# ---- design 1 ----
Figure 1. Gate families picked out (design 1).
Drawn at 3 px/um.
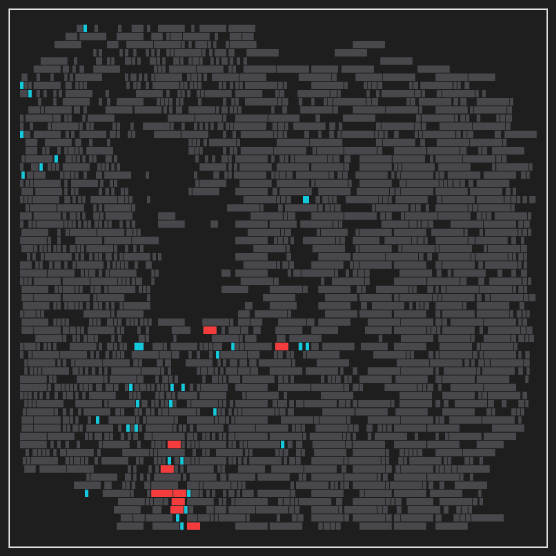
<file path="config.mk">
export PLATFORM = sky130hd
export DESIGN_NAME = io_out_collector
export DESIGN_NICKNAME = d
export VERILOG_FILES = /design/src/rtl/io_out_collector.sv
export SDC_FILE = /design/constraint.sdc
export NUM_CORES = 1
export LEC_CHECK = 0
export ABC_AREA = 1
export CAP_MARGIN = 15
export CORE_MARGIN = 3
export CORE_UTILIZATION = 60
export CTS_BUF_LIST = sky130_fd_sc_hd__clkbuf_16
export DETAILED_ROUTE_END_ITERATION = 10
export DONT_BUFFER_PORTS = 1
export PLACE_DENSITY = 0.85
export REMOVE_ABC_BUFFERS = 1
export SETUP_SLACK_MARGIN = 0.1
export SLEW_MARGIN = 20
export SYNTH_ARGS = -nofsm -noshare
export SYNTH_HDL_FRONTEND = slang
export SYNTH_SLANG_ARGS = --single-unit
</file>
<file path="constraint.sdc">
create_clock -name clk -period 7.5 [get_ports clk]
set_input_delay 1.875 -clock clk [delete_from_list [all_inputs] [get_ports clk]]
set_output_delay 1.875 -clock clk [all_outputs]
set_load 0.02 [all_outputs]
</file>
<file path="src/rtl/io_out_collector.sv">
// Collects output words from four cores into a shared FIFO, tagging each word
// with its source core; cores are served round-robin with sticky overrun flags.
module io_out_collector #(
  parameter int unsigned DEPTH = 8,
  parameter int unsigned WIDTH = 32
) (
  input  logic                     clk,
  input  logic                     rst,
  input  logic signed [WIDTH-1:0]  io_out0,
  input  logic signed [WIDTH-1:0]  io_out1,
  input  logic signed [WIDTH-1:0]  io_out2,
  input  logic signed [WIDTH-1:0]  io_out3,
  input  logic [1:0]               out_en0,
  input  logic [1:0]               out_en1,
  input  logic [1:0]               out_en2,
  input  logic [1:0]               out_en3,
  output logic signed [WIDTH-1:0]  dout,
  output logic [1:0]               dout_src,
  output logic                     dout_valid,
  input  logic                     dout_ready,
  output logic [$clog2(DEPTH):0]   count,
  output logic [3:0]               ovf
);

  localparam int unsigned AW = $clog2(DEPTH);
  localparam int unsigned CW = AW + 1;
  localparam int unsigned NC = 4;

  typedef struct packed {
    logic [1:0]       src;
    logic [WIDTH-1:0] data;
  } entry_t;

  logic [WIDTH-1:0] din [NC];
  logic [NC-1:0]    cap_en;
  logic [WIDTH-1:0] cap_q [NC];
  logic [NC-1:0]    pend_q;
  logic [1:0]       rr_q;
  entry_t           mem [DEPTH];
  logic [AW-1:0]    wr_ptr;
  logic [AW-1:0]    rd_ptr;

  logic             gnt_vld;
  logic [1:0]       gnt_idx;
  logic [1:0]       idx;
  logic [NC-1:0]    gnt;
  logic             push;
  logic             pop;

  assign din[0] = io_out0;
  assign din[1] = io_out1;
  assign din[2] = io_out2;
  assign din[3] = io_out3;

  assign cap_en = {out_en3 == 2'b01, out_en2 == 2'b01,
                   out_en1 == 2'b01, out_en0 == 2'b01};

  // Round-robin search from rr_q; iterate downward so the nearest pending core wins.
  always_comb begin
    gnt_vld = 1'b0;
    gnt_idx = 2'd0;
    idx     = 2'd0;
    if (count != CW'(DEPTH)) begin
      for (int i = NC - 1; i >= 0; i--) begin
        idx = rr_q + 2'(i);
        if (pend_q[idx]) begin
          gnt_vld = 1'b1;
          gnt_idx = idx;
        end
      end
    end
  end

  assign gnt        = gnt_vld ? (NC'(1) << gnt_idx) : '0;
  assign push       = gnt_vld;
  assign dout_valid = (count != '0);
  assign pop        = dout_valid && dout_ready;

  // Head is gated so an empty FIFO presents zeros.
  always_comb begin
    dout     = '0;
    dout_src = 2'd0;
    if (dout_valid) begin
      dout     = signed'(mem[rd_ptr].data);
      dout_src = mem[rd_ptr].src;
    end
  end

  always_ff @(posedge clk or negedge rst) begin
    if (!rst) begin
      for (int k = 0; k < NC; k++) cap_q[k] <= '0;
      pend_q <= '0;
      ovf    <= '0;
      rr_q   <= 2'd0;
      wr_ptr <= '0;
      rd_ptr <= '0;
      count  <= '0;
    end else begin
      for (int k = 0; k < NC; k++) begin
        if (cap_en[k]) cap_q[k] <= din[k];
      end
      // A capture on the granting edge keeps the core pending with the new word.
      pend_q <= cap_en | (pend_q & ~gnt);
      ovf    <= ovf | (cap_en & pend_q & ~gnt);
      if (gnt_vld) rr_q   <= gnt_idx + 2'd1;
      if (push)    wr_ptr <= wr_ptr + AW'(1);
      if (pop)     rd_ptr <= rd_ptr + AW'(1);
      count <= count + CW'(push) - CW'(pop);
    end
  end

  // Storage carries no reset; validity is tracked by count.
  always_ff @(posedge clk) begin
    if (push) mem[wr_ptr] <= '{src: gnt_idx, data: cap_q[gnt_idx]};
  end

endmodule

</file>
==> impl_metrics.ini <==
; yosys + openroad results
[run_status]
status = finished, final reports clean

[yosys]
postSynth.asyncResetShare_pct = 35.2
yosysUniqueCellTypes = 33
common_cells = nand2_1 (567), edfxtp_1 (272), nor2_1 (218)
yosysMostFrequentCell = nand2_1
ys_seq_share_pct = 66.2

[sta]
fin_hold_ws_ns = 0.469
finalHoldViolCount = 0
tns_ns = 0
slew_headroom_pct = 37.9

[layout]
n_all_inverters = 30
final_core_util_pct = 66.6
layout.nonclk_buf_share_pct = 0.917
drive_gt1_share_pct = 8.38
syn2layout_area_growth_pct = 8.15
clk_share_pct = 6.57
nNetsFinal = 1827
seq_area_um2 = 11900

[worst_setup_path]
worst_setup_path_start_kind = flip-flop
rr_endpoint = mem[2][20]
crit_top_cell = o21ai_0
slowest_delay_ns = 0.73

[clock_tree]
cts_tree = built
cts_hold_buffers = 0
htreeDepth = 2

[drt]
wirelength_um = 43300

[grt]
grt_start_max_net_pins = 149
groute.layer.met1.usage_pct = 38.2
gr-total-overflow = 0
track_usage_pct = 27.3

[worst_hold_path]
hold_path.class = reg2reg

[floorplanning]
dieHeight_um = 179
Notes on Figure 1 above:
colour	family	cells	most used
red	fa/ha/maj cells	9	ha_1
cyan	inv cells	30	inv_1
logic share of the area: 28.1%
non-filler cells in the finished layout: 2094
most frequent logic cell in the layout: nand2_1

==> registers in the layout, indices dropped and copies added, names as in the netlist <==
signal  count
cap_q     128
mem       272
wr_ptr      3
pend_q      4
rr_q        2
count       4
ovf         4
rd_ptr      3

# ---- design 2 ----
Figure 2. Gate families picked out (design 2).
Drawn at 4 px/um.
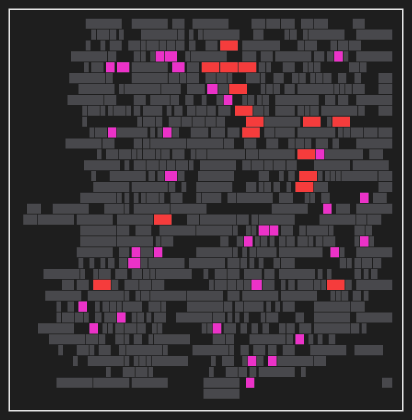
Figure 3. Wires at chosen ports, followed through buffers (design 2).
Drawn at 3 px/um.
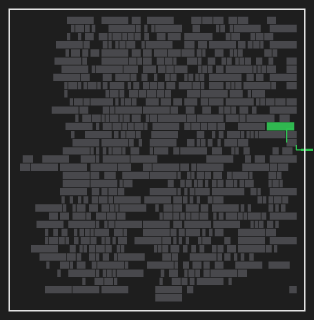
Figure 4. Placed standard cells (design 2).
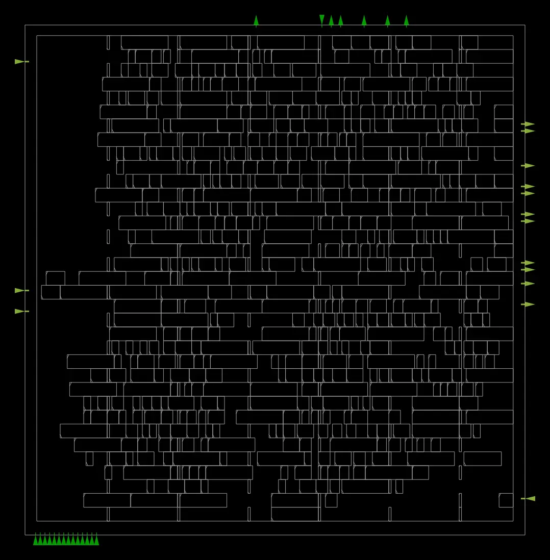
File: src/rtl/ring_stop_game.sv
// Reaction-game controller: paces the five-position ring counter, debounces the
// player button and scores each press against the lit ring position.
module ring_stop_game #(
  parameter int unsigned STEP_DIV   = 25_000_000,
  parameter int unsigned DEB_CYC    = 1_000_000,
  parameter int unsigned FREEZE_CYC = 50_000_000,
  parameter int unsigned TARGET     = 14,
  parameter int unsigned MAX_LIVES  = 3,
  parameter int unsigned SCORE_W    = 8
) (
  input  logic               clk,
  input  logic               rst_n,
  input  logic               start,
  input  logic               btn,
  input  logic [14:0]        count,
  output logic               ring_en,
  output logic               hit,
  output logic               miss,
  output logic [SCORE_W-1:0] score,
  output logic [1:0]         lives,
  output logic [1:0]         level,
  output logic [1:0]         state
);

  localparam logic [1:0] S_IDLE   = 2'd0;
  localparam logic [1:0] S_RUN    = 2'd1;
  localparam logic [1:0] S_FREEZE = 2'd2;
  localparam logic [1:0] S_OVER   = 2'd3;

  localparam int unsigned DIV_W = $clog2(STEP_DIV + 1);
  localparam int unsigned DEB_W = $clog2(DEB_CYC + 1);
  localparam int unsigned FRZ_W = $clog2(FREEZE_CYC + 1);

  localparam logic [DEB_W-1:0]   DEB_LAST   = DEB_W'(DEB_CYC - 1);
  localparam logic [FRZ_W-1:0]   FRZ_LAST   = FRZ_W'(FREEZE_CYC - 1);
  localparam logic [1:0]         LIVES_INIT = 2'(MAX_LIVES);
  localparam logic [SCORE_W-1:0] SCORE_MAX  = '1;

  logic               r_btn_s1, r_btn_s2;
  logic               r_start_s1, r_start_s2, r_start_d;
  logic [DEB_W-1:0]   r_deb_cnt;
  logic               r_btn_db, r_btn_db_d;
  logic [1:0]         r_state;
  logic [SCORE_W-1:0] r_score;
  logic [1:0]         r_lives;
  logic [1:0]         r_level;
  logic               r_hit, r_miss;
  logic [DIV_W-1:0]   r_div_cnt;
  logic [FRZ_W-1:0]   r_frz_cnt;

  logic               w_press;
  logic               w_start_p;
  logic [DIV_W-1:0]   w_div_last;
  logic               w_div_tc;
  logic               w_unused;

  // Only the target bit of the ring is judged; the rest is intentionally ignored.
  assign w_unused = ^count;

  assign w_press    = r_btn_db & ~r_btn_db_d;
  assign w_start_p  = r_start_s2 & ~r_start_d;
  assign w_div_last = DIV_W'((STEP_DIV >> r_level) - 1);
  assign w_div_tc   = (r_div_cnt == w_div_last);

  // A press in the terminal-count cycle wins: the step is withheld so the
  // judged position is the one the player saw.
  assign ring_en = (r_state == S_RUN) && w_div_tc && !w_press;

  assign hit   = r_hit;
  assign miss  = r_miss;
  assign score = r_score;
  assign lives = r_lives;
  assign level = r_level;
  assign state = r_state;

  // Two-flop synchronizers for the asynchronous start and button inputs.
  always_ff @(posedge clk or negedge rst_n) begin
    if (!rst_n) begin
      r_btn_s1   <= 1'b0;
      r_btn_s2   <= 1'b0;
      r_start_s1 <= 1'b0;
      r_start_s2 <= 1'b0;
      r_start_d  <= 1'b0;
    end else begin
      r_btn_s1   <= btn;
      r_btn_s2   <= r_btn_s1;
      r_start_s1 <= start;
      r_start_s2 <= r_start_s1;
      r_start_d  <= r_start_s2;
    end
  end

  // Debounce: accept a new button level only after it has persisted DEB_CYC cycles.
  always_ff @(posedge clk or negedge rst_n) begin
    if (!rst_n) begin
      r_deb_cnt  <= '0;
      r_btn_db   <= 1'b0;
      r_btn_db_d <= 1'b0;
    end else begin
      r_btn_db_d <= r_btn_db;
      if (r_btn_s2 != r_btn_db) begin
        if (r_deb_cnt == DEB_LAST) begin
          r_btn_db  <= r_btn_s2;
          r_deb_cnt <= '0;
        end else begin
          r_deb_cnt <= r_deb_cnt + DEB_W'(1);
        end
      end else begin
        r_deb_cnt <= '0;
      end
    end
  end

  // Game state machine with step divider, freeze timer and scoring.
  always_ff @(posedge clk or negedge rst_n) begin
    if (!rst_n) begin
      r_state   <= S_IDLE;
      r_score   <= '0;
      r_lives   <= LIVES_INIT;
      r_level   <= 2'd0;
      r_hit     <= 1'b0;
      r_miss    <= 1'b0;
      r_div_cnt <= '0;
      r_frz_cnt <= '0;
    end else begin
      r_hit  <= 1'b0;
      r_miss <= 1'b0;
      case (r_state)
        S_IDLE, S_OVER: begin
          r_div_cnt <= '0;
          if (w_start_p) begin
            r_score <= '0;
            r_lives <= LIVES_INIT;
            r_level <= 2'd0;
            r_state <= S_RUN;
          end
        end
        S_RUN: begin
          if (w_press) begin
            if (count[TARGET]) begin
              r_hit <= 1'b1;
              if (r_score != SCORE_MAX) r_score <= r_score + SCORE_W'(1);
              if (r_level != 2'd3)      r_level <= r_level + 2'd1;
            end else begin
              r_miss <= 1'b1;
              if (r_lives != 2'd0) r_lives <= r_lives - 2'd1;
            end
            r_frz_cnt <= '0;
            r_div_cnt <= '0;
            r_state   <= S_FREEZE;
          end else if (w_div_tc) begin
            r_div_cnt <= '0;
          end else begin
            r_div_cnt <= r_div_cnt + DIV_W'(1);
          end
        end
        S_FREEZE: begin
          r_div_cnt <= '0;
          if (r_frz_cnt == FRZ_LAST) begin
            r_frz_cnt <= '0;
            r_state   <= (r_lives != 2'd0) ? S_RUN : S_OVER;
          end else begin
            r_frz_cnt <= r_frz_cnt + FRZ_W'(1);
          end
        end
        default: r_state <= S_IDLE;
      endcase
    end
  end

endmodule
File: config.mk
export PLATFORM = sky130hd
export DESIGN_NAME = ring_stop_game
export DESIGN_NICKNAME = d
export VERILOG_FILES = /design/src/rtl/ring_stop_game.sv
export SDC_FILE = /design/constraint.sdc
export NUM_CORES = 1
export LEC_CHECK = 0
export CORE_AREA = 2 2 96 98
export DETAILED_ROUTE_END_ITERATION = 12
export DIE_AREA = 0 0 98 100
export GPL_ROUTABILITY_DRIVEN = 0
export HOLD_SLACK_MARGIN = 0.02
export MAX_ROUTING_LAYER = met4
export PLACE_DENSITY = 0.78
export SLEW_MARGIN = 20
export SYNTH_ARGS = -nofsm -noshare
export SYNTH_HDL_FRONTEND = slang
export SYNTH_SLANG_ARGS = --single-unit
File: constraint.sdc
create_clock -name clk -period 3.2 [get_ports clk]
set_input_delay 0.64 -clock clk [delete_from_list [all_inputs] [get_ports clk]]
set_output_delay 0.64 -clock clk [all_outputs]
set_load 0.005 [all_outputs]
==> impl_metrics.ini <==
; yosys + openroad results
[run_status]
status = finished, final reports clean

[clock_tree]
clk_latency_ns = 0.37
htreeDepth = 3
clkTransAtPathRegs_ns = 0.10

[worst_setup_path]
critPathKind = reg2out
slowest_stage = or4_1
critPathRequiredTime_ns = 2.56
crit_chain = inv_2 > ha_1 > or4_1 > a22oi_1 > nand4_1 > nor4_2 > clkbuf_2
slowest_delay_ns = 0.51
cp.depth = 7
crit_buf_inv = 2
path_max_fanout = 6
r2r_start = level[0]
worstPathArrival_ns = 2.35

[yosys]
adder_share_pct = 3.97
yosysUniqueCellTypes = 57
yosysMostFrequentCell = dfrtp_1
common_cells = dfrtp_1 (92), nor2_1 (76), nand2_1 (45)
ys_seq_share_pct = 46.7
synthesis.nets = 563

[power]
power.largest_group = registers
p_int_uw = 2270
share_seq_of_total_power_pct = 41.4
power.density_nw_per_um2 = 611
p_sw_share_pct = 34.2
clkPwrFrac_pct = 26.2

[drt]
wl_met3_um = 367
wire_per_inst_um = 14.8
top_layer_used = met4
wl_met1_um = 4630
dr.pass1.iters = 5
drt-initial-drc-count = 171
met2_length_um = 4850
wirelength_um = 9980
vias = 3983
detail-route-antenna-nets = 0
vias_per_cell = 5.92

[layout]
comb_area_um2 = 2550
logic_gates = 403
seq_cell_count = 94
clk_share_pct = 4.08
layout.nonclk_buf_share_pct = 5.15
mostFrequentLayoutCells = dfrtp_1 (91), nor2_1 (76), nand2_1 (45)
antenna_cells = 0

[grt]
grt_use_met3_pct = 4.25
grt_start_max_net_pins = 62
gr-total-overflow = 0
met2_usage_pct = 35.1
top_usage_layer = met2
groute.layer.met1.usage_pct = 28.5

[sta]
fin_ws_ns = 0.206
slew_headroom_pct = 49.8
rsz0062_at_grt = no
finalHoldViolCount = 0

[floorplanning]
dieHeight_um = 100
design.portCount = 36

[placement]
dp_hpwl_um = 6800
pre_cts_ws_ns = 0.109
io_buffers = 21

[flow_run]
warning_count = 48
maxCapViolCount = 0
About Figure 2:
colour	family	cells	most used
magenta	and/or cells	31	and3_1
red	fa/ha/maj cells	16	ha_1
most frequent logic cell in the layout: dfrtp_1
non-filler cells in the finished layout: 673
logic share of the area: 45.3%

About Figure 3:
colour	port	bits	direction	end cells	buffers	wire
green	`hit`	1	output	1	1	10.4 um

About Figure 4:
final core occ: 63.4%
fillcell total: 721
Core ar.: 8890 um2
TAP cells: 111

==> what timing repair did <==
action                     in CTS  in global routing
pin swaps                       2                  2
setup buffers                   0                  1
setup endpoints to repair       1                  1
gates resized                   3                  3
==> flip-flops by register name, summed over array words and instances, names as in the netlist, 2 cells and up <==
| register | flops |
|---|---|
| lives | 2 |
| r_frz_cnt | 26 |
| score | 8 |
| level | 2 |
| r_deb_cnt | 20 |
| r_div_cnt | 25 |
| state | 2 |

# ---- design 3 ----
`src/rtl/dual_car_scheduler.sv`:
```
// Two-car elevator scheduler: latches floor requests, assigns each pending floor to
// car A or B, and sequences every car through move, door-open and emergency-halt states.
module dual_car_scheduler #(
    parameter int FLOOR_TRAVEL_CYCLES = 4,
    parameter int DOOR_OPEN_CYCLES    = 3
) (
    input  logic       clk,
    input  logic       rst_n,
    input  logic [3:0] arbiter_requests,
    input  logic       emergency_override,
    output logic [3:0] pending_requests,
    output logic [1:0] car_a_floor,
    output logic [1:0] car_b_floor,
    output logic [1:0] car_a_dir,
    output logic [1:0] car_b_dir,
    output logic       car_a_door,
    output logic       car_b_door,
    output logic [3:0] served_pulse
);
    localparam int MAX_CYCLES = (FLOOR_TRAVEL_CYCLES > DOOR_OPEN_CYCLES) ? FLOOR_TRAVEL_CYCLES : DOOR_OPEN_CYCLES;
    localparam int CNT_W      = $clog2(MAX_CYCLES + 1);
    localparam logic [CNT_W-1:0] TRAVEL_LAST = CNT_W'(FLOOR_TRAVEL_CYCLES - 1);
    localparam logic [CNT_W-1:0] DOOR_LAST   = CNT_W'(DOOR_OPEN_CYCLES - 1);
    localparam logic [1:0] DIR_IDLE = 2'b00;
    localparam logic [1:0] DIR_UP   = 2'b01;
    localparam logic [1:0] DIR_DOWN = 2'b10;

    typedef enum logic [1:0] {IDLE = 2'd0, MOVE = 2'd1, DOOR_OPEN = 2'd2, HALT = 2'd3} car_state_e;

    car_state_e       state_q [2];
    car_state_e       state_d [2];
    logic [1:0]       floor_q [2];
    logic [1:0]       floor_d [2];
    logic [1:0]       dir_q [2];
    logic [1:0]       dir_d [2];
    logic [1:0]       target_q [2];
    logic [1:0]       target_d [2];
    logic             tvalid_q [2];
    logic             tvalid_d [2];
    logic             door_q [2];
    logic             door_d [2];
    logic [CNT_W-1:0] cnt_q [2];
    logic [CNT_W-1:0] cnt_d [2];
    logic [3:0]       pending_q, pending_d;
    logic [3:0]       served_q, served_d;

    logic [3:0]       tmask_s [2];
    logic [2:0]       pick_s [2];
    logic [3:0]       a_elig_s, b_elig_s, a_pick_mask_s, clear_s;
    logic [1:0]       step_s;
    logic             halt_s;

    function automatic logic [1:0] floor_dist(input logic [1:0] x, input logic [1:0] y);
        return (x > y) ? (x - y) : (y - x);
    endfunction

    // Returns {found, floor}; the strict compare makes ties fall to the lower floor.
    function automatic logic [2:0] pick_nearest(input logic [3:0] elig, input logic [1:0] from);
        logic       found;
        logic [1:0] best;
        logic [1:0] best_d;
        logic [1:0] d;
        found  = 1'b0;
        best   = 2'd0;
        best_d = 2'd0;
        for (int i = 0; i < 4; i++) begin
            d = floor_dist(2'(i), from);
            if (elig[i] && (!found || (d < best_d))) begin
                found  = 1'b1;
                best   = 2'(i);
                best_d = d;
            end else begin
                found = found;
            end
        end
        return {found, best};
    endfunction

    // Floor assignment, per-car motion/door sequencing and pending-set update.
    always_comb begin
        halt_s        = emergency_override || (state_q[0] == HALT) || (state_q[1] == HALT);
        served_d      = 4'b0000;
        clear_s       = 4'b0000;
        step_s        = 2'd0;
        a_elig_s      = 4'b0000;
        for (int c = 0; c < 2; c++) begin
            tmask_s[c] = tvalid_q[c] ? (4'b0001 << target_q[c]) : 4'b0000;
        end
        // With both cars idle, A only takes floors it is at least as close to as B.
        for (int i = 0; i < 4; i++) begin
            a_elig_s[i] = pending_q[i] && !tmask_s[1][i] &&
                          ((state_q[1] != IDLE) ||
                           (floor_dist(2'(i), floor_q[0]) <= floor_dist(2'(i), floor_q[1])));
        end
        pick_s[0]     = (state_q[0] == IDLE) ? pick_nearest(a_elig_s, floor_q[0]) : 3'b000;
        a_pick_mask_s = pick_s[0][2] ? (4'b0001 << pick_s[0][1:0]) : 4'b0000;
        b_elig_s      = pending_q & ~tmask_s[0] & ~a_pick_mask_s;
        pick_s[1]     = (state_q[1] == IDLE) ? pick_nearest(b_elig_s, floor_q[1]) : 3'b000;

        for (int c = 0; c < 2; c++) begin
            state_d[c]  = state_q[c];
            floor_d[c]  = floor_q[c];
            dir_d[c]    = dir_q[c];
            door_d[c]   = door_q[c];
            target_d[c] = target_q[c];
            tvalid_d[c] = tvalid_q[c];
            cnt_d[c]    = cnt_q[c];
            if (emergency_override) begin
                state_d[c]  = HALT;
                dir_d[c]    = DIR_IDLE;
                door_d[c]   = 1'b0;
                cnt_d[c]    = {CNT_W{1'b0}};
                target_d[c] = 2'd0;
                tvalid_d[c] = 1'b0;
            end else begin
                case (state_q[c])
                    IDLE: begin
                        if (pick_s[c][2] && (pick_s[c][1:0] == floor_q[c])) begin
                            state_d[c] = DOOR_OPEN;
                            door_d[c]  = 1'b1;
                            cnt_d[c]   = {CNT_W{1'b0}};
                            served_d[pick_s[c][1:0]] = 1'b1;
                        end else if (pick_s[c][2]) begin
                            state_d[c]  = MOVE;
                            target_d[c] = pick_s[c][1:0];
                            tvalid_d[c] = 1'b1;
                            dir_d[c]    = (pick_s[c][1:0] > floor_q[c]) ? DIR_UP : DIR_DOWN;
                            cnt_d[c]    = {CNT_W{1'b0}};
                        end else begin
                            state_d[c] = IDLE;
                        end
                    end
                    MOVE: begin
                        if (cnt_q[c] == TRAVEL_LAST) begin
                            step_s     = (dir_q[c] == DIR_UP) ? (floor_q[c] + 2'd1) : (floor_q[c] - 2'd1);
                            floor_d[c] = step_s;
                            cnt_d[c]   = {CNT_W{1'b0}};
                            if (step_s == target_q[c]) begin
                                state_d[c]  = DOOR_OPEN;
                                dir_d[c]    = DIR_IDLE;
                                door_d[c]   = 1'b1;
                                tvalid_d[c] = 1'b0;
                                target_d[c] = 2'd0;
                                served_d[target_q[c]] = 1'b1;
                            end else begin
                                state_d[c] = MOVE;
                            end
                        end else begin
                            cnt_d[c] = cnt_q[c] + CNT_W'(1);
                        end
                    end
                    DOOR_OPEN: begin
                        if (cnt_q[c] == DOOR_LAST) begin
                            state_d[c] = IDLE;
                            door_d[c]  = 1'b0;
                            cnt_d[c]   = {CNT_W{1'b0}};
                        end else begin
                            cnt_d[c] = cnt_q[c] + CNT_W'(1);
                        end
                    end
                    HALT: begin
                        state_d[c] = IDLE;
                    end
                    default: begin
                        state_d[c] = IDLE;
                        dir_d[c]   = DIR_IDLE;
                        door_d[c]  = 1'b0;
                        cnt_d[c]   = {CNT_W{1'b0}};
                    end
                endcase
            end
            // A car standing with its door open absorbs new calls for its floor.
            if (state_q[c] == DOOR_OPEN) begin
                clear_s = clear_s | (4'b0001 << floor_q[c]);
            end else begin
                clear_s = clear_s;
            end
        end
        pending_d = halt_s ? 4'b0000 : ((pending_q | arbiter_requests) & ~(clear_s | served_d));
    end

    // State registers with synchronous active-low reset.
    always_ff @(posedge clk) begin
        if (!rst_n) begin
            pending_q <= 4'b0000;
            served_q  <= 4'b0000;
            floor_q[0] <= 2'd0;
            floor_q[1] <= 2'd3;
            for (int c = 0; c < 2; c++) begin
                state_q[c]  <= IDLE;
                dir_q[c]    <= DIR_IDLE;
                door_q[c]   <= 1'b0;
                target_q[c] <= 2'd0;
                tvalid_q[c] <= 1'b0;
                cnt_q[c]    <= {CNT_W{1'b0}};
            end
        end else begin
            pending_q <= pending_d;
            served_q  <= served_d;
            for (int c = 0; c < 2; c++) begin
                state_q[c]  <= state_d[c];
                floor_q[c]  <= floor_d[c];
                dir_q[c]    <= dir_d[c];
                door_q[c]   <= door_d[c];
                target_q[c] <= target_d[c];
                tvalid_q[c] <= tvalid_d[c];
                cnt_q[c]    <= cnt_d[c];
            end
        end
    end

    assign pending_requests = pending_q;
    assign served_pulse     = served_q;
    assign car_a_floor      = floor_q[0];
    assign car_b_floor      = floor_q[1];
    assign car_a_dir        = dir_q[0];
    assign car_b_dir        = dir_q[1];
    assign car_a_door       = door_q[0];
    assign car_b_door       = door_q[1];

endmodule

```
`config.mk`:
```
export PLATFORM = sky130hd
export DESIGN_NAME = dual_car_scheduler
export DESIGN_NICKNAME = d
export VERILOG_FILES = /design/src/rtl/dual_car_scheduler.sv
export SDC_FILE = /design/constraint.sdc
export NUM_CORES = 1
export LEC_CHECK = 0
export ABC_AREA = 0
export ABC_CLOCK_PERIOD_IN_PS = 10150
export CORE_ASPECT_RATIO = 0.5
export CORE_MARGIN = 1.5
export CORE_UTILIZATION = 52
export CTS_CLUSTER_DIAMETER = 60
export DETAILED_ROUTE_END_ITERATION = 10
export GPL_TIMING_DRIVEN = 0
export PLACE_DENSITY_LB_ADDON = 0.05
export SLEW_MARGIN = 20
export SYNTH_ARGS = -nofsm -noshare
export SYNTH_HDL_FRONTEND = slang
export SYNTH_SLANG_ARGS = --single-unit
```
`constraint.sdc`:
```
create_clock -name clk -period 10.15 [get_ports clk]
set_clock_uncertainty 0.15 [all_clocks]
set_input_delay 1.5225 -clock clk [delete_from_list [all_inputs] [get_ports clk]]
set_output_delay 1.5225 -clock clk [all_outputs]
set_load 0.01 [all_outputs]
```
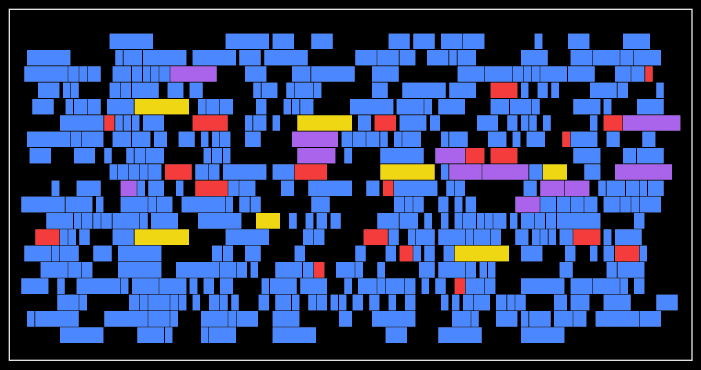
Figure 5: design 3, cell sizes after repair.
Drawn at 6 px/um.
colour	size	cells	share
blue	x1 and smaller	384	91%
yellow	x6 and larger	7	1.7%
red	x2	20	4.7%
purple	x3 and x4	12	2.8%

==> impl_metrics.ini <==
; yosys + openroad results
[layout]
clk_share_pct = 3.72
sh_comb_area_pct = 63.5
largest_class = combinational gates
seq_cell_count = 34
syn2layout_area_growth_pct = 14.4
nNonClkBuffers = 34
layout.nonclk_buf_share_pct = 8.06
largest_register_ff_count = 6
final_common_cell = ha_1
seqAreaFraction_pct = 18.7
seq_area_um2 = 681
design_area_um2 = 3630
nNetsFinal = 474

[grt]
grt_use_met3_pct = 6.49
met2_usage_pct = 40.9
grt_pass1_wl_um = 14200
gr-total-overflow = 0

[worst_setup_path]
crit_start = floor_q[0][0]
r2r_start = floor_q[0][0]
reg2reg_slack_ns = 0.91
slowest_stage = dfxtp_1
crit_top_cell = ha_1
r2r_cells = 38
rr_endpoint = target_q[0][2]

[sta]
fin_ws_ns = 0.906
fin_crit_sh_pct = 91.1
fin_hold_ws_ns = 0.324
rsz0062_at_grt = no
max_freq_mhz = 108

[drt]
top_layer_used = met4
wirelength_um = 8850
vias_per_cell = 6.15
vias = 3048
wire_per_inst_um = 17.9

[power]
ir_drop_uv = 67.7

[clock_tree]
clockBufferDepth = 2
cts_hold_buffers = 0
cts_buffers = 5
post_cts_buffers = 0

[yosys]
logic_family = AND-OR/OR-AND gates
ys_sh_mux_pct = 2.95
synth_flops = 34
yosysTopAreaCell = dfxtp_1
yosys_warnings = 0
postSynth.asyncResetShare_pct = 0
ys.flop_type = dfxtp_1
syn_area_um2 = 3180
simple_gate_area_share_pct = 22.1
ys_sh_aoi_pct = 28.0

[worst_hold_path]
hold_start = dir_q[0][0]
hold_path.class = reg2reg

[floorplanning]
fp-row-count = 19
tapCellCount = 73
design.portCount = 25
dieArea_um2 = 6620
die_x_um = 114

[run_status]
status = finished, final reports clean

[placement]
gp_congestion = 0.885
[synthesized netlist by cell type (4+ instances only)]
cell type / number
ha_1: 44
nand2_1: 41
nor2_1: 37
dfxtp_1: 34
inv_1: 32
a21oi_1: 26
o21ai_0: 19
nand3_1: 13
nor2b_1: 9
nor3_1: 9
a31oi_1: 7
xnor2_1: 7
clkbuf_1: 6
mux2i_1: 6
nand2b_1: 6
o21a_1: 6
and2_1: 5
and3_1: 5
a221oi_1: 4
o31ai_1: 4
[report_power, final]
group          total [uW]  internal [uW]  switching, uW
sequential            142            138           4.28
combinational         103           38.2           65.1
clock                 145           88.5           56.5

# ---- design 4 ----
Figure 6. Gate families picked out (design 4).
Drawn at 1.5 px/um.
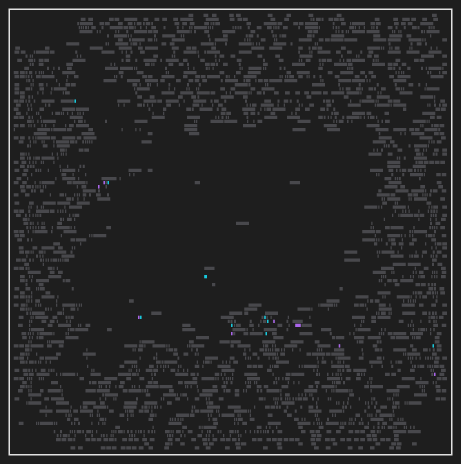
### config.mk
export PLATFORM = sky130hd
export DESIGN_NAME = mem_port_arbiter
export DESIGN_NICKNAME = d
export VERILOG_FILES = /design/src/rtl/mem_port_arbiter.sv
export SDC_FILE = /design/constraint.sdc
export NUM_CORES = 1
export LEC_CHECK = 0
export ABC_AREA = 1
export ABC_CLOCK_PERIOD_IN_PS = 3190
export CAP_MARGIN = 15
export CORE_AREA = 2 2 292 294
export DETAILED_ROUTE_END_ITERATION = 8
export DIE_AREA = 0 0 294 296
export PLACE_DENSITY = 0.39
export SETUP_SLACK_MARGIN = 0.3
export SYNTH_ARGS = -nofsm -noshare
export SYNTH_HDL_FRONTEND = slang
export SYNTH_SLANG_ARGS = --single-unit
### constraint.sdc
create_clock -name clk -period 3.19 [get_ports clk]
set_clock_uncertainty 0.05 [all_clocks]
set_input_delay 0.638 -clock clk [delete_from_list [all_inputs] [get_ports clk]]
set_output_delay 0.638 -clock clk [all_outputs]
set_load 0.005 [all_outputs]
### src/rtl/mem_port_arbiter.sv
// Multi-client arbiter feeding one line-wide memory port.
// One transaction is outstanding at a time. The winner's request is registered onto the
// memory bus and held until mem_ready or a timeout, then a one-cycle done pulse is returned.
module mem_port_arbiter #(
  parameter int unsigned NUM_PORTS  = 2,
  parameter int unsigned ADDR_W     = 32,
  parameter int unsigned LINE_W     = 128,
  parameter int unsigned FIXED_PRIO = 0,
  parameter int unsigned TIMEOUT    = 0
) (
  input  logic                          clk,
  input  logic                          rst_n,
  input  logic [NUM_PORTS-1:0]          req_valid,
  input  logic [NUM_PORTS-1:0]          req_write,
  input  logic [NUM_PORTS*ADDR_W-1:0]   req_addr,
  input  logic [NUM_PORTS*LINE_W-1:0]   req_wdata,
  output logic [NUM_PORTS-1:0]          done,
  output logic [NUM_PORTS-1:0]          stall,
  output logic [LINE_W-1:0]             resp_rdata,
  output logic                          resp_err,
  output logic                          mem_read,
  output logic                          mem_write,
  output logic [ADDR_W-1:0]             mem_addr,
  output logic [LINE_W-1:0]             mem_wdata,
  input  logic [LINE_W-1:0]             mem_rdata,
  input  logic                          mem_ready
);

  localparam int unsigned PW    = (NUM_PORTS > 1) ? $clog2(NUM_PORTS) : 1;
  localparam int unsigned CNT_W = (TIMEOUT > 1) ? $clog2(TIMEOUT) : 1;
  localparam logic [CNT_W-1:0] TO_LAST = CNT_W'((TIMEOUT > 0) ? TIMEOUT - 1 : 0);
  localparam logic [PW-1:0]    LAST_PORT = PW'(NUM_PORTS - 1);

  typedef enum logic [1:0] {StIdle, StBusy, StDone} state_e;

  state_e                 state_q, state_d;
  logic [PW-1:0]          rr_ptr_q;
  logic [PW-1:0]          win_q;
  logic [PW-1:0]          win_idx;
  logic [CNT_W-1:0]       cnt_q;
  logic [NUM_PORTS-1:0]   done_q;
  logic                   err_q;
  logic                   mem_read_q, mem_write_q;
  logic [ADDR_W-1:0]      mem_addr_q;
  logic [LINE_W-1:0]      mem_wdata_q;
  logic [LINE_W-1:0]      rdata_q;
  logic                   any_req;
  logic                   timeout_hit;

  logic [ADDR_W-1:0] addr_arr  [NUM_PORTS];
  logic [LINE_W-1:0] wdata_arr [NUM_PORTS];

  for (genvar g = 0; g < NUM_PORTS; g++) begin : g_unpack
    assign addr_arr[g]  = req_addr[g*ADDR_W +: ADDR_W];
    assign wdata_arr[g] = req_wdata[g*LINE_W +: LINE_W];
  end

  assign any_req     = |req_valid;
  assign timeout_hit = (TIMEOUT > 0) && (cnt_q == TO_LAST);

  // Winner select: scan from rr_ptr (round-robin) or from port 0 (fixed priority).
  always_comb begin
    logic        found;
    int unsigned cand;
    win_idx = '0;
    found   = 1'b0;
    cand    = 0;
    for (int unsigned i = 0; i < NUM_PORTS; i++) begin
      cand = (FIXED_PRIO != 0) ? i : ((32'(rr_ptr_q) + i) % NUM_PORTS);
      if (!found && req_valid[PW'(cand)]) begin
        win_idx = PW'(cand);
        found   = 1'b1;
      end
    end
  end

  // Next-state logic.
  always_comb begin
    state_d = state_q;
    unique case (state_q)
      StIdle:  if (any_req) state_d = StBusy;
      StBusy:  if (mem_ready || timeout_hit) state_d = StDone;
      StDone:  state_d = StIdle;
      default: state_d = StIdle;
    endcase
  end

  // State register.
  always_ff @(posedge clk or negedge rst_n) begin
    if (!rst_n) state_q <= StIdle;
    else        state_q <= state_d;
  end

  // Datapath: grant capture, memory bus hold, completion and pointer update.
  always_ff @(posedge clk or negedge rst_n) begin
    if (!rst_n) begin
      rr_ptr_q    <= '0;
      win_q       <= '0;
      cnt_q       <= '0;
      done_q      <= '0;
      err_q       <= 1'b0;
      mem_read_q  <= 1'b0;
      mem_write_q <= 1'b0;
      mem_addr_q  <= '0;
      mem_wdata_q <= '0;
      rdata_q     <= '0;
    end else begin
      unique case (state_q)
        StIdle: begin
          if (any_req) begin
            win_q       <= win_idx;
            mem_addr_q  <= addr_arr[win_idx];
            mem_wdata_q <= wdata_arr[win_idx];
            mem_read_q  <= ~req_write[win_idx];
            mem_write_q <= req_write[win_idx];
            cnt_q       <= '0;
          end
        end
        StBusy: begin
          if (mem_ready) begin
            // mem_ready beats a simultaneous timeout.
            if (mem_read_q) rdata_q <= mem_rdata;
            mem_read_q  <= 1'b0;
            mem_write_q <= 1'b0;
            done_q      <= NUM_PORTS'(1) << win_q;
            err_q       <= 1'b0;
          end else if (timeout_hit) begin
            mem_read_q  <= 1'b0;
            mem_write_q <= 1'b0;
            done_q      <= NUM_PORTS'(1) << win_q;
            err_q       <= 1'b1;
          end else begin
            cnt_q <= cnt_q + 1'b1;
          end
        end
        StDone: begin
          done_q <= '0;
          err_q  <= 1'b0;
          if (FIXED_PRIO == 0) rr_ptr_q <= (win_q == LAST_PORT) ? '0 : win_q + 1'b1;
        end
        default: ;
      endcase
    end
  end

  assign done       = done_q;
  assign stall      = req_valid & ~done_q;
  assign resp_rdata = rdata_q;
  assign resp_err   = err_q;
  assign mem_read   = mem_read_q;
  assign mem_write  = mem_write_q;
  assign mem_addr   = mem_addr_q;
  assign mem_wdata  = mem_wdata_q;

endmodule

==> impl_metrics.ini <==
; yosys + openroad results
[run_status]
status = finished, final reports clean

[grt]
gr-total-overflow = 0
met2_usage_pct = 26.0
grt_start_max_net_pins = 130
grt_pass1_wl_um = 99500

[sta]
rsz0062_at_grt = no
tns_ns = 0
setup_violations = 0
fin_ws_ns = 0.720
worst_pin_slew_ns = 0.898
max_freq_mhz = 405

[yosys]
yosysTopAreaCellShare_pct = 54.5
common_cells = nand2_1 (1065), dfrtp_1 (296), nand3_1 (292)
synth_flops = 296
yosys_cells = 1811
ys_top_cells_by_area = dfrtp_1 (55%), nand2_1 (29%), nand3_1 (11%)
ys_seq_share_pct = 54.5
avgSynthCellArea_um2 = 7.50
syn_inst = 1811

[layout]
nNonClkBuffers = 787
layout.nonclk_buf_share_pct = 33.5
largest_class = non-clock buffers
logic_gates = 1376
antenna_cells = 12
comb_area_um2 = 5600
n_fill_cell = 9139
seqAreaFraction_pct = 31.1

[drt]
wl_met3_um = 4740
vias_per_cell = 3.96
vias = 14400
detail-route-antenna-nets = 0
top_layer_used = met4
met2_length_um = 34000
wl_met1_um = 27000

[worst_setup_path]
worst_setup_path_start_kind = flip-flop
path_max_fanout = 23
slowest_stage = dfrtp_4
crit_start = mem_read
critPathRequiredTime_ns = 2.50
rr_endpoint = mem_wdata[38]
cp.depth = 1
endpoint = mem_read
critPathKind = reg2out
slowest_delay_ns = 0.64

[floorplanning]
die_x_um = 294
tapCellCount = 1090
dieArea_um2 = 87000
dieHeight_um = 296

[placement]
pre_cts_ws_ns = 0.503

[clock_tree]
clock-sinks = 296
cts_hold_buffers = 0
clk_latency_ns = 0.55
clkTransAtPathRegs_ns = 0.05
post_cts_resized = 0
htreeDepth = 2

[flow_run]
warning_count = 32
maxCapViolCount = 0

[worst_hold_path]
hold_path.class = in2async

[power]
ir_drop_uv = 396
power_uw = 20500
About Figure 6:
colour	family	cells	most used
purple	nor cells	8	nor2_1
cyan	inv cells	9	inv_1
most frequent logic cell in the layout: nand2_1
logic share of the area: 23.5%
non-filler cells in the finished layout: 3641

## report_power, final
| part | internal [uW] | total, uW | switching [uW] | leakage (uW) |
|---|---|---|---|---|
| Combinational | 4640 | 9190 | 4540 | 0.00708 |
| Sequential | 5510 | 6590 | 1080 | 0.00370 |
| Clock | 2890 | 4700 | 1820 | 0.000681 |
## cell families (layout without fill, tap and decap cells)
kind of cell    count (synthesis)  after routing  share of synthesized area [%]
simple gates                 1367           1367                           40.5
flops                         296            296                           54.5
buf+inv                       139            867                           4.58
compound gates                  8              8                          0.313
other cells                     1             13                         0.0276

# ---- design 5 ----
Figure 7. Cell sizes after repair (design 5).
Drawn at 4 px/um.
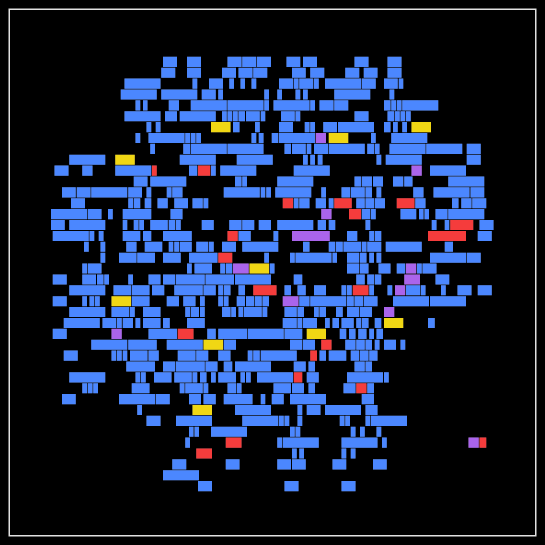
Figure 8. Gate families picked out (design 5).
Drawn at 4 px/um.
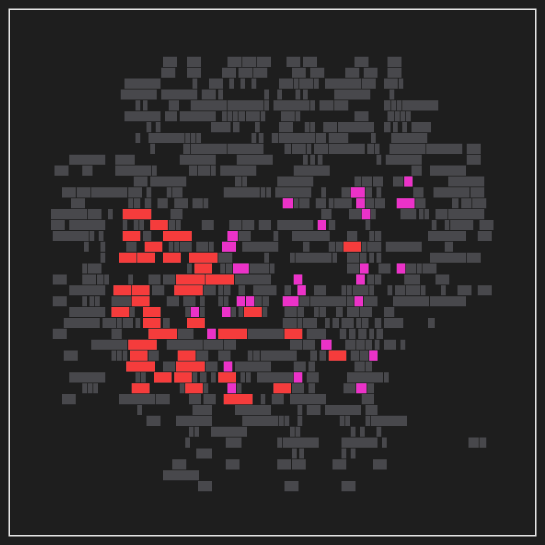
$ cat src/rtl/tile_sched_pkg.sv
// Shared definitions for the tiled matmul scheduler: opcodes, FSM states and the
// tile address helper used to build addr_1 for FILL, CALC and STORE.
package tile_sched_pkg;

    localparam logic [2:0] OP_CLEAR      = 3'd1;
    localparam logic [2:0] OP_FILL       = 3'd2;
    localparam logic [2:0] OP_DRAIN      = 3'd3;
    localparam logic [2:0] OP_CALC       = 3'd4;
    localparam logic [2:0] OP_STORE      = 3'd5;
    localparam logic [2:0] OP_STORE_RELU = 3'd6;

    typedef enum logic [2:0] {
        S_IDLE,
        S_ISSUE,
        S_WAIT,
        S_ADVANCE,
        S_FINISH
    } sched_state_e;

    // Callers truncate the result to their address width, which gives the wrap.
    function automatic logic [31:0] tile_addr(input logic [31:0] base,
                                              input logic [31:0] index,
                                              input logic [31:0] wh);
        return base + index * wh;
    endfunction

endpackage

$ cat src/rtl/tile_loop_counter.sv
// Nested mt/nt/kt tile counter. Exposes next-cycle values so the scheduler can
// register a command's fields on the same edge that the counters move.
module tile_loop_counter #(
    parameter int TILE_W = 3
) (
    input  logic              clk,
    input  logic              rst_n,
    input  logic              clear,
    input  logic              advance_k,
    input  logic              advance_mn,
    input  logic [TILE_W-1:0] m_lim,
    input  logic [TILE_W-1:0] n_lim,
    input  logic [TILE_W-1:0] k_lim,
    output logic [TILE_W-1:0] mt_nxt,
    output logic [TILE_W-1:0] nt_nxt,
    output logic [TILE_W-1:0] kt_nxt,
    output logic              last_k,
    output logic              last_job
);

    logic [TILE_W-1:0] mt_q, nt_q, kt_q;
    logic [TILE_W-1:0] mt_d, nt_d, kt_d;

    always_comb begin
        mt_d = mt_q;
        nt_d = nt_q;
        kt_d = kt_q;
        if (clear) begin
            mt_d = '0;
            nt_d = '0;
            kt_d = '0;
        end else if (advance_mn) begin
            kt_d = '0;
            if (nt_q == n_lim) begin
                nt_d = '0;
                mt_d = mt_q + 1'b1;
            end else begin
                nt_d = nt_q + 1'b1;
            end
        end else if (advance_k) begin
            kt_d = kt_q + 1'b1;
        end
    end

    always_ff @(posedge clk or negedge rst_n) begin
        if (!rst_n) begin
            mt_q <= '0;
            nt_q <= '0;
            kt_q <= '0;
        end else begin
            mt_q <= mt_d;
            nt_q <= nt_d;
            kt_q <= kt_d;
        end
    end

    assign mt_nxt   = mt_d;
    assign nt_nxt   = nt_d;
    assign kt_nxt   = kt_d;
    assign last_k   = (kt_q == k_lim);
    assign last_job = (mt_q == m_lim) && (nt_q == n_lim);

endmodule

$ cat src/rtl/tile_scheduler.sv
// Issues one tiled matmul job to master_control as CLEAR/FILL/DRAIN/CALC/STORE ops.
// Define TILE_SCHED_WATCHDOG_EN to bound each WAIT by TIMEOUT cycles.
module tile_scheduler
    import tile_sched_pkg::*;
#(
    parameter int WIDTH_HEIGHT = 16,
    parameter int MAX_MAT_WH   = 128,
    parameter int ADDR_WIDTH   = 8,
    parameter int TILE_W       = $clog2(MAX_MAT_WH / WIDTH_HEIGHT),
    parameter int TIMEOUT      = 1024
) (
    input  logic                  axi_clk,
    input  logic                  axi_reset,
    input  logic                  cmd_valid,
    output logic                  cmd_ready,
    input  logic [TILE_W-1:0]     cmd_m_tiles,
    input  logic [TILE_W-1:0]     cmd_n_tiles,
    input  logic [TILE_W-1:0]     cmd_k_tiles,
    input  logic [ADDR_WIDTH-1:0] cmd_w_base,
    input  logic [ADDR_WIDTH-1:0] cmd_in_base,
    input  logic [ADDR_WIDTH-1:0] cmd_out_base,
    input  logic                  cmd_relu,
    input  logic                  abort,
    output logic                  mc_start,
    output logic [2:0]            mc_opcode,
    output logic [ADDR_WIDTH-1:0] mc_addr,
    output logic [TILE_W-1:0]     mc_submat_row,
    output logic [TILE_W-1:0]     mc_submat_col,
    input  logic                  mc_done,
    output logic                  busy,
    output logic                  job_done,
    output logic                  job_err
);

    sched_state_e          state_q, state_d;
    logic [2:0]            op_q, op_d;
    logic [TILE_W-1:0]     m_lim_q, m_lim_d, n_lim_q, n_lim_d, k_lim_q, k_lim_d;
    logic [ADDR_WIDTH-1:0] w_base_q, w_base_d, in_base_q, in_base_d, out_base_q, out_base_d;
    logic                  relu_q, relu_d;
    logic                  cmd_ready_q, cmd_ready_d, mc_start_q, mc_start_d;
    logic [2:0]            mc_opcode_q, mc_opcode_d;
    logic [ADDR_WIDTH-1:0] mc_addr_q, mc_addr_d, addr_sel;
    logic [TILE_W-1:0]     row_q, row_d, col_q, col_d;
    logic                  busy_q, busy_d, job_done_q, job_done_d, job_err_q, job_err_d;
    logic                  ctr_clear, adv_k, adv_mn, last_k, last_job, fin_err, wd_expired;
    logic [TILE_W-1:0]     mt_nxt, nt_nxt, kt_nxt;

    tile_loop_counter #(.TILE_W(TILE_W)) u_loop (
        .clk       (axi_clk),
        .rst_n     (axi_reset),
        .clear     (ctr_clear),
        .advance_k (adv_k),
        .advance_mn(adv_mn),
        .m_lim     (m_lim_q),
        .n_lim     (n_lim_q),
        .k_lim     (k_lim_q),
        .mt_nxt    (mt_nxt),
        .nt_nxt    (nt_nxt),
        .kt_nxt    (kt_nxt),
        .last_k    (last_k),
        .last_job  (last_job)
    );

`ifdef TILE_SCHED_WATCHDOG_EN
    localparam int WD_W = $clog2(TIMEOUT + 1);
    logic [WD_W-1:0] wd_q, wd_d;

    always_comb begin
        wd_d = wd_q;
        if (state_q == S_ISSUE)     wd_d = '0;
        else if (state_q == S_WAIT) wd_d = wd_q + 1'b1;
    end

    // The ISSUE cycle is the first of the TIMEOUT cycles, so FINISH lands TIMEOUT after start.
    assign wd_expired = (state_q == S_WAIT) && (wd_q == WD_W'(TIMEOUT - 2));

    always_ff @(posedge axi_clk or negedge axi_reset) begin
        if (!axi_reset) wd_q <= '0;
        else            wd_q <= wd_d;
    end
`else
    logic unused_timeout;
    assign unused_timeout = (TIMEOUT != 0);
    assign wd_expired     = 1'b0;
`endif

    // Fields are computed from next-cycle counters and latched values so they are valid in ISSUE.
    always_comb begin
        case (op_d)
            OP_FILL:  addr_sel = ADDR_WIDTH'(tile_addr(32'(w_base_d),
                          32'(kt_nxt) * (32'(n_lim_d) + 32'd1) + 32'(nt_nxt), 32'(WIDTH_HEIGHT)));
            OP_CALC:  addr_sel = ADDR_WIDTH'(tile_addr(32'(in_base_d),
                          32'(mt_nxt) * (32'(k_lim_d) + 32'd1) + 32'(kt_nxt), 32'(WIDTH_HEIGHT)));
            OP_STORE: addr_sel = ADDR_WIDTH'(tile_addr(32'(out_base_d),
                          32'(mt_nxt) * (32'(n_lim_d) + 32'd1) + 32'(nt_nxt), 32'(WIDTH_HEIGHT)));
            default:  addr_sel = '0;
        endcase
    end

    always_comb begin
        state_d = state_q;     op_d = op_q;
        m_lim_d = m_lim_q;     n_lim_d = n_lim_q;       k_lim_d = k_lim_q;
        w_base_d = w_base_q;   in_base_d = in_base_q;   out_base_d = out_base_q;
        relu_d = relu_q;
        ctr_clear = 1'b0;      adv_k = 1'b0;            adv_mn = 1'b0;
        fin_err = 1'b0;
        case (state_q)
            S_IDLE: if (cmd_valid && cmd_ready_q) begin
                m_lim_d = cmd_m_tiles;   n_lim_d = cmd_n_tiles;     k_lim_d = cmd_k_tiles;
                w_base_d = cmd_w_base;   in_base_d = cmd_in_base;   out_base_d = cmd_out_base;
                relu_d = cmd_relu;
                ctr_clear = 1'b1;
                op_d = OP_CLEAR;
                state_d = S_ISSUE;
            end
            S_ISSUE: state_d = S_WAIT;
            S_WAIT: begin
                if (mc_done) state_d = S_ADVANCE;
                else if (wd_expired) begin
                    state_d = S_FINISH;
                    fin_err = 1'b1;
                end
            end
            S_ADVANCE: begin
                state_d = S_ISSUE;
                if (abort) begin
                    state_d = S_FINISH;
                    fin_err = 1'b1;
                end else begin
                    case (op_q)
                        OP_CLEAR: op_d = OP_FILL;
                        OP_FILL:  op_d = OP_DRAIN;
                        OP_DRAIN: op_d = OP_CALC;
                        OP_CALC: begin
                            op_d  = last_k ? OP_STORE : OP_FILL;
                            adv_k = !last_k;
                        end
                        default: begin
                            if (last_job) state_d = S_FINISH;
                            else begin
                                op_d   = OP_CLEAR;
                                adv_mn = 1'b1;
                            end
                        end
                    endcase
                end
            end
            default: state_d = S_IDLE;
        endcase

        cmd_ready_d = (state_d == S_IDLE);
        mc_start_d  = (state_d == S_ISSUE);
        busy_d      = (state_d == S_ISSUE) || (state_d == S_WAIT) || (state_d == S_ADVANCE);
        job_done_d  = (state_d == S_FINISH);
        job_err_d   = (state_d == S_FINISH) && fin_err;
        mc_opcode_d = mc_opcode_q;  mc_addr_d = mc_addr_q;
        row_d = row_q;              col_d = col_q;
        if (state_d == S_ISSUE) begin
            mc_opcode_d = (op_d == OP_STORE && relu_d) ? OP_STORE_RELU : op_d;
            mc_addr_d   = addr_sel;
            row_d       = mt_nxt;
            col_d       = nt_nxt;
        end
    end

    always_ff @(posedge axi_clk or negedge axi_reset) begin
        if (!axi_reset) begin
            state_q <= S_IDLE;    op_q <= '0;
            m_lim_q <= '0;        n_lim_q <= '0;        k_lim_q <= '0;
            w_base_q <= '0;       in_base_q <= '0;      out_base_q <= '0;
            relu_q <= 1'b0;       cmd_ready_q <= 1'b1;  mc_start_q <= 1'b0;
            mc_opcode_q <= '0;    mc_addr_q <= '0;      row_q <= '0;  col_q <= '0;
            busy_q <= 1'b0;       job_done_q <= 1'b0;   job_err_q <= 1'b0;
        end else begin
            state_q <= state_d;   op_q <= op_d;
            m_lim_q <= m_lim_d;   n_lim_q <= n_lim_d;   k_lim_q <= k_lim_d;
            w_base_q <= w_base_d; in_base_q <= in_base_d; out_base_q <= out_base_d;
            relu_q <= relu_d;     cmd_ready_q <= cmd_ready_d; mc_start_q <= mc_start_d;
            mc_opcode_q <= mc_opcode_d; mc_addr_q <= mc_addr_d; row_q <= row_d; col_q <= col_d;
            busy_q <= busy_d;     job_done_q <= job_done_d; job_err_q <= job_err_d;
        end
    end

    assign cmd_ready     = cmd_ready_q;
    assign mc_start      = mc_start_q;
    assign mc_opcode     = mc_opcode_q;
    assign mc_addr       = mc_addr_q;
    assign mc_submat_row = row_q;
    assign mc_submat_col = col_q;
    assign busy          = busy_q;
    assign job_done      = job_done_q;
    assign job_err       = job_err_q;

endmodule

$ cat config.mk
export PLATFORM = sky130hd
export DESIGN_NAME = tile_scheduler
export DESIGN_NICKNAME = d
export VERILOG_FILES = /design/src/rtl/tile_sched_pkg.sv /design/src/rtl/tile_loop_counter.sv /design/src/rtl/tile_scheduler.sv
export SDC_FILE = /design/constraint.sdc
export NUM_CORES = 1
export LEC_CHECK = 0
export CORE_MARGIN = 10
export CORE_UTILIZATION = 36
export CTS_BUF_LIST = sky130_fd_sc_hd__clkbuf_2 sky130_fd_sc_hd__clkbuf_4 sky130_fd_sc_hd__clkbuf_8
export DETAILED_ROUTE_END_ITERATION = 12
export SYNTH_ARGS = -nofsm -noshare
export SYNTH_HDL_FRONTEND = slang
export SYNTH_SLANG_ARGS = --single-unit
$ cat constraint.sdc
create_clock -name axi_clk -period 16.85 [get_ports axi_clk]
set_input_delay 1.685 -clock axi_clk [delete_from_list [all_inputs] [get_ports axi_clk]]
set_output_delay 1.685 -clock axi_clk [all_outputs]
set_load 0.02 [all_outputs]
==> impl_metrics.ini <==
; yosys + openroad results
[sta]
worst_pin_slew_ns = 0.931
tns_ns = 0
min_period_ns = 6.97
fin_hold_ws_ns = 0.476
fin_skew_ns = 0.0110
fin_crit_sh_pct = 41.4
rsz0062_at_grt = no
drv_slew = 0

[drt]
wl_met1_um = 5250
drt-initial-drc-count = 191
vias = 3444
drc = 0
wire_per_inst_um = 16.2
vias_per_cell = 4.91
met2_length_um = 5370

[yosys]
yosysTopAreaCell = dfrtp_1
yosysMostFrequentCell = nand2_1
xor_share_pct = 7.44
ys_sh_aoi_pct = 11.8
postSynth.asyncResetShare_pct = 100
syn_inst = 474
synth-edff-count = 0
ys_area_um2 = 4460
ys.flop_type = dfrtp_1
yosysUniqueCellTypes = 63
logic_family = simple AND/OR/NAND/NOR gates
avgSynthCellArea_um2 = 9.41

[worst_setup_path]
r2r_cells = 20
crit_buf_inv = 3
critPathKind = in2reg
crit_chain = clkdlybuf4s50_1 > nand4bb_2 > or2_1 > buf_4 > nand2_1 > nand2_1 > ha_1 > xor2_2 > or3_1 > fa_1 > fa_1 > inv_1 > fa_1 > ha_1 > a21oi_1 > xnor2_1 > xnor2_1 > xor2_1 > a21oi_1 > or4b_1 > o2111ai_1
rr_endpoint = mc_addr[7]
path_max_fanout = 37
reg2reg_slack_ns = 11.08
endpoint_kind = flip-flop
cp.depth = 21
crit_top_cell = fa_1

[worst_hold_path]
hold_start = out_base_q[1]

[grt]
grt_pass1_vias = 3637
gr-total-overflow = 0
met2_usage_pct = 21.8
grt_pass1_wl_um = 19100

[layout]
final_common_cell = nand2_1
comb_area_um2 = 2470
n_clock_buffer = 12
logic_gates = 355
mostFrequentLayoutCells = nand2_1 (114), dfrtp_1 (70), clkdlybuf4s50_1 (59)
nNetsFinal = 607
clk_share_pct = 3.22
drive_gt1_share_pct = 7.87
antenna_cells = 0
largest_class = combinational gates
layout.nonclk_buf_share_pct = 11.7

[clock_tree]
cts_hold_buffers = 0
clk_latency_ns = 0.37
clock-sinks = 71
clockBufferDepth = 2
cts_tree = built
cts_buffers = 9
post_cts_resized = 0
clkTransAtPathRegs_ns = 0.07

[power]
leakage_uw = 0.00256
power_uw = 825

[placement]
post_dp_cell_area_um2 = 5190
gp_congestion = 0.870
placed_cells = 687

[floorplanning]
design.portCount = 61
fp-row-count = 40

[run_status]
status = finished, final reports clean
## Picture notes: Figure 7
colour	size	cells	share
purple	x3 and x4	12	2.2%
blue	x1 and smaller	492	92%
yellow	x6 and larger	10	1.9%
red	x2	20	3.7%
area grow syn2layout: 20.3%
post-route cell area: 5360 um2
Final WS setup: 9.88 ns
count of non-CTS buffers in the layout: 64

## Picture notes: Figure 8
colour	family	cells	most used
magenta	and/or cells	28	and2_1
red	fa/ha/maj cells	38	ha_1

-- worst max-delay path by stage --
stage / to / slack [ns]
5_1_grt: mc_addr[7] / 9.63
3_3_place_gp: mc_addr[7] / 9.67
4_1_cts: mc_addr[7] / 9.92
3_5_place_dp: mc_addr[7] / 9.57
6_report: mc_addr[7] / 9.88
2_1_floorplan: mc_addr[7] / 9.71
-- power breakdown --
part           internal, uW  switching (uW)  leakage, uW
clock                  59.6            64.5    0.0000853
combinational           173             248      0.00156
sequential              235            44.6     0.000913
total                   468             357      0.00256

# ---- design 6 ----
<file path="config.mk">
export PLATFORM = sky130hd
export DESIGN_NAME = gated_mux_pipe
export DESIGN_NICKNAME = d
export VERILOG_FILES = /design/src/rtl/gated_mux_pipe.sv
export SDC_FILE = /design/constraint.sdc
export NUM_CORES = 1
export LEC_CHECK = 0
export CAP_MARGIN = 20
export CORE_ASPECT_RATIO = 1.4
export CORE_MARGIN = 5
export CORE_UTILIZATION = 30
export CTS_BUF_LIST = sky130_fd_sc_hd__clkbuf_16
export DETAILED_ROUTE_END_ITERATION = 7
export PLACE_DENSITY = 0.78
export SYNTH_ARGS = -nofsm -noshare
export SYNTH_HDL_FRONTEND = slang
export SYNTH_SLANG_ARGS = --single-unit
</file>
<file path="constraint.sdc">
create_clock -name clk_i -period 3.6 [get_ports clk_i]
set_input_delay 0.36 -clock clk_i [delete_from_list [all_inputs] [get_ports clk_i]]
set_output_delay 0.36 -clock clk_i [all_outputs]
set_load 0.005 [all_outputs]
</file>
<file path="src/rtl/gated_mux_pipe.sv">
// Select one of NUM_INPUTS words, AND it with a gate word, and carry the result
// through an elastic valid/ready pipeline of STAGES registers.
module gated_mux_pipe #(
  parameter int WIDTH      = 8,
  parameter int NUM_INPUTS = 4,
  parameter int STAGES     = 2,
  parameter int SEL_W      = (NUM_INPUTS > 1) ? $clog2(NUM_INPUTS) : 1
) (
  input  logic                        clk_i,
  input  logic                        rst_i,
  input  logic [NUM_INPUTS*WIDTH-1:0] i_i,
  input  logic [SEL_W-1:0]            s_i,
  input  logic [WIDTH-1:0]            b_i,
  input  logic                        valid_i,
  output logic                        ready_o,
  input  logic                        flush_i,
  output logic [WIDTH-1:0]            y_o,
  output logic                        valid_o,
  input  logic                        ready_i
);

  logic [WIDTH-1:0]  w_word;
  logic [WIDTH-1:0]  w_result;
  logic [STAGES:0]   w_adv;
  logic [WIDTH-1:0]  r_data [STAGES];
  logic [STAGES-1:0] r_valid;

  // Out-of-range selects match no word and yield zero; invalid transfers also
  // load zero so an empty stage always carries a cleared word.
  always_comb begin
    w_word = '0;
    for (int k = 0; k < NUM_INPUTS; k++) begin
      if (s_i == SEL_W'(k)) begin
        w_word = i_i[k*WIDTH +: WIDTH];
      end
    end
    w_result = b_i & w_word & {WIDTH{valid_i}};
  end

  always_comb begin : advChain
    logic acc;
    w_adv         = '0;
    acc           = ready_i;
    w_adv[STAGES] = ready_i;
    for (int n = STAGES - 1; n >= 0; n--) begin
      acc      = acc | ~r_valid[n];
      w_adv[n] = acc;
    end
  end

  always_ff @(posedge clk_i) begin
    if (rst_i || flush_i) begin
      for (int n = 0; n < STAGES; n++) begin
        r_data[n] <= '0;
      end
      r_valid <= '0;
    end else begin
      if (w_adv[0]) begin
        r_data[0]  <= w_result;
        r_valid[0] <= valid_i;
      end
      for (int n = 1; n < STAGES; n++) begin
        if (w_adv[n]) begin
          r_data[n]  <= r_data[n-1];
          r_valid[n] <= r_valid[n-1];
        end
      end
    end
  end

  assign ready_o = w_adv[0] & ~flush_i;
  assign y_o     = r_data[STAGES-1];
  assign valid_o = r_valid[STAGES-1];

endmodule

</file>
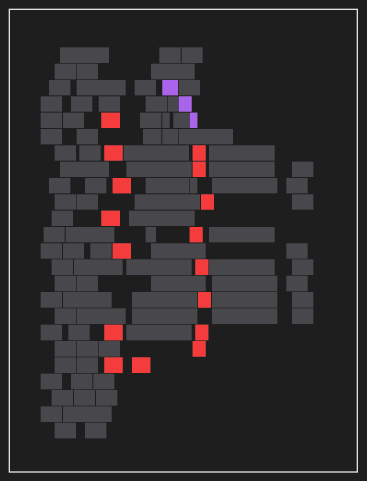
Figure 9: design 6, gate families picked out.
Drawn at 6 px/um.
colour	family	cells
purple	nor cells	3
red	and/or cells	16
logic share of the area: 22.7%
non-filler cells in the finished layout: 150

==> impl_metrics.ini <==
; yosys + openroad results
[run_status]
status = finished, final reports clean

[worst_setup_path]
endpoint_kind = output port
slowest_delay_ns = 0.46
path_max_fanout = 5
reg2reg_slack_ns = 2.23
worst_setup_path_start_kind = primary input
crit_start = ready_i
cp.depth = 4
worstPathArrival_ns = 1.66
crit_chain = clkdlybuf4s50_1 > nor2b_1 > a21oi_1 > clkdlybuf4s50_1
crit_top_cell = clkdlybuf4s50_1

[power]
power_uw = 520
power_switching_uw = 82.2
p_int_uw = 438
share_seq_of_total_power_pct = 44.2
powerClk_uw = 211
power.density_nw_per_um2 = 333

[clock_tree]
clockBufferDepth = 2
clkTransAtPathRegs_ns = 0.05
htreeDepth = 1
post_cts_buffers = 0
cts_buffers = 3

[layout]
logic_gates = 33
antenna_cells = 0
seq_area_um2 = 520
final_core_util_pct = 50.6
reg.largest.list = r_data: 16 flops, r_valid: 2 flops
largest_class = non-clock buffers
comb_area_um2 = 355
n_fill_cell = 279

[drt]
vias = 713
drc = 0
wire_per_inst_um = 13.0
wirelength_um = 1950
drt-initial-drc-count = 17

[grt]
antenna_found_initial = 0
gr-total-overflow = 0

[sta]
finalHoldViolCount = 0
setup_violations = 0
slew_headroom_pct = 45.7
rsz0062_at_grt = no
worst_pin_slew_ns = 0.812

[worst_hold_path]
hold_start = r_data[0][5]
hold_end = r_data[0][13]
hold_path.class = reg2reg

[flow_run]
maxCapViolCount = 0

[yosys]
yosysMostFrequentCell = edfxtp_1
ys_top_cells_by_area = edfxtp_1 (50%), mux4_2 (19%), and4_1 (7.3%)
syn_area_um2 = 958
syn_inst = 63
yosys_warnings = 0
synthesis.nets = 110

[floorplanning]
core_area_um2 = 3090

[placement]
post_dp_cell_area_um2 = 1490
pre_cts_ws_ns = 1.37
io_buffers = 56
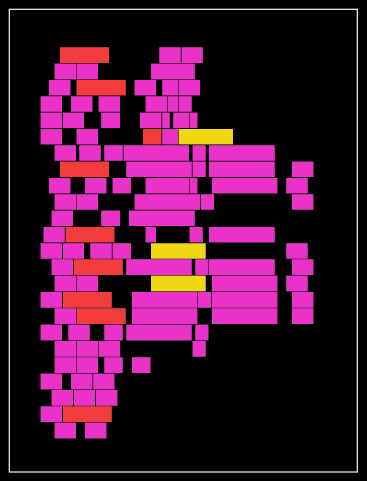
Figure 10: design 6, cell sizes after repair.
Drawn at 6 px/um.
colour	size	cells	share
red	x2	9	8.1%
magenta	x1 and smaller	99	89%
yellow	x6 and larger	3	2.7%
Final WS setup: 1.58 ns
area grow syn2layout: 63.2%
count of non-CTS buffers in the layout: 56
post-route cell area: 1560 um2

per-layer routing:
metal	up-vias	wire length, um	GRT usage, %
met1	312	569	7.17
met3	4	284	4.54
met5	-	0	0
met4	0	38	4.87
li1	344	-	-
met2	53	1060	17.8
cells by family after synthesis:
logic type      synth area share (%)
flops                           54.3
compound gates                  2.22
simple gates                    16.1
mux                             18.8
buf+inv                         8.62
stage by stage:
stage,hold slack (ns),instances
detailed placement,0.526,146
finish,0.537,150
global route,0.565,150
floorplan,0.507,63
global placement,0.526,146
CTS,0.538,150

# ---- design 7 ----
Figure 11. Placed standard cells (design 7).
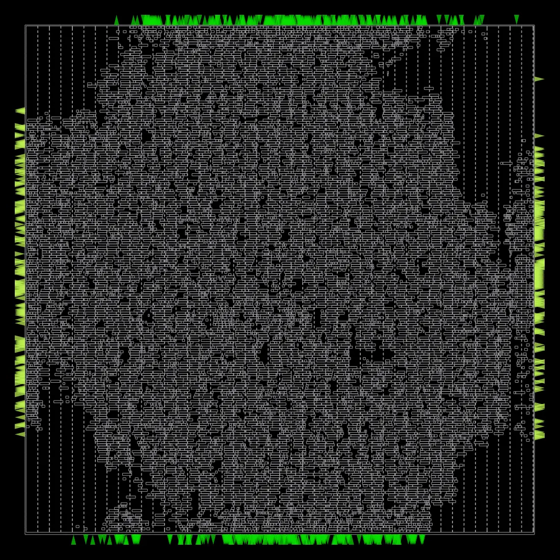
Figure 12. I/O pins on the die edge (design 7).
Pins as bars across the die edge, other pins in grey.
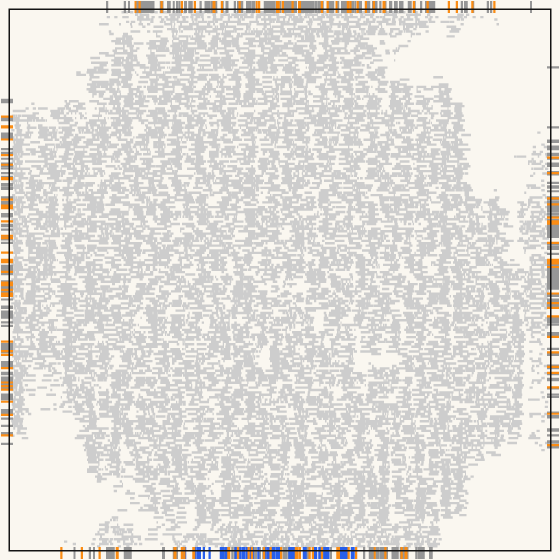
==> config.mk <==
export PLATFORM = sky130hd
export DESIGN_NAME = layer_2_pool_window_flat
export DESIGN_NICKNAME = d
export VERILOG_FILES = /design/src/rtl/layer2_pkg.sv /design/src/rtl/layer_2_pool_window_if.sv /design/src/rtl/pool_row_buf.sv /design/src/rtl/layer_2_pool_window.sv /design/src/flat_wrapper.sv
export SDC_FILE = /design/constraint.sdc
export NUM_CORES = 2
export LEC_CHECK = 0
export CAP_MARGIN = 20
export CORE_UTILIZATION = 45
export CTS_BUF_LIST = sky130_fd_sc_hd__clkbuf_4 sky130_fd_sc_hd__clkbuf_8
export CTS_CLUSTER_SIZE = 20
export DETAILED_ROUTE_END_ITERATION = 8
export PLACE_DENSITY = 0.62
export SLEW_MARGIN = 10
export SYNTH_ARGS = -nofsm -noshare
export SYNTH_HDL_FRONTEND = slang
export SYNTH_SLANG_ARGS = --single-unit
==> constraint.sdc <==
create_clock -name i_clk -period 25.1 [get_ports i_clk]
set_clock_uncertainty 0.2 [all_clocks]
set_input_delay 2.51 -clock i_clk [delete_from_list [all_inputs] [get_ports i_clk]]
set_output_delay 2.51 -clock i_clk [all_outputs]
set_load 0.01 [all_outputs]
==> src/rtl/layer2_pkg.sv <==
// Shared constants, window payload layout and lane helpers for the layer-2 pool path.
package layer2_pkg;

  localparam int unsigned CH    = 8;
  localparam int unsigned DW    = 16;
  localparam int unsigned PIX_W = CH * DW;
  localparam int unsigned WIN_W = 4 * DW;

  typedef logic [DW-1:0]    val_t;
  typedef logic [PIX_W-1:0] pix_t;

  // One channel's 2x2 window; tl sits in the low 16 bits.
  typedef struct packed {
    val_t br;
    val_t bl;
    val_t tr;
    val_t tl;
  } win_t;

  function automatic val_t get_lane(input pix_t px, input int unsigned k);
    return px[k*DW +: DW];
  endfunction

  function automatic pix_t put_lane(input pix_t px, input int unsigned k, input val_t v);
    pix_t r;
    r = px;
    r[k*DW +: DW] = v;
    return r;
  endfunction

endpackage

==> src/rtl/layer_2_pool_window_if.sv <==
// Pixel-in / window-out handshake bundle of the layer-2 pool window assembler.
interface layer_2_pool_window_if;
  import layer2_pkg::*;

  logic               i_valid;
  logic               o_ready;
  pix_t               i_data;
  logic               o_valid;
  logic               i_ready;
  logic [WIN_W-1:0]   o_data_0;
  logic [WIN_W-1:0]   o_data_1;
  logic [WIN_W-1:0]   o_data_2;
  logic [WIN_W-1:0]   o_data_3;
  logic [WIN_W-1:0]   o_data_4;
  logic [WIN_W-1:0]   o_data_5;
  logic [WIN_W-1:0]   o_data_6;
  logic [WIN_W-1:0]   o_data_7;
  logic               o_last;

  modport slave (
    input  i_valid, i_data, i_ready,
    output o_ready, o_valid, o_last,
           o_data_0, o_data_1, o_data_2, o_data_3,
           o_data_4, o_data_5, o_data_6, o_data_7
  );

  modport master (
    output i_valid, i_data, i_ready,
    input  o_ready, o_valid, o_last,
           o_data_0, o_data_1, o_data_2, o_data_3,
           o_data_4, o_data_5, o_data_6, o_data_7
  );

endinterface

==> src/rtl/pool_row_buf.sv <==
// One-row pixel store: single write port, two combinational read ports.
module pool_row_buf
  import layer2_pkg::*;
#(
  parameter int unsigned DEPTH = 24,
  parameter int unsigned AW    = 5
) (
  input  logic          clk,
  input  logic          we,
  input  logic [AW-1:0] waddr,
  input  pix_t          wdata,
  input  logic [AW-1:0] raddr_a,
  output pix_t          rdata_a,
  input  logic [AW-1:0] raddr_b,
  output pix_t          rdata_b
);

  pix_t mem [DEPTH];

  always_ff @(posedge clk) begin
    if (we) mem[waddr] <= wdata;
  end

  assign rdata_a = mem[raddr_a];
  assign rdata_b = mem[raddr_b];

endmodule

==> src/rtl/layer_2_pool_window.sv <==
// Assembles 2x2 pooling windows from a raster pixel stream: even rows are buffered,
// odd rows pair with them and a window leaves on every odd-row/odd-column pixel.
module layer_2_pool_window
  import layer2_pkg::*;
#(
  parameter int unsigned IMG_W = 24,
  parameter int unsigned IMG_H = 24
) (
  input  logic                  i_clk,
  input  logic                  i_rst,
  layer_2_pool_window_if.slave  bus
);

  localparam int unsigned CW = (IMG_W > 1) ? $clog2(IMG_W) : 1;
  localparam int unsigned RW = (IMG_H > 1) ? $clog2(IMG_H) : 1;
  localparam logic [CW-1:0] COL_LAST = CW'(IMG_W - 1);
  localparam logic [RW-1:0] ROW_LAST = RW'(IMG_H - 1);

  logic [CW-1:0] col;
  logic [RW-1:0] row;
  pix_t          left_px;
  pix_t          top_l;
  pix_t          top_r;
  logic          out_valid;
  logic          out_last;
  logic          ready;
  logic          accept;
  logic          win_done;
  win_t          win_q [CH];

  // Single-stage pipeline: take a pixel whenever the output slot is free or draining.
  assign ready    = !out_valid || bus.i_ready;
  assign accept   = bus.i_valid && ready;
  assign win_done = accept && row[0] && col[0];

  pool_row_buf #(
    .DEPTH (IMG_W),
    .AW    (CW)
  ) u_row_buf (
    .clk     (i_clk),
    .we      (accept && !row[0]),
    .waddr   (col),
    .wdata   (bus.i_data),
    .raddr_a (CW'(col - CW'(1))),
    .rdata_a (top_l),
    .raddr_b (col),
    .rdata_b (top_r)
  );

  always_ff @(posedge i_clk) begin
    if (i_rst) begin
      col       <= '0;
      row       <= '0;
      left_px   <= '0;
      out_valid <= 1'b0;
      out_last  <= 1'b0;
      for (int unsigned k = 0; k < CH; k++) win_q[k] <= '0;
    end else begin
      // A completing pixel reloads the slot even while the previous window drains.
      if (win_done) begin
        out_valid <= 1'b1;
        out_last  <= (row == ROW_LAST) && (col == COL_LAST);
        for (int unsigned k = 0; k < CH; k++) begin
          win_q[k] <= '{br: get_lane(bus.i_data, k),
                        bl: get_lane(left_px, k),
                        tr: get_lane(top_r, k),
                        tl: get_lane(top_l, k)};
        end
      end else if (out_valid && bus.i_ready) begin
        out_valid <= 1'b0;
      end

      if (accept) begin
        if (row[0] && !col[0]) left_px <= bus.i_data;
        if (col == COL_LAST) begin
          col <= '0;
          row <= (row == ROW_LAST) ? '0 : RW'(row + RW'(1));
        end else begin
          col <= CW'(col + CW'(1));
        end
      end
    end
  end

  assign bus.o_ready  = ready;
  assign bus.o_valid  = out_valid;
  assign bus.o_last   = out_last;
  assign bus.o_data_0 = win_q[0];
  assign bus.o_data_1 = win_q[1];
  assign bus.o_data_2 = win_q[2];
  assign bus.o_data_3 = win_q[3];
  assign bus.o_data_4 = win_q[4];
  assign bus.o_data_5 = win_q[5];
  assign bus.o_data_6 = win_q[6];
  assign bus.o_data_7 = win_q[7];

endmodule

==> src/flat_wrapper.sv <==
// flat-port wrapper written by rule: the top's interface ports become plain ports
module layer_2_pool_window_flat import layer2_pkg::*;
#(
  parameter int unsigned IMG_W = 24,
  parameter int unsigned IMG_H = 24
)
  (i_clk, i_rst, bus_i_valid, bus_i_data, bus_i_ready, bus_o_ready, bus_o_valid, bus_o_last, bus_o_data_0, bus_o_data_1, bus_o_data_2, bus_o_data_3, bus_o_data_4, bus_o_data_5, bus_o_data_6, bus_o_data_7);
  layer_2_pool_window_if bus_i ();
  input  logic i_clk;
  input  logic i_rst;
  input wire logic [$bits(bus_i.i_valid)-1:0] bus_i_valid;
  input wire logic [$bits(bus_i.i_data)-1:0] bus_i_data;
  input wire logic [$bits(bus_i.i_ready)-1:0] bus_i_ready;
  output wire logic [$bits(bus_i.o_ready)-1:0] bus_o_ready;
  output wire logic [$bits(bus_i.o_valid)-1:0] bus_o_valid;
  output wire logic [$bits(bus_i.o_last)-1:0] bus_o_last;
  output wire logic [$bits(bus_i.o_data_0)-1:0] bus_o_data_0;
  output wire logic [$bits(bus_i.o_data_1)-1:0] bus_o_data_1;
  output wire logic [$bits(bus_i.o_data_2)-1:0] bus_o_data_2;
  output wire logic [$bits(bus_i.o_data_3)-1:0] bus_o_data_3;
  output wire logic [$bits(bus_i.o_data_4)-1:0] bus_o_data_4;
  output wire logic [$bits(bus_i.o_data_5)-1:0] bus_o_data_5;
  output wire logic [$bits(bus_i.o_data_6)-1:0] bus_o_data_6;
  output wire logic [$bits(bus_i.o_data_7)-1:0] bus_o_data_7;
  assign bus_i.i_valid = bus_i_valid;
  assign bus_i.i_data = bus_i_data;
  assign bus_i.i_ready = bus_i_ready;
  assign bus_o_ready = bus_i.o_ready;
  assign bus_o_valid = bus_i.o_valid;
  assign bus_o_last = bus_i.o_last;
  assign bus_o_data_0 = bus_i.o_data_0;
  assign bus_o_data_1 = bus_i.o_data_1;
  assign bus_o_data_2 = bus_i.o_data_2;
  assign bus_o_data_3 = bus_i.o_data_3;
  assign bus_o_data_4 = bus_i.o_data_4;
  assign bus_o_data_5 = bus_i.o_data_5;
  assign bus_o_data_6 = bus_i.o_data_6;
  assign bus_o_data_7 = bus_i.o_data_7;
  layer_2_pool_window #(.IMG_W(IMG_W), .IMG_H(IMG_H)) u_core (.i_clk(i_clk), .i_rst(i_rst), .bus(bus_i));
endmodule
==> impl_metrics.ini <==
; yosys + openroad results
[layout]
drive_gt1_share_pct = 22.4
seq_area_um2 = 111000
nNetsFinal = 10700

[grt]
grt_pass1_vias = 105000
antenna_found_initial = 24

[power]
power_switching_uw = 3670
ir_drop_uv = 53.6
combPwrFrac_pct = 12.1
comb_power_uw = 1720
clkPwrFrac_pct = 38.8

[yosys]
yosysMostFrequentCell = edfxtp_1
postSynth.asyncResetShare_pct = 0
common_cells = edfxtp_1 (3584), nand2_1 (1183), mux2i_1 (1148)
syn_area_um2 = 167000
avgSynthCellArea_um2 = 17.0

[clock_tree]
cts_tree = built

[worst_setup_path]
endpoint = bus_o_ready
crit_top_cell = clkdlybuf4s50_1
cp_top_family = buffers and inverters

[placement]
pre_cts_ws_ns = 17.49

[run_status]
status = finished, final reports clean

[drt]
wl_met3_um = 50900
Notes on Figure 11 above:
fillcell total: 30000
Core ar.: 369000 um2
final core occ: 51.8%
Seq area share: 57.9%
non-filler cells in the finished layout: 16100

Notes on Figure 12 above:
colour	port	pins	direction	edge
blue	`bus_o_data_6`	64	output	bottom
green	`bus_o_ready`	1	output	bottom
orange	`bus_i_data`	128	input	36 left, 35 bottom, 33 top, 24 right
all pins by edge	194 top, 189 bottom, 134 left, 130 right
Die Wd: 611 um
Die Y: 611 um
Buffers on Ports: 646

cell usage in the layout (no fill, tap or decap), types with 15 or more instances in the layout:
master              n
nor2b_1            67
nor3_1            128
clkinv_1          127
clkbuf_4          237
or3_1              33
buf_4             183
mux2_2            133
edfxtp_1         3584
nand3_1           266
clkdlybuf4s50_1   644
diode_2            15
a221oi_1          152
clkbuf_8          657
dfxtp_1           140
nand2_1          1183
a22oi_1           296
and2_1            202
clkinvlp_4         15
mux4_2           1024
a311o_1            88
mux2i_1          1148
clkinv_2           65
a21oi_1           346
buf_12             30
a31oi_1           128
nor2_4             27

# ---- design 8 ----
Figure 13. Cell sizes after repair (design 8).
Drawn at 3 px/um.
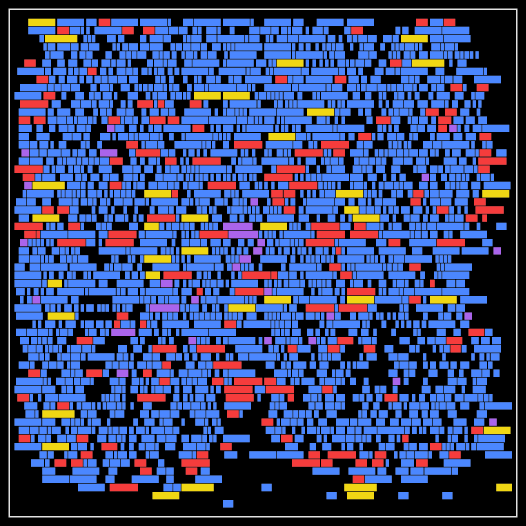
Figure 14. Gate families picked out (design 8).
Drawn at 3 px/um.
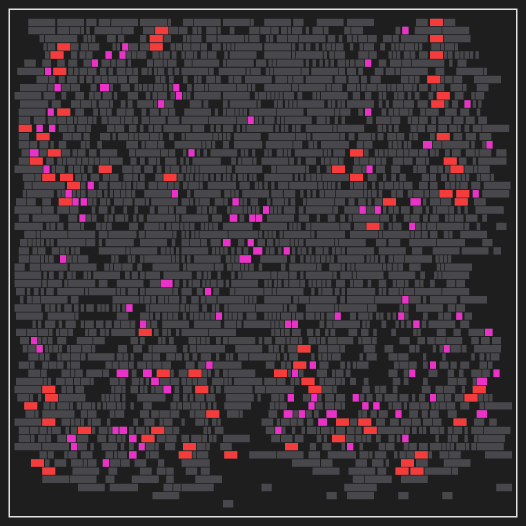
Figure 15. I/O pins on the die edge (design 8).
Drawn at 3 px/um. Pins as bars across the die edge, other pins in grey.
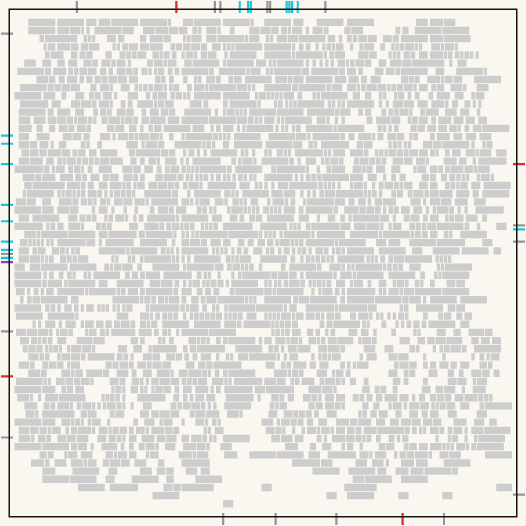
**src/rtl/clk_div_multi.sv**
```systemverilog
// Multi-channel programmable clock divider with per-channel tick strobes.
// New divisors take effect at the channel's wrap or immediately on SYNC.
module clk_div_multi #(
  parameter int NCH         = 4,
  parameter int WIDTH       = 16,
  parameter int DEFAULT_DIV = 100
) (
  input  logic             CLK,
  input  logic             RESET,
  input  logic             EN,
  input  logic             LOAD,
  input  logic [NCH-1:0]   LOAD_SEL,
  input  logic [WIDTH-1:0] DIV_IN,
  input  logic             SYNC,
  output logic [NCH-1:0]   CLK_OUT,
  output logic [NCH-1:0]   TICK,
  output logic [NCH-1:0]   PENDING,
  output logic             ERR
);

  localparam logic [WIDTH-1:0] DEF_DIV = WIDTH'(DEFAULT_DIV);
  localparam logic [WIDTH-1:0] ONE     = WIDTH'(1);
  localparam logic [WIDTH-1:0] TWO     = WIDTH'(2);

  logic load_ok;
  logic err_q, err_d;

  assign load_ok = LOAD && (DIV_IN >= TWO);

  always_comb begin
    err_d = err_q | (LOAD && (DIV_IN < TWO));
  end

  always_ff @(posedge CLK or negedge RESET) begin
    if (!RESET) err_q <= 1'b0;
    else        err_q <= err_d;
  end

  assign ERR = err_q;

  for (genvar g = 0; g < NCH; g++) begin : g_ch
    logic [WIDTH-1:0] cnt_q, cnt_d;
    logic [WIDTH-1:0] div_q, div_d;
    logic [WIDTH-1:0] pend_div_q, pend_div_d;
    logic [WIDTH-1:0] nxt_div;
    logic             pending_q, pending_d;
    logic             clk_out_q, clk_out_d;
    logic             tick_q, tick_d;
    logic             sel_load;

    // A load in the same cycle as a wrap or SYNC wins over any older pending value.
    always_comb begin
      sel_load   = load_ok && LOAD_SEL[g];
      nxt_div    = sel_load ? DIV_IN : (pending_q ? pend_div_q : div_q);
      pend_div_d = sel_load ? DIV_IN : pend_div_q;
      cnt_d      = cnt_q;
      div_d      = div_q;
      pending_d  = sel_load || pending_q;
      clk_out_d  = clk_out_q;
      tick_d     = 1'b0;
      if (EN) begin
        if (SYNC || (cnt_q == div_q - ONE)) begin
          cnt_d     = '0;
          div_d     = nxt_div;
          pending_d = 1'b0;
        end else begin
          cnt_d = cnt_q + ONE;
        end
        clk_out_d = (cnt_d < (div_d >> 1));
        tick_d    = (cnt_d == div_d - ONE);
      end
    end

    always_ff @(posedge CLK or negedge RESET) begin
      if (!RESET) begin
        cnt_q      <= DEF_DIV - ONE;
        div_q      <= DEF_DIV;
        pend_div_q <= DEF_DIV;
        pending_q  <= 1'b0;
        clk_out_q  <= 1'b0;
        tick_q     <= 1'b0;
      end else begin
        cnt_q      <= cnt_d;
        div_q      <= div_d;
        pend_div_q <= pend_div_d;
        pending_q  <= pending_d;
        clk_out_q  <= clk_out_d;
        tick_q     <= tick_d;
      end
    end

    assign CLK_OUT[g] = clk_out_q;
    assign TICK[g]    = tick_q;
    assign PENDING[g] = pending_q;
  end

endmodule

```
**config.mk**
```make
export PLATFORM = sky130hd
export DESIGN_NAME = clk_div_multi
export DESIGN_NICKNAME = d
export VERILOG_FILES = /design/src/rtl/clk_div_multi.sv
export SDC_FILE = /design/constraint.sdc
export NUM_CORES = 1
export LEC_CHECK = 0
export CORE_UTILIZATION = 65
export CTS_CLUSTER_DIAMETER = 200
export DETAILED_ROUTE_END_ITERATION = 12
export PLACE_DENSITY = 0.91
export SETUP_SLACK_MARGIN = 0.3
export SYNTH_ARGS = -nofsm -noshare
export SYNTH_HDL_FRONTEND = slang
export SYNTH_SLANG_ARGS = --single-unit
```
**constraint.sdc**
```tcl
create_clock -name CLK -period 10.1 [get_ports CLK]
set_clock_uncertainty 0.15 [all_clocks]
set_input_delay 1.515 -clock CLK [delete_from_list [all_inputs] [get_ports CLK]]
set_output_delay 1.515 -clock CLK [all_outputs]
set_load 0.1 [all_outputs]
```
==> impl_metrics.ini <==
; yosys + openroad results
[run_status]
status = finished, final reports clean

[layout]
final_core_util_pct = 70.9
nNetsFinal = 2271
mostFrequentLayoutCells = nand2_1 (369), nor2_1 (215), dfrtp_1 (165)

[worst_setup_path]
worstPathArrival_ns = 6.72
reg2reg_slack_ns = 4.20
endpoint = g_ch[1].tick_q
crit_top_cell = o21ai_0
worst_setup_path_start_kind = primary input
critPathRequiredTime_ns = 10.40
slowest_stage = or4_1
slowest_delay_ns = 0.78
rr_endpoint = g_ch[1].tick_q
crit_buf_inv = 2

[clock_tree]
clockBufferDepth = 3
clk_latency_ns = 0.54
cts_root_buf = clkbuf_16
htreeDepth = 1
cts_tree = built

[sta]
max_freq_mhz = 156
fin_crit_sh_pct = 63.6
tns_ns = 0
worst_pin_slew_ns = 1.18
rsz0062_at_grt = no
slew_headroom_pct = 20.9

[drt]
dr.pass1.iters = 6
drt-initial-drc-count = 2196
top_layer_used = met5
wirelength_um = 52400
vias = 17000
drc = 0

[grt]
met2_usage_pct = 58.4
gr-total-overflow = 0
grt_pass1_vias = 16200
antenna_found_initial = 2
grt_start_max_net_pins = 80
grt_pass1_wl_um = 85100

[worst_hold_path]
hold_path.class = reg2reg
hold_start = g_ch[3].pend_div_q[6]

[floorplanning]
dieArea_um2 = 28500
core_area_um2 = 27100
dieHeight_um = 169
fp_util_pct = 66.6
fp-row-count = 60

[yosys]
ys_seq_share_pct = 28.7
postSynth.asyncResetShare_pct = 100
ys.flop_type = dfrtp_1
yosysUniqueCellTypes = 93
yosysTopAreaCell = dfrtp_1
avgSynthCellArea_um2 = 7.98
xor_share_pct = 10.2
ys_sh_mux_pct = 10.2
synthesis.nets = 2356
ys_area_um2 = 18100
adder_share_pct = 4.71
common_cells = nand2_1 (369), nor2_1 (215), dfrtp_1 (165)

[power]
p_int_uw = 2060
p_seq_uw = 1160
p_sw_share_pct = 38.7
power_switching_uw = 1300
clkPwrFrac_pct = 29.6
combPwrFrac_pct = 35.9
comb_power_uw = 1210
power_uw = 3360
share_seq_of_total_power_pct = 34.5

[placement]
gp_congestion = 0.978
io_buffers = 37
placed_cells = 2524
pre_cts_ws_ns = 3.24

[flow_run]
maxCapViolCount = 0
Notes on Figure 13 above:
colour	size	cells	share
yellow	x6 and larger	36	1.6%
purple	x3 and x4	29	1.3%
blue	x1 and smaller	1973	90%
red	x2	157	7.2%
count of non-CTS buffers in the layout: 55
area grow syn2layout: 6.35%
Final WS setup: 3.67 ns
post-route cell area: 19200 um2

Notes on Figure 14 above:
colour	family	cells	most used	where
magenta	and/or cells	97	or3_1	spread over the die
red	fa/ha/maj cells	68	ha_1	spread over the die
most frequent logic cell in the layout: nand2_1
non-filler cells in the finished layout: 2568
logic share of the area: 62.4%

Notes on Figure 15 above:
colour	port	pins	direction	edge
cyan	`DIV_IN`	16	input	8 left, 7 top, 1 right
purple	`EN`	1	input	left
red	`TICK`	4	output	1 left, 1 bottom, 1 right, 1 top
all pins by edge	14 left, 14 top, 5 bottom, 5 right

[final cells by class]
type / count / area [um2]
multi-input cells: 1848 / 12000
flip-flops and latches: 205 / 5180
repair buffers: 55 / 508
diodes: 1 / 2.50
inverters: 44 / 165
clock buffers: 33 / 696
well taps: 372 / 465
fillers: 2080 / 7900
clock inverters: 10 / 203

# ---- design 9 ----
Figure 16. Gate families picked out (design 9).
Drawn at 2 px/um.
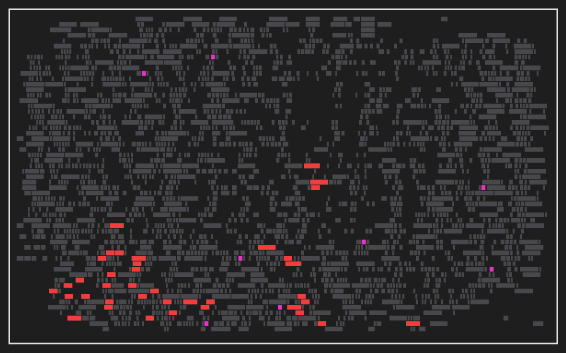
## src/rtl/rv32i_types.sv

```systemverilog
// Shared core types: physical/architectural register counts, preg index type,
// and the rename/commit width used by the free list.
package rv32i_types;
  localparam int SS         = 2;
  localparam int PHYS_REGS  = 64;
  localparam int ARCH_REGS  = 32;
  localparam int PREG_W     = $clog2(PHYS_REGS);
  localparam int FL_DEPTH   = PHYS_REGS - ARCH_REGS;
  localparam int FL_PTR_W   = $clog2(FL_DEPTH) + 1;

  typedef logic [PREG_W-1:0] preg_t;
endpackage

```

## src/rtl/free_list_if.sv

```systemverilog
// Rename/commit side of the physical-register free list.
// Optional stall_cycles signal exists only with FREE_LIST_STALL_CNT_EN.
interface free_list_if;
  import rv32i_types::*;

  logic [SS-1:0]          alloc_req;
  logic                   alloc_ok;
  preg_t [SS-1:0]         alloc_preg;
  logic [SS-1:0]          free_valid;
  preg_t [SS-1:0]         free_preg;
  logic [SS-1:0]          commit_alloc;
  logic                   flush;
  logic [FL_PTR_W-1:0]    free_count;
  logic                   overflow_err;
`ifdef FREE_LIST_STALL_CNT_EN
  logic [31:0]            stall_cycles;
`endif

  modport master (
    output alloc_req, free_valid, free_preg, commit_alloc, flush,
    input  alloc_ok, alloc_preg, free_count, overflow_err
`ifdef FREE_LIST_STALL_CNT_EN
    , input stall_cycles
`endif
  );

  modport slave (
    input  alloc_req, free_valid, free_preg, commit_alloc, flush,
    output alloc_ok, alloc_preg, free_count, overflow_err
`ifdef FREE_LIST_STALL_CNT_EN
    , output stall_cycles
`endif
  );
endinterface

```

## src/rtl/free_list_compact.sv

```systemverilog
// Prefix popcount: offset[i] = number of set mask bits below lane i.
module free_list_compact #(
  parameter int NUM_LANES = 2,
  parameter int CW        = $clog2(NUM_LANES + 1)
) (
  input  logic [NUM_LANES-1:0]         mask,
  output logic [NUM_LANES-1:0][CW-1:0] offset,
  output logic [CW-1:0]                total
);
  logic [CW-1:0] acc;

  always_comb begin
    acc    = '0;
    offset = '0;
    for (int i = 0; i < NUM_LANES; i++) begin
      offset[i] = acc;
      acc       = acc + CW'(mask[i]);
    end
    total = acc;
  end
endmodule

```

## src/rtl/free_list.sv

```systemverilog
// Circular free list of physical registers with committed read pointer for
// single-cycle flush recovery. Optional stall counter: FREE_LIST_STALL_CNT_EN.
module free_list
  import rv32i_types::*;
(
  input logic        clk,
  input logic        rst_n,
  free_list_if.slave fl
);
  localparam int IW = $clog2(FL_DEPTH);
  localparam int PW = FL_PTR_W;
  localparam int CW = $clog2(SS + 1);

  preg_t         entry [FL_DEPTH];
  logic [PW-1:0] rd_ptr, wr_ptr, arch_rd_ptr;
  logic [PW-1:0] free_count, room;

  logic [SS-1:0][CW-1:0] a_off, f_off;
  logic [CW-1:0]         a_n, f_raw, c_n;
  logic [PW-1:0]         f_n;
  logic [SS-1:0]         free_mask, accept;
  logic [SS-1:0][IW-1:0] w_idx;
  logic                  alloc_ok, drop;

  assign free_count = wr_ptr - rd_ptr;
  assign room       = PW'(FL_DEPTH) - free_count;

  always_comb begin
    for (int s = 0; s < SS; s++) free_mask[s] = fl.free_valid[s] && (fl.free_preg[s] != '0);
  end

  free_list_compact #(.NUM_LANES(SS)) u_alloc_cmp (.mask(fl.alloc_req), .offset(a_off), .total(a_n));
  free_list_compact #(.NUM_LANES(SS)) u_free_cmp  (.mask(free_mask),    .offset(f_off), .total(f_raw));

  assign alloc_ok = (PW'(a_n) <= free_count) && !fl.flush;

  // Frees are compacted, so only the first `room` of them fit; the rest overflow.
  always_comb begin
    c_n          = '0;
    fl.alloc_preg = '0;
    for (int s = 0; s < SS; s++) begin
      c_n       = c_n + CW'(fl.commit_alloc[s]);
      accept[s] = free_mask[s] && (PW'(f_off[s]) < room);
      w_idx[s]  = wr_ptr[IW-1:0] + IW'(f_off[s]);
      if (fl.alloc_req[s]) fl.alloc_preg[s] = entry[rd_ptr[IW-1:0] + IW'(a_off[s])];
    end
    f_n  = (PW'(f_raw) > room) ? room : PW'(f_raw);
    drop = |(free_mask & ~accept);
  end

  always_ff @(posedge clk or negedge rst_n) begin
    if (!rst_n) begin
      rd_ptr          <= '0;
      arch_rd_ptr     <= '0;
      wr_ptr          <= PW'(FL_DEPTH);
      fl.overflow_err <= 1'b0;
      for (int i = 0; i < FL_DEPTH; i++) entry[i] <= preg_t'(ARCH_REGS + i);
    end else begin
      if (fl.flush)       rd_ptr <= arch_rd_ptr + PW'(c_n);
      else if (alloc_ok)  rd_ptr <= rd_ptr + PW'(a_n);
      arch_rd_ptr     <= arch_rd_ptr + PW'(c_n);
      wr_ptr          <= wr_ptr + f_n;
      fl.overflow_err <= fl.overflow_err | drop;
      for (int s = 0; s < SS; s++) begin
        if (accept[s]) entry[w_idx[s]] <= fl.free_preg[s];
      end
    end
  end

  assign fl.alloc_ok   = alloc_ok;
  assign fl.free_count = free_count;

`ifdef FREE_LIST_STALL_CNT_EN
  always_ff @(posedge clk or negedge rst_n) begin
    if (!rst_n)
      fl.stall_cycles <= '0;
    else if ((a_n != '0) && !fl.flush && !alloc_ok && (fl.stall_cycles != '1))
      fl.stall_cycles <= fl.stall_cycles + 32'd1;
  end
`endif
endmodule

```

## src/flat_wrapper.sv

```systemverilog
// flat-port wrapper written by rule: the top's interface ports become plain ports
module free_list_flat import rv32i_types::*;
  (clk, rst_n, fl_alloc_req, fl_free_valid, fl_free_preg, fl_commit_alloc, fl_flush, fl_alloc_ok, fl_alloc_preg, fl_free_count, fl_overflow_err);
  free_list_if fl_i ();
  input logic clk;
  input logic rst_n;
  input wire logic [$bits(fl_i.alloc_req)-1:0] fl_alloc_req;
  input wire logic [$bits(fl_i.free_valid)-1:0] fl_free_valid;
  input wire logic [$bits(fl_i.free_preg)-1:0] fl_free_preg;
  input wire logic [$bits(fl_i.commit_alloc)-1:0] fl_commit_alloc;
  input wire logic [$bits(fl_i.flush)-1:0] fl_flush;
  output wire logic [$bits(fl_i.alloc_ok)-1:0] fl_alloc_ok;
  output wire logic [$bits(fl_i.alloc_preg)-1:0] fl_alloc_preg;
  output wire logic [$bits(fl_i.free_count)-1:0] fl_free_count;
  output wire logic [$bits(fl_i.overflow_err)-1:0] fl_overflow_err;
  assign fl_i.alloc_req = fl_alloc_req;
  assign fl_i.free_valid = fl_free_valid;
  assign fl_i.free_preg = fl_free_preg;
  assign fl_i.commit_alloc = fl_commit_alloc;
  assign fl_i.flush = fl_flush;
  assign fl_alloc_ok = fl_i.alloc_ok;
  assign fl_alloc_preg = fl_i.alloc_preg;
  assign fl_free_count = fl_i.free_count;
  assign fl_overflow_err = fl_i.overflow_err;
  free_list u_core (.clk(clk), .rst_n(rst_n), .fl(fl_i));
endmodule
```

## config.mk

```make
export PLATFORM = sky130hd
export DESIGN_NAME = free_list_flat
export DESIGN_NICKNAME = d
export VERILOG_FILES = /design/src/rtl/rv32i_types.sv /design/src/rtl/free_list_if.sv /design/src/rtl/free_list_compact.sv /design/src/rtl/free_list.sv /design/src/flat_wrapper.sv
export SDC_FILE = /design/constraint.sdc
export NUM_CORES = 1
export LEC_CHECK = 0
export ABC_AREA = 1
export ABC_CLOCK_PERIOD_IN_PS = 4550
export CAP_MARGIN = 40
export CORE_ASPECT_RATIO = 0.6
export CORE_MARGIN = 3
export CORE_UTILIZATION = 40
export CTS_CLUSTER_SIZE = 30
export DETAILED_ROUTE_END_ITERATION = 8
export SLEW_MARGIN = 20
export SYNTH_ARGS = -nofsm -noshare
export SYNTH_HDL_FRONTEND = slang
export SYNTH_HIERARCHICAL = 1
export SYNTH_SLANG_ARGS = --single-unit
export TNS_END_PERCENT = 50
```

## constraint.sdc

```tcl
create_clock -name clk -period 4.55 [get_ports clk]
set_input_delay 0.6825 -clock clk [delete_from_list [all_inputs] [get_ports clk]]
set_output_delay 0.6825 -clock clk [all_outputs]
set_load 0.1 [all_outputs]
```

==> impl_metrics.ini <==
; yosys + openroad results
[yosys]
common_cells = nand2_1 (706), o21ai_0 (315), inv_1 (250)
yosys_warnings = 6
yosysUniqueCellTypes = 42
ys_sh_mux_pct = 0
ys.flop_type = dfstp_2
yosys_cells = 2650
avgSynthCellArea_um2 = 6.47
ys_sh_aoi_pct = 19.6
syn_area_um2 = 17100
logic_family = simple AND/OR/NAND/NOR gates

[grt]
grt_pass1_wl_um = 116000
grt_pass1_vias = 16900
track_usage_pct = 34.6
grt_start_max_net_pins = 108

[clock_tree]
post_cts_resized = 2
post_cts_buffers = 0
clk_latency_ns = 0.58
cts_hold_buffers = 0
clock-sinks = 211
clkTransAtPathRegs_ns = 0.06

[drt]
wire_per_inst_um = 25.0

[sta]
fin_crit_sh_pct = 99.1
setup_violations = 0
rsz0062_at_grt = yes
slew_headroom_pct = 34.0
finalHoldViolCount = 0
min_period_ns = 4.51

[worst_setup_path]
crit_buf_inv = 4
r2r_start = u_core/rd_ptr[0]
endpoint = fl_alloc_preg[9]
crit_top_cell = a21oi_1
path_max_fanout = 17
worst_setup_path_start_kind = primary input
reg2reg_slack_ns = 0.48
crit_start = fl_alloc_req[0]
crit_chain = clkdlybuf4s50_1 > ha_4 > fa_2 > xor2_2 > inv_1 > buf_4 > a21oi_1 > o21ai_0 > o311ai_0 > a21oi_1 > nor2_1 > buf_12

[layout]
seq_cell_count = 211
n_fill_cell = 4410
antenna_cells = 0
logic_gates = 1982
nNetsFinal = 2679
n_all_inverters = 266
final_core_util_pct = 45.9
clk_share_pct = 4.62
layout.nonclk_buf_share_pct = 7.25

[placement]
post_dp_cell_area_um2 = 18400
pre_cts_ws_ns = -0.0193

[floorplanning]
dieHeight_um = 166
tapCellCount = 570

[flow_run]
warning_count = 29

[run_status]
status = finished, final reports clean

[worst_hold_path]
hold_path.class = in2async
Notes on Figure 16 above:
colour	family	cells	most used
magenta	and/or cells	8	or2_2
red	fa/ha/maj cells	38	ha_1
logic share of the area: 51.2%
most frequent logic cell in the layout: nand2_1
non-filler cells in the finished layout: 3209

==> metrics by stage <==
| step | hold slack (ns) | cells | TNS (ns) |
|---|---|---|---|
| finish | 0.174 | 3209 | 0 |
| global placement | 0.457 | 3160 | 0 |
| CTS | 0.233 | 3209 | 0 |
| global route | 0.248 | 3209 | -0.0185 |
| detailed placement | 0.472 | 3163 | -0.0193 |
| floorplan | 0.387 | 2656 | 0 |
==> routing by layer <==
layer	global-route usage [%]	routed length, um
met1	53.1	36100
met2	42.2	28700
met4	7.76	1990
met5	1.37	92
met3	16.4	13500

# ---- design 10 ----
Figure 17. Wires at chosen ports, followed through buffers (design 10).
Drawn at 3 px/um.
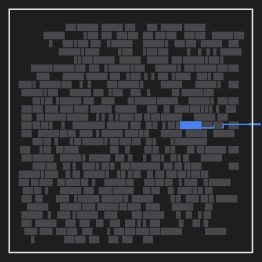
Figure 18. Placed standard cells (design 10).
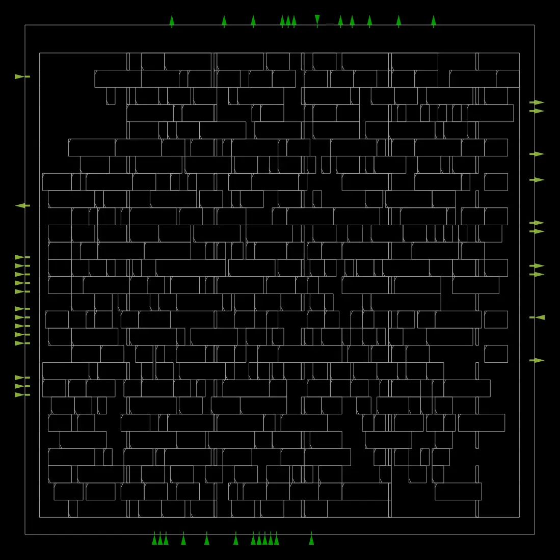
Figure 19. Gate families picked out (design 10).
Drawn at 6 px/um.
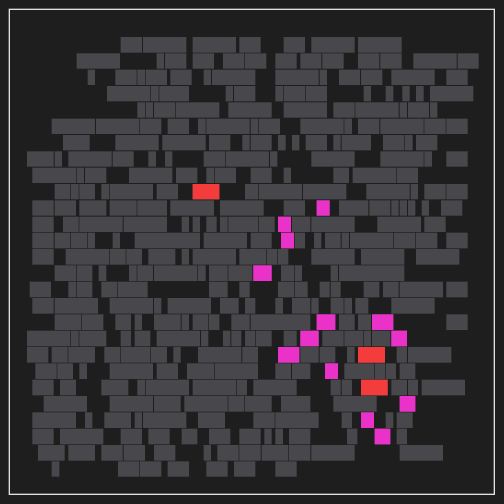
### src/rtl/rpi_spi_master.sv
// SPI initiator for the 24-bit {R/W, address, data} register frame, SPI mode 0, active-high chip select.
// Optional define SPI_MISO_SYNC_EN adds a 2-flop synchronizer on spi_miso (requires CLK_DIV >= 3).
module rpi_spi_master #(
    parameter int ADDR_BITS = 7,
    parameter int DATA_BITS = 16,
    parameter int CLK_DIV   = 4,
    parameter int CS_GAP    = 8
) (
    input  logic                 clk,
    input  logic                 reset_n,
    input  logic                 start,
    input  logic                 rw,
    input  logic [ADDR_BITS-1:0] addr,
    input  logic [DATA_BITS-1:0] wr_data,
    output logic                 busy,
    output logic                 done,
    output logic [DATA_BITS-1:0] rd_data,
    output logic                 spi_cs,
    output logic                 spi_clk,
    output logic                 spi_mosi,
    input  logic                 spi_miso
);
    localparam int FRAME   = 1 + ADDR_BITS + DATA_BITS;
    localparam int BCW     = $clog2(FRAME + 1);
    localparam int CNT_MAX = (CLK_DIV > CS_GAP) ? CLK_DIV : CS_GAP;
    localparam int CW      = $clog2(CNT_MAX + 1);
    localparam logic [CW-1:0]  HALF_LAST = CW'(CLK_DIV - 1);
    localparam logic [CW-1:0]  GAP_LAST  = CW'(CS_GAP - 1);
    localparam logic [BCW-1:0] BIT_LAST  = BCW'(FRAME);

    typedef enum logic [2:0] {IDLE, SETUP, SHIFT, HOLD, GAP} state_t;

    state_t               state_q, state_d;
    logic [CW-1:0]        cnt_q, cnt_d;
    logic [BCW-1:0]       bit_cnt_q, bit_cnt_d;
    logic [FRAME-2:0]     tx_sr_q, tx_sr_d;
    logic [DATA_BITS-1:0] rd_sr_q, rd_sr_d;
    logic [DATA_BITS-1:0] rd_data_q, rd_data_d;
    logic                 busy_q, busy_d;
    logic                 done_q, done_d;
    logic                 cs_q, cs_d;
    logic                 sclk_q, sclk_d;
    logic                 mosi_q, mosi_d;
    logic                 rise;
    logic                 sample_en;
    logic                 sample_bit;
    logic [FRAME-1:0]     frame_load;
    logic                 half_end;
    logic                 gap_end;

    // Reads put zeros in the data field regardless of wr_data.
    assign frame_load = {rw, addr, (rw ? {DATA_BITS{1'b0}} : wr_data)};
    assign half_end   = (cnt_q == HALF_LAST);
    assign gap_end    = (cnt_q == GAP_LAST);

`ifdef SPI_MISO_SYNC_EN
    if (CLK_DIV < 3) begin : g_bad_div
        $error("rpi_spi_master: CLK_DIV must be >= 3 when SPI_MISO_SYNC_EN is defined");
    end

    logic miso_s1_q, miso_s2_q, rise_d1_q, rise_d2_q;

    // Delaying the sample strobe by the synchronizer depth keeps the captured bit aligned to the rise.
    always_ff @(posedge clk) begin
        if (!reset_n) begin
            miso_s1_q <= 1'b0;
            miso_s2_q <= 1'b0;
            rise_d1_q <= 1'b0;
            rise_d2_q <= 1'b0;
        end else begin
            miso_s1_q <= spi_miso;
            miso_s2_q <= miso_s1_q;
            rise_d1_q <= rise;
            rise_d2_q <= rise_d1_q;
        end
    end

    assign sample_en  = rise_d2_q;
    assign sample_bit = miso_s2_q;
`else
    if (CLK_DIV < 2) begin : g_bad_div
        $error("rpi_spi_master: CLK_DIV must be >= 2");
    end

    assign sample_en  = rise;
    assign sample_bit = spi_miso;
`endif

    always_ff @(posedge clk) begin
        if (!reset_n) state_q <= IDLE;
        else          state_q <= state_d;
    end

    always_comb begin
        state_d = state_q;
        case (state_q)
            IDLE:    if (start) state_d = SETUP;
            SETUP:   if (half_end) state_d = SHIFT;
            // The trailing low half-period after the last bit belongs to SHIFT.
            SHIFT:   if (half_end && !sclk_q && bit_cnt_q == BIT_LAST) state_d = HOLD;
            HOLD:    if (half_end) state_d = GAP;
            GAP:     if (gap_end) state_d = IDLE;
            default: state_d = IDLE;
        endcase
    end

    always_comb begin
        cnt_d     = cnt_q + 1'b1;
        bit_cnt_d = bit_cnt_q;
        tx_sr_d   = tx_sr_q;
        sclk_d    = sclk_q;
        mosi_d    = mosi_q;
        rd_data_d = rd_data_q;
        done_d    = 1'b0;
        rise      = 1'b0;
        if (state_d != state_q || state_q == IDLE || (state_q == SHIFT && half_end))
            cnt_d = '0;
        case (state_q)
            IDLE: begin
                bit_cnt_d = '0;
                if (start) begin
                    tx_sr_d = frame_load[FRAME-2:0];
                    mosi_d  = frame_load[FRAME-1];
                end
            end
            SETUP: begin
                if (half_end) begin
                    sclk_d    = 1'b1;
                    rise      = 1'b1;
                    bit_cnt_d = bit_cnt_q + 1'b1;
                end
            end
            SHIFT: begin
                if (half_end) begin
                    if (sclk_q) begin
                        sclk_d = 1'b0;
                        if (bit_cnt_q == BIT_LAST) begin
                            mosi_d = 1'b0;
                        end else begin
                            mosi_d  = tx_sr_q[FRAME-2];
                            tx_sr_d = {tx_sr_q[FRAME-3:0], 1'b0};
                        end
                    end else if (bit_cnt_q != BIT_LAST) begin
                        sclk_d    = 1'b1;
                        rise      = 1'b1;
                        bit_cnt_d = bit_cnt_q + 1'b1;
                    end
                end
            end
            HOLD: begin
                if (half_end) begin
                    done_d    = 1'b1;
                    rd_data_d = rd_sr_q;
                end
            end
            default: ;
        endcase
        cs_d   = (state_d == SETUP) || (state_d == SHIFT) || (state_d == HOLD);
        busy_d = (state_d != IDLE);
    end

    always_comb begin
        rd_sr_d = rd_sr_q;
        if (sample_en) rd_sr_d = {rd_sr_q[DATA_BITS-2:0], sample_bit};
    end

    always_ff @(posedge clk) begin
        if (!reset_n) begin
            cnt_q     <= '0;
            bit_cnt_q <= '0;
            tx_sr_q   <= '0;
            rd_sr_q   <= '0;
            rd_data_q <= '0;
            busy_q    <= 1'b0;
            done_q    <= 1'b0;
            cs_q      <= 1'b0;
            sclk_q    <= 1'b0;
            mosi_q    <= 1'b0;
        end else begin
            cnt_q     <= cnt_d;
            bit_cnt_q <= bit_cnt_d;
            tx_sr_q   <= tx_sr_d;
            rd_sr_q   <= rd_sr_d;
            rd_data_q <= rd_data_d;
            busy_q    <= busy_d;
            done_q    <= done_d;
            cs_q      <= cs_d;
            sclk_q    <= sclk_d;
            mosi_q    <= mosi_d;
        end
    end

    assign busy     = busy_q;
    assign done     = done_q;
    assign rd_data  = rd_data_q;
    assign spi_cs   = cs_q;
    assign spi_clk  = sclk_q;
    assign spi_mosi = mosi_q;

endmodule

### config.mk
export PLATFORM = sky130hd
export DESIGN_NAME = rpi_spi_master
export DESIGN_NICKNAME = d
export VERILOG_FILES = /design/src/rtl/rpi_spi_master.sv
export SDC_FILE = /design/constraint.sdc
export NUM_CORES = 1
export LEC_CHECK = 0
export CORE_MARGIN = 2
export CORE_UTILIZATION = 53
export DETAILED_ROUTE_END_ITERATION = 16
export PLACE_DENSITY = 0.79
export SLEW_MARGIN = 20
export SYNTH_ARGS = -nofsm -noshare
export SYNTH_HDL_FRONTEND = slang
export SYNTH_SLANG_ARGS = --single-unit
export TNS_END_PERCENT = 20
### constraint.sdc
create_clock -name clk -period 4.2 [get_ports clk]
set_clock_uncertainty 0.2 [all_clocks]
set_input_delay 0.42 -clock clk [delete_from_list [all_inputs] [get_ports clk]]
set_output_delay 0.42 -clock clk [all_outputs]
set_load 0.005 [all_outputs]
==> impl_metrics.ini <==
; yosys + openroad results
[power]
power.largest_group = registers
power_uw = 1440
ir_drop_uv = 214
p_sw_share_pct = 23.3

[clock_tree]
cts_root_buf = clkbuf_8
post_cts_buffers = 0
clkTransAtPathRegs_ns = 0.08
cts_tree = built

[drt]
detail-route-antenna-nets = 0
vias = 2354
wirelength_um = 5820
wire_per_inst_um = 13.5

[run_status]
status = finished, final reports clean

[yosys]
postSynth.asyncResetShare_pct = 0
ys_top_cells_by_area = dfxtp_1 (46%), mux2i_1 (13%), a211oi_2 (7.2%)
yosysMostFrequentCell = dfxtp_1
ys.flop_type = dfxtp_1
ys_area_um2 = 3110
ys_sh_mux_pct = 12.6
ys_sh_aoi_pct = 18.1
syn_area_um2 = 3110
xor_share_pct = 1.13
yosysTopAreaCellShare_pct = 46.4

[layout]
antenna_cells = 0
design_area_um2 = 3810
drive_gt1_share_pct = 12.0
largest_register_ff_count = 23

[sta]
max_freq_mhz = 388
fin_ws_ns = 1.62
tns_ns = 0
finalHoldViolCount = 0
rsz0062_at_grt = no

[worst_setup_path]
endpoint_kind = flip-flop
slowest_stage = dfxtp_1
worst_setup_path_start_kind = flip-flop
critPathRequiredTime_ns = 4.26
cp_top_family = flip-flops
slowest_delay_ns = 0.81
rr_endpoint = tx_sr_q[6]
endpoint = tx_sr_q[6]

[floorplanning]
dieHeight_um = 80.6
fp-row-count = 27
die_x_um = 80.6

[placement]
gp_congestion = 0.796
placed_cells = 414
dp_hpwl_um = 4000
pre_cts_ws_ns = 1.37

[grt]
top_usage_layer = met2
antenna_found_initial = 0
met2_usage_pct = 33.1
grt_pass1_wl_um = 9920
groute.layer.met1.usage_pct = 23.6

[worst_hold_path]
hold_end = rd_sr_q[15]

[flow_run]
maxCapViolCount = 0
warning_count = 27
## Picture notes: Figure 17
colour	port	bits	direction	end cells	buffers	wire
blue	`busy`	1	output	1	1	15.1 um
Buffers on Ports: 48
I/O pins: 49

## Picture notes: Figure 18
Seq area share: 37.8%
Flops: 72
final core occ: 68.4%

## Picture notes: Figure 19
colour	family	cells
magenta	and/or cells	13
red	fa/ha/maj cells	3
most frequent logic cell in the layout: dfxtp_1
logic share of the area: 39.9%
non-filler cells in the finished layout: 430

## metal layers
| metal | wire length, um | vias to the layer above |
|---|---|---|
| met4 | 40 | 0 |
| met1 | 2720 | 1116 |
| li1 | - | 1198 |
| met5 | 0 | - |
| met3 | 213 | 4 |
| met2 | 2850 | 36 |
## layout make-up
class | count | area, um2 | area share, %
well taps | 72 | 90.1 | 2.36
inverters | 8 | 30.0 | 0.788
clock buffers | 10 | 128 | 3.35
multi-input cells | 210 | 1520 | 39.9
repair buffers | 52 | 510 | 13.4
clock inverters | 6 | 90.1 | 2.36
flip-flops and latches | 72 | 1440 | 37.8

# ---- design 11 ----
Figure 20. I/O pins on the die edge (design 11).
Drawn at 6 px/um. Pins as bars across the die edge, other pins in grey.
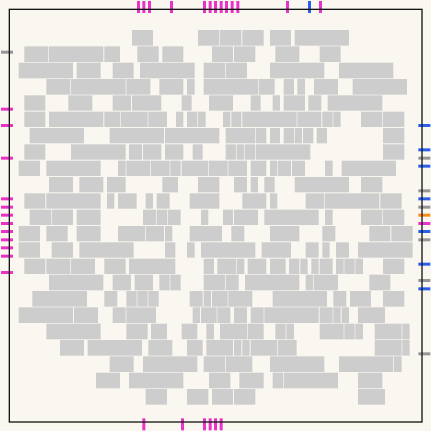
Figure 21. Cell sizes after repair (design 11).
Drawn at 6 px/um.
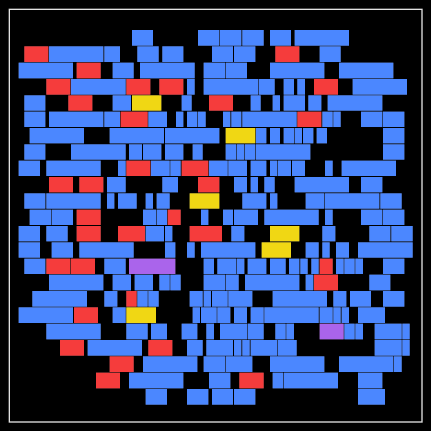
Figure 22. Placed standard cells (design 11).
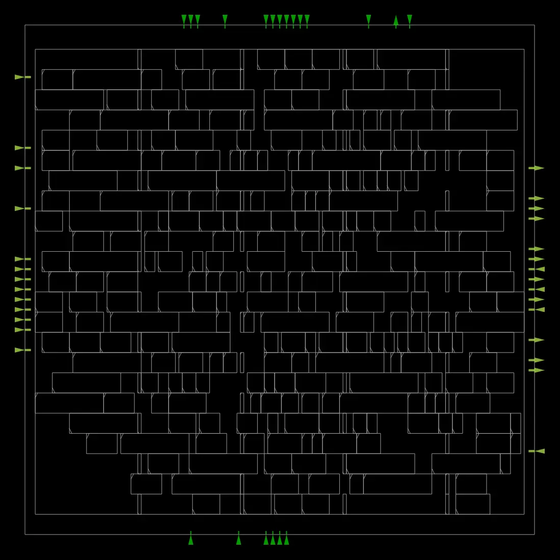
<file path="config.mk">
export PLATFORM = sky130hd
export DESIGN_NAME = str_serializer
export DESIGN_NICKNAME = d
export VERILOG_FILES = /design/src/rtl/str_serializer.sv
export SDC_FILE = /design/constraint.sdc
export NUM_CORES = 1
export LEC_CHECK = 0
export CORE_UTILIZATION = 50
export CTS_CLUSTER_SIZE = 28
export DETAILED_ROUTE_END_ITERATION = 7
export PLACE_DENSITY = 0.77
export RECOVER_POWER = 50
export SYNTH_ARGS = -nofsm -noshare
export SYNTH_HDL_FRONTEND = slang
export SYNTH_SLANG_ARGS = --single-unit
</file>
<file path="constraint.sdc">
create_clock -name iClock -period 5.9 [get_ports iClock]
set_clock_uncertainty 0.15 [all_clocks]
set_input_delay 1.18 -clock iClock [delete_from_list [all_inputs] [get_ports iClock]]
set_output_delay 1.18 -clock iClock [all_outputs]
set_load 0.05 [all_outputs]
</file>
<file path="src/rtl/str_serializer.sv">
// ---------------------------------------------------------------------------
// str_serializer
//
// Captures a packed ASCII digit string on a one-cycle load strobe and sends
// it one byte per transfer, most significant character first, over a
// valid/ready byte handshake. It can optionally skip leading '0' characters
// and append a CR/LF terminator.
//
// Parameters:
//   pChars      : number of characters in iString (>= 1)
//   pBlankZeros : 1 = skip leading 8'h30 characters (the last one is always sent)
//   pAppendCRLF : 1 = send 8'h0D, 8'h0A after the last character
//
// Ports:
//   iClock     in   rising-edge clock
//   iReset_n   in   asynchronous active-low reset
//   iString    in   packed characters, char k at [8k+7:8k], k=pChars-1 is MS
//   iLoad      in   capture strobe (converter done)
//   oByte      out  current byte, held while stalled
//   oValid     out  oByte is valid
//   iReady     in   consumer accepts; transfer = oValid & iReady
//   oBusy      out  frame in progress
//   oFrameDone out  one-cycle pulse in the first idle cycle after a frame
//   oDropped   out  one-cycle pulse after an iLoad that arrived while busy
// ---------------------------------------------------------------------------
module str_serializer #(
  parameter int pChars      = 4,
  parameter bit pBlankZeros = 1'b1,
  parameter bit pAppendCRLF = 1'b1
) (
  input  logic                  iClock,
  input  logic                  iReset_n,
  input  logic [8*pChars-1:0]   iString,
  input  logic                  iLoad,
  output logic [7:0]            oByte,
  output logic                  oValid,
  input  logic                  iReady,
  output logic                  oBusy,
  output logic                  oFrameDone,
  output logic                  oDropped
);

  // A single-character string still needs a 1-bit index register.
  localparam int IdxW = (pChars > 1) ? $clog2(pChars) : 1;

  localparam logic [7:0] AsciiZero = 8'h30;
  localparam logic [7:0] AsciiCr   = 8'h0D;
  localparam logic [7:0] AsciiLf   = 8'h0A;

  typedef enum logic [1:0] {
    IDLE,
    CHAR,
    CR,
    LF
  } state_t;

  state_t              state;
  logic [8*pChars-1:0] latched;
  logic [IdxW-1:0]     index;

  logic [IdxW-1:0]     start_index;
  logic [7:0]          start_char;
  logic [IdxW-1:0]     next_index;
  logic [7:0]          next_char;
  logic                xfer;

  assign xfer       = oValid & iReady;
  assign next_index = index - 1'b1;

  // oValid is registered and is high exactly when the FSM is outside IDLE,
  // so busy is derived from the same state register.
  assign oBusy = (state != IDLE);

  // Start-index priority encoder: the highest non-'0' character wins, or
  // index 0 when every character is '0'. Scanning upward and letting later
  // hits overwrite earlier ones gives highest-index priority.
  always_comb begin
    start_index = '0;
    if (!pBlankZeros) begin
      start_index = IdxW'(pChars - 1);
    end else begin
      for (int k = 0; k < pChars; k++) begin
        if (iString[8*k +: 8] != AsciiZero) begin
          start_index = IdxW'(k);
        end
      end
    end
  end

  // Character selection muxes: the first byte comes straight from iString so
  // it can be registered on the load edge; later bytes come from the latched
  // copy at index-1 so they are ready on the transfer edge.
  always_comb begin
    start_char = '0;
    next_char  = '0;
    for (int k = 0; k < pChars; k++) begin
      if (start_index == IdxW'(k)) begin
        start_char = iString[8*k +: 8];
      end
      if (next_index == IdxW'(k)) begin
        next_char = latched[8*k +: 8];
      end
    end
  end

  // Main FSM. All outputs are registered here so oByte/oValid never depend
  // combinationally on iReady. Each state preloads the byte for the state it
  // moves to, which gives one byte per cycle with no bubbles.
  always_ff @(posedge iClock or negedge iReset_n) begin
    if (!iReset_n) begin
      state      <= IDLE;
      latched    <= '0;
      index      <= '0;
      oByte      <= '0;
      oValid     <= 1'b0;
      oFrameDone <= 1'b0;
      oDropped   <= 1'b0;
    end else begin
      oFrameDone <= 1'b0;
      oDropped   <= iLoad && (state != IDLE);

      case (state)
        IDLE: begin
          if (iLoad) begin
            latched <= iString;
            index   <= start_index;
            oByte   <= start_char;
            oValid  <= 1'b1;
            state   <= CHAR;
          end
        end

        CHAR: begin
          if (xfer) begin
            if (index != '0) begin
              index <= next_index;
              oByte <= next_char;
            end else if (pAppendCRLF) begin
              oByte <= AsciiCr;
              state <= CR;
            end else begin
              oByte      <= '0;
              oValid     <= 1'b0;
              oFrameDone <= 1'b1;
              state      <= IDLE;
            end
          end
        end

        CR: begin
          if (xfer) begin
            oByte <= AsciiLf;
            state <= LF;
          end
        end

        LF: begin
          if (xfer) begin
            oByte      <= '0;
            oValid     <= 1'b0;
            oFrameDone <= 1'b1;
            state      <= IDLE;
          end
        end

        default: begin
          oByte  <= '0;
          oValid <= 1'b0;
          state  <= IDLE;
        end
      endcase
    end
  end

endmodule

</file>
==> impl_metrics.ini <==
; yosys + openroad results
[worst_setup_path]
endpoint = oBusy
endpoint_kind = output port
worst_setup_path_start_kind = flip-flop

[floorplanning]
dieArea_um2 = 4700
design.portCount = 48

[run_status]
violations = capacitance limit, slew limit
status = finished, violations left

[sta]
drv_slew = 40
worst_pin_slew_ns = 2.07
tns_ns = 0
finalHoldViolCount = 0
rsz0062_at_grt = no

[layout]
seqAreaFraction_pct = 35.0
largest_class = combinational gates
n_clock_buffer = 6
antenna_cells = 0

[yosys]
synth_flops = 39
synthesis.nets = 256

[flow_run]
maxCapViolCount = 1

[worst_hold_path]
hold_end = latched[23]

[placement]
gp_congestion = 0.854
About Figure 20:
colour	port	pins	direction	edge
magenta	`iString`	32	input	13 top, 12 left, 6 bottom, 1 right
blue	`oByte`	8	output	7 right, 1 top
orange	`oFrameDone`	1	output	right

About Figure 21:
colour	size	cells	share
purple	x3 and x4	2	0.78%
red	x2	32	13%
yellow	x6 and larger	6	2.3%
blue	x1 and smaller	216	84%

About Figure 22:
Flops: 39
non-filler cells in the finished layout: 306

==> routing by layer <==
metal	GRT usage, %	wire, um	share of wire (%)
met1	35.1	2530	47
met2	40.9	2500	46
met3	4.28	291	5.4
met4	12.5	115	2.1
met5	0	0	0
==> worst register-to-register path, cell delays in order, from the launching register on <==
cell      delay, ns
dfrtp_1        0.42
inv_1          0.10
ha_1           0.40
nand2_1        0.75
a2111o_1       0.64
o221a_1        0.22
==> registers in the layout, summed over array words and instances, names as in the netlist <==
| register | flops |
|---|---|
| state | 2 |
| latched | 24 |
| oDropped | 1 |
| index | 2 |
| oByte | 8 |
| oFrameDone | 1 |
| oValid | 1 |


## Gallery

Placed standard cells.
shot_01.png
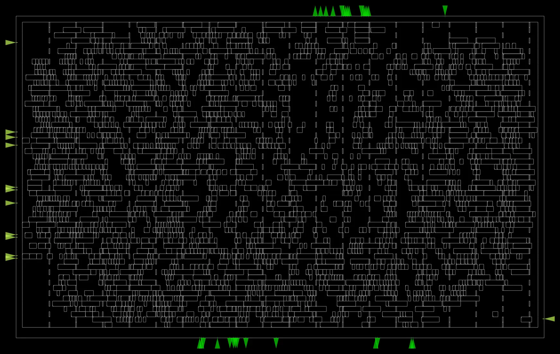
shot_02.png
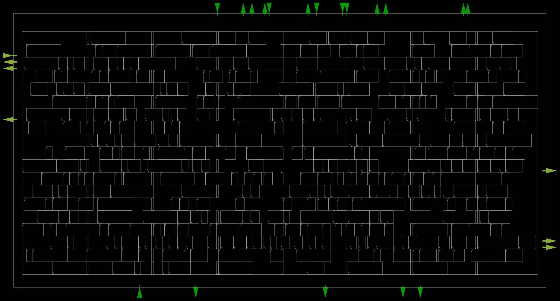
shot_03.png
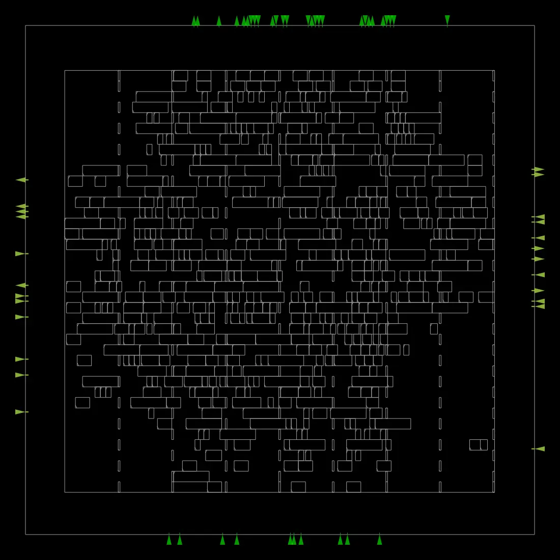
shot_04.png
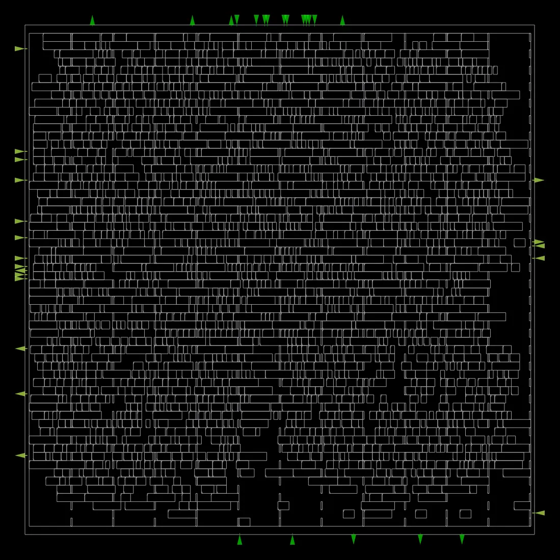
shot_05.png
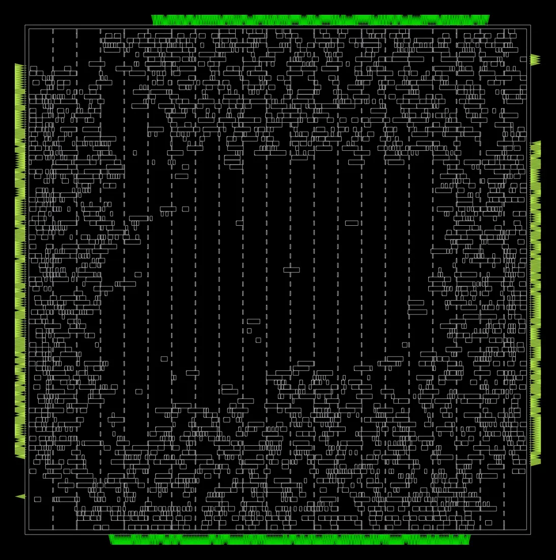
shot_06.png
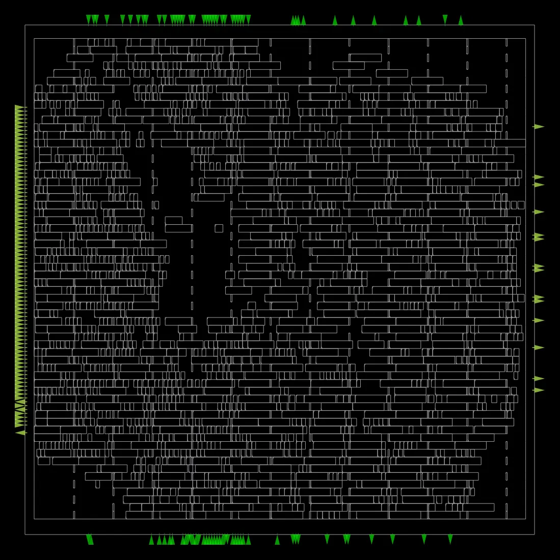
| from | picture |
|---|---|
| design 5 | shot_03.png |
| design 8 | shot_04.png |
| design 3 | shot_02.png |
| design 4 | shot_05.png |
| design 1 | shot_06.png |
| design 9 | shot_01.png |
The one with the fewest sequential cells is shot_02.png.


==> gallery <==
Wires at chosen ports, followed through buffers.
image #1
Drawn at 1.5 px/um.
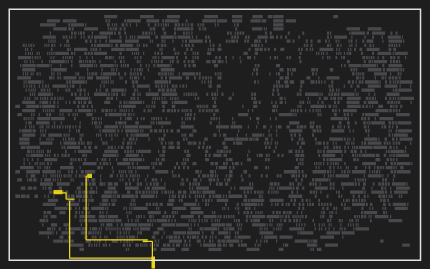
image #2
Drawn at 1 px/um.
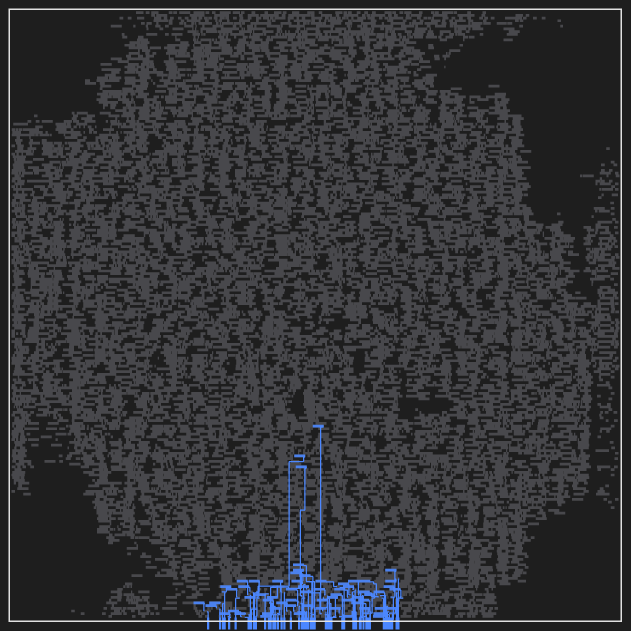
image #3
Drawn at 1.5 px/um.
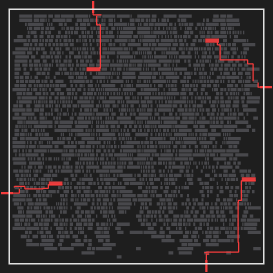
image #4
Drawn at 2 px/um.
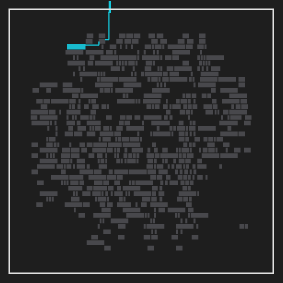
image #5
Drawn at 4 px/um.
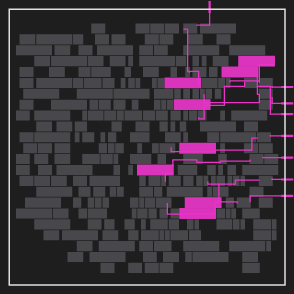
image #6
Drawn at 3 px/um.
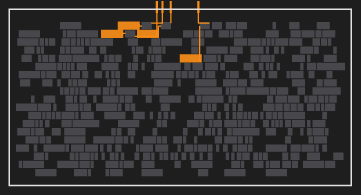
- image #6 = design 3
- image #5 = design 11
- image #1 = design 9
- image #2 = design 7
- image #3 = design 8
- image #4 = design 5

Power figures rest on the tool's default switching activity, not on a simulated workload.
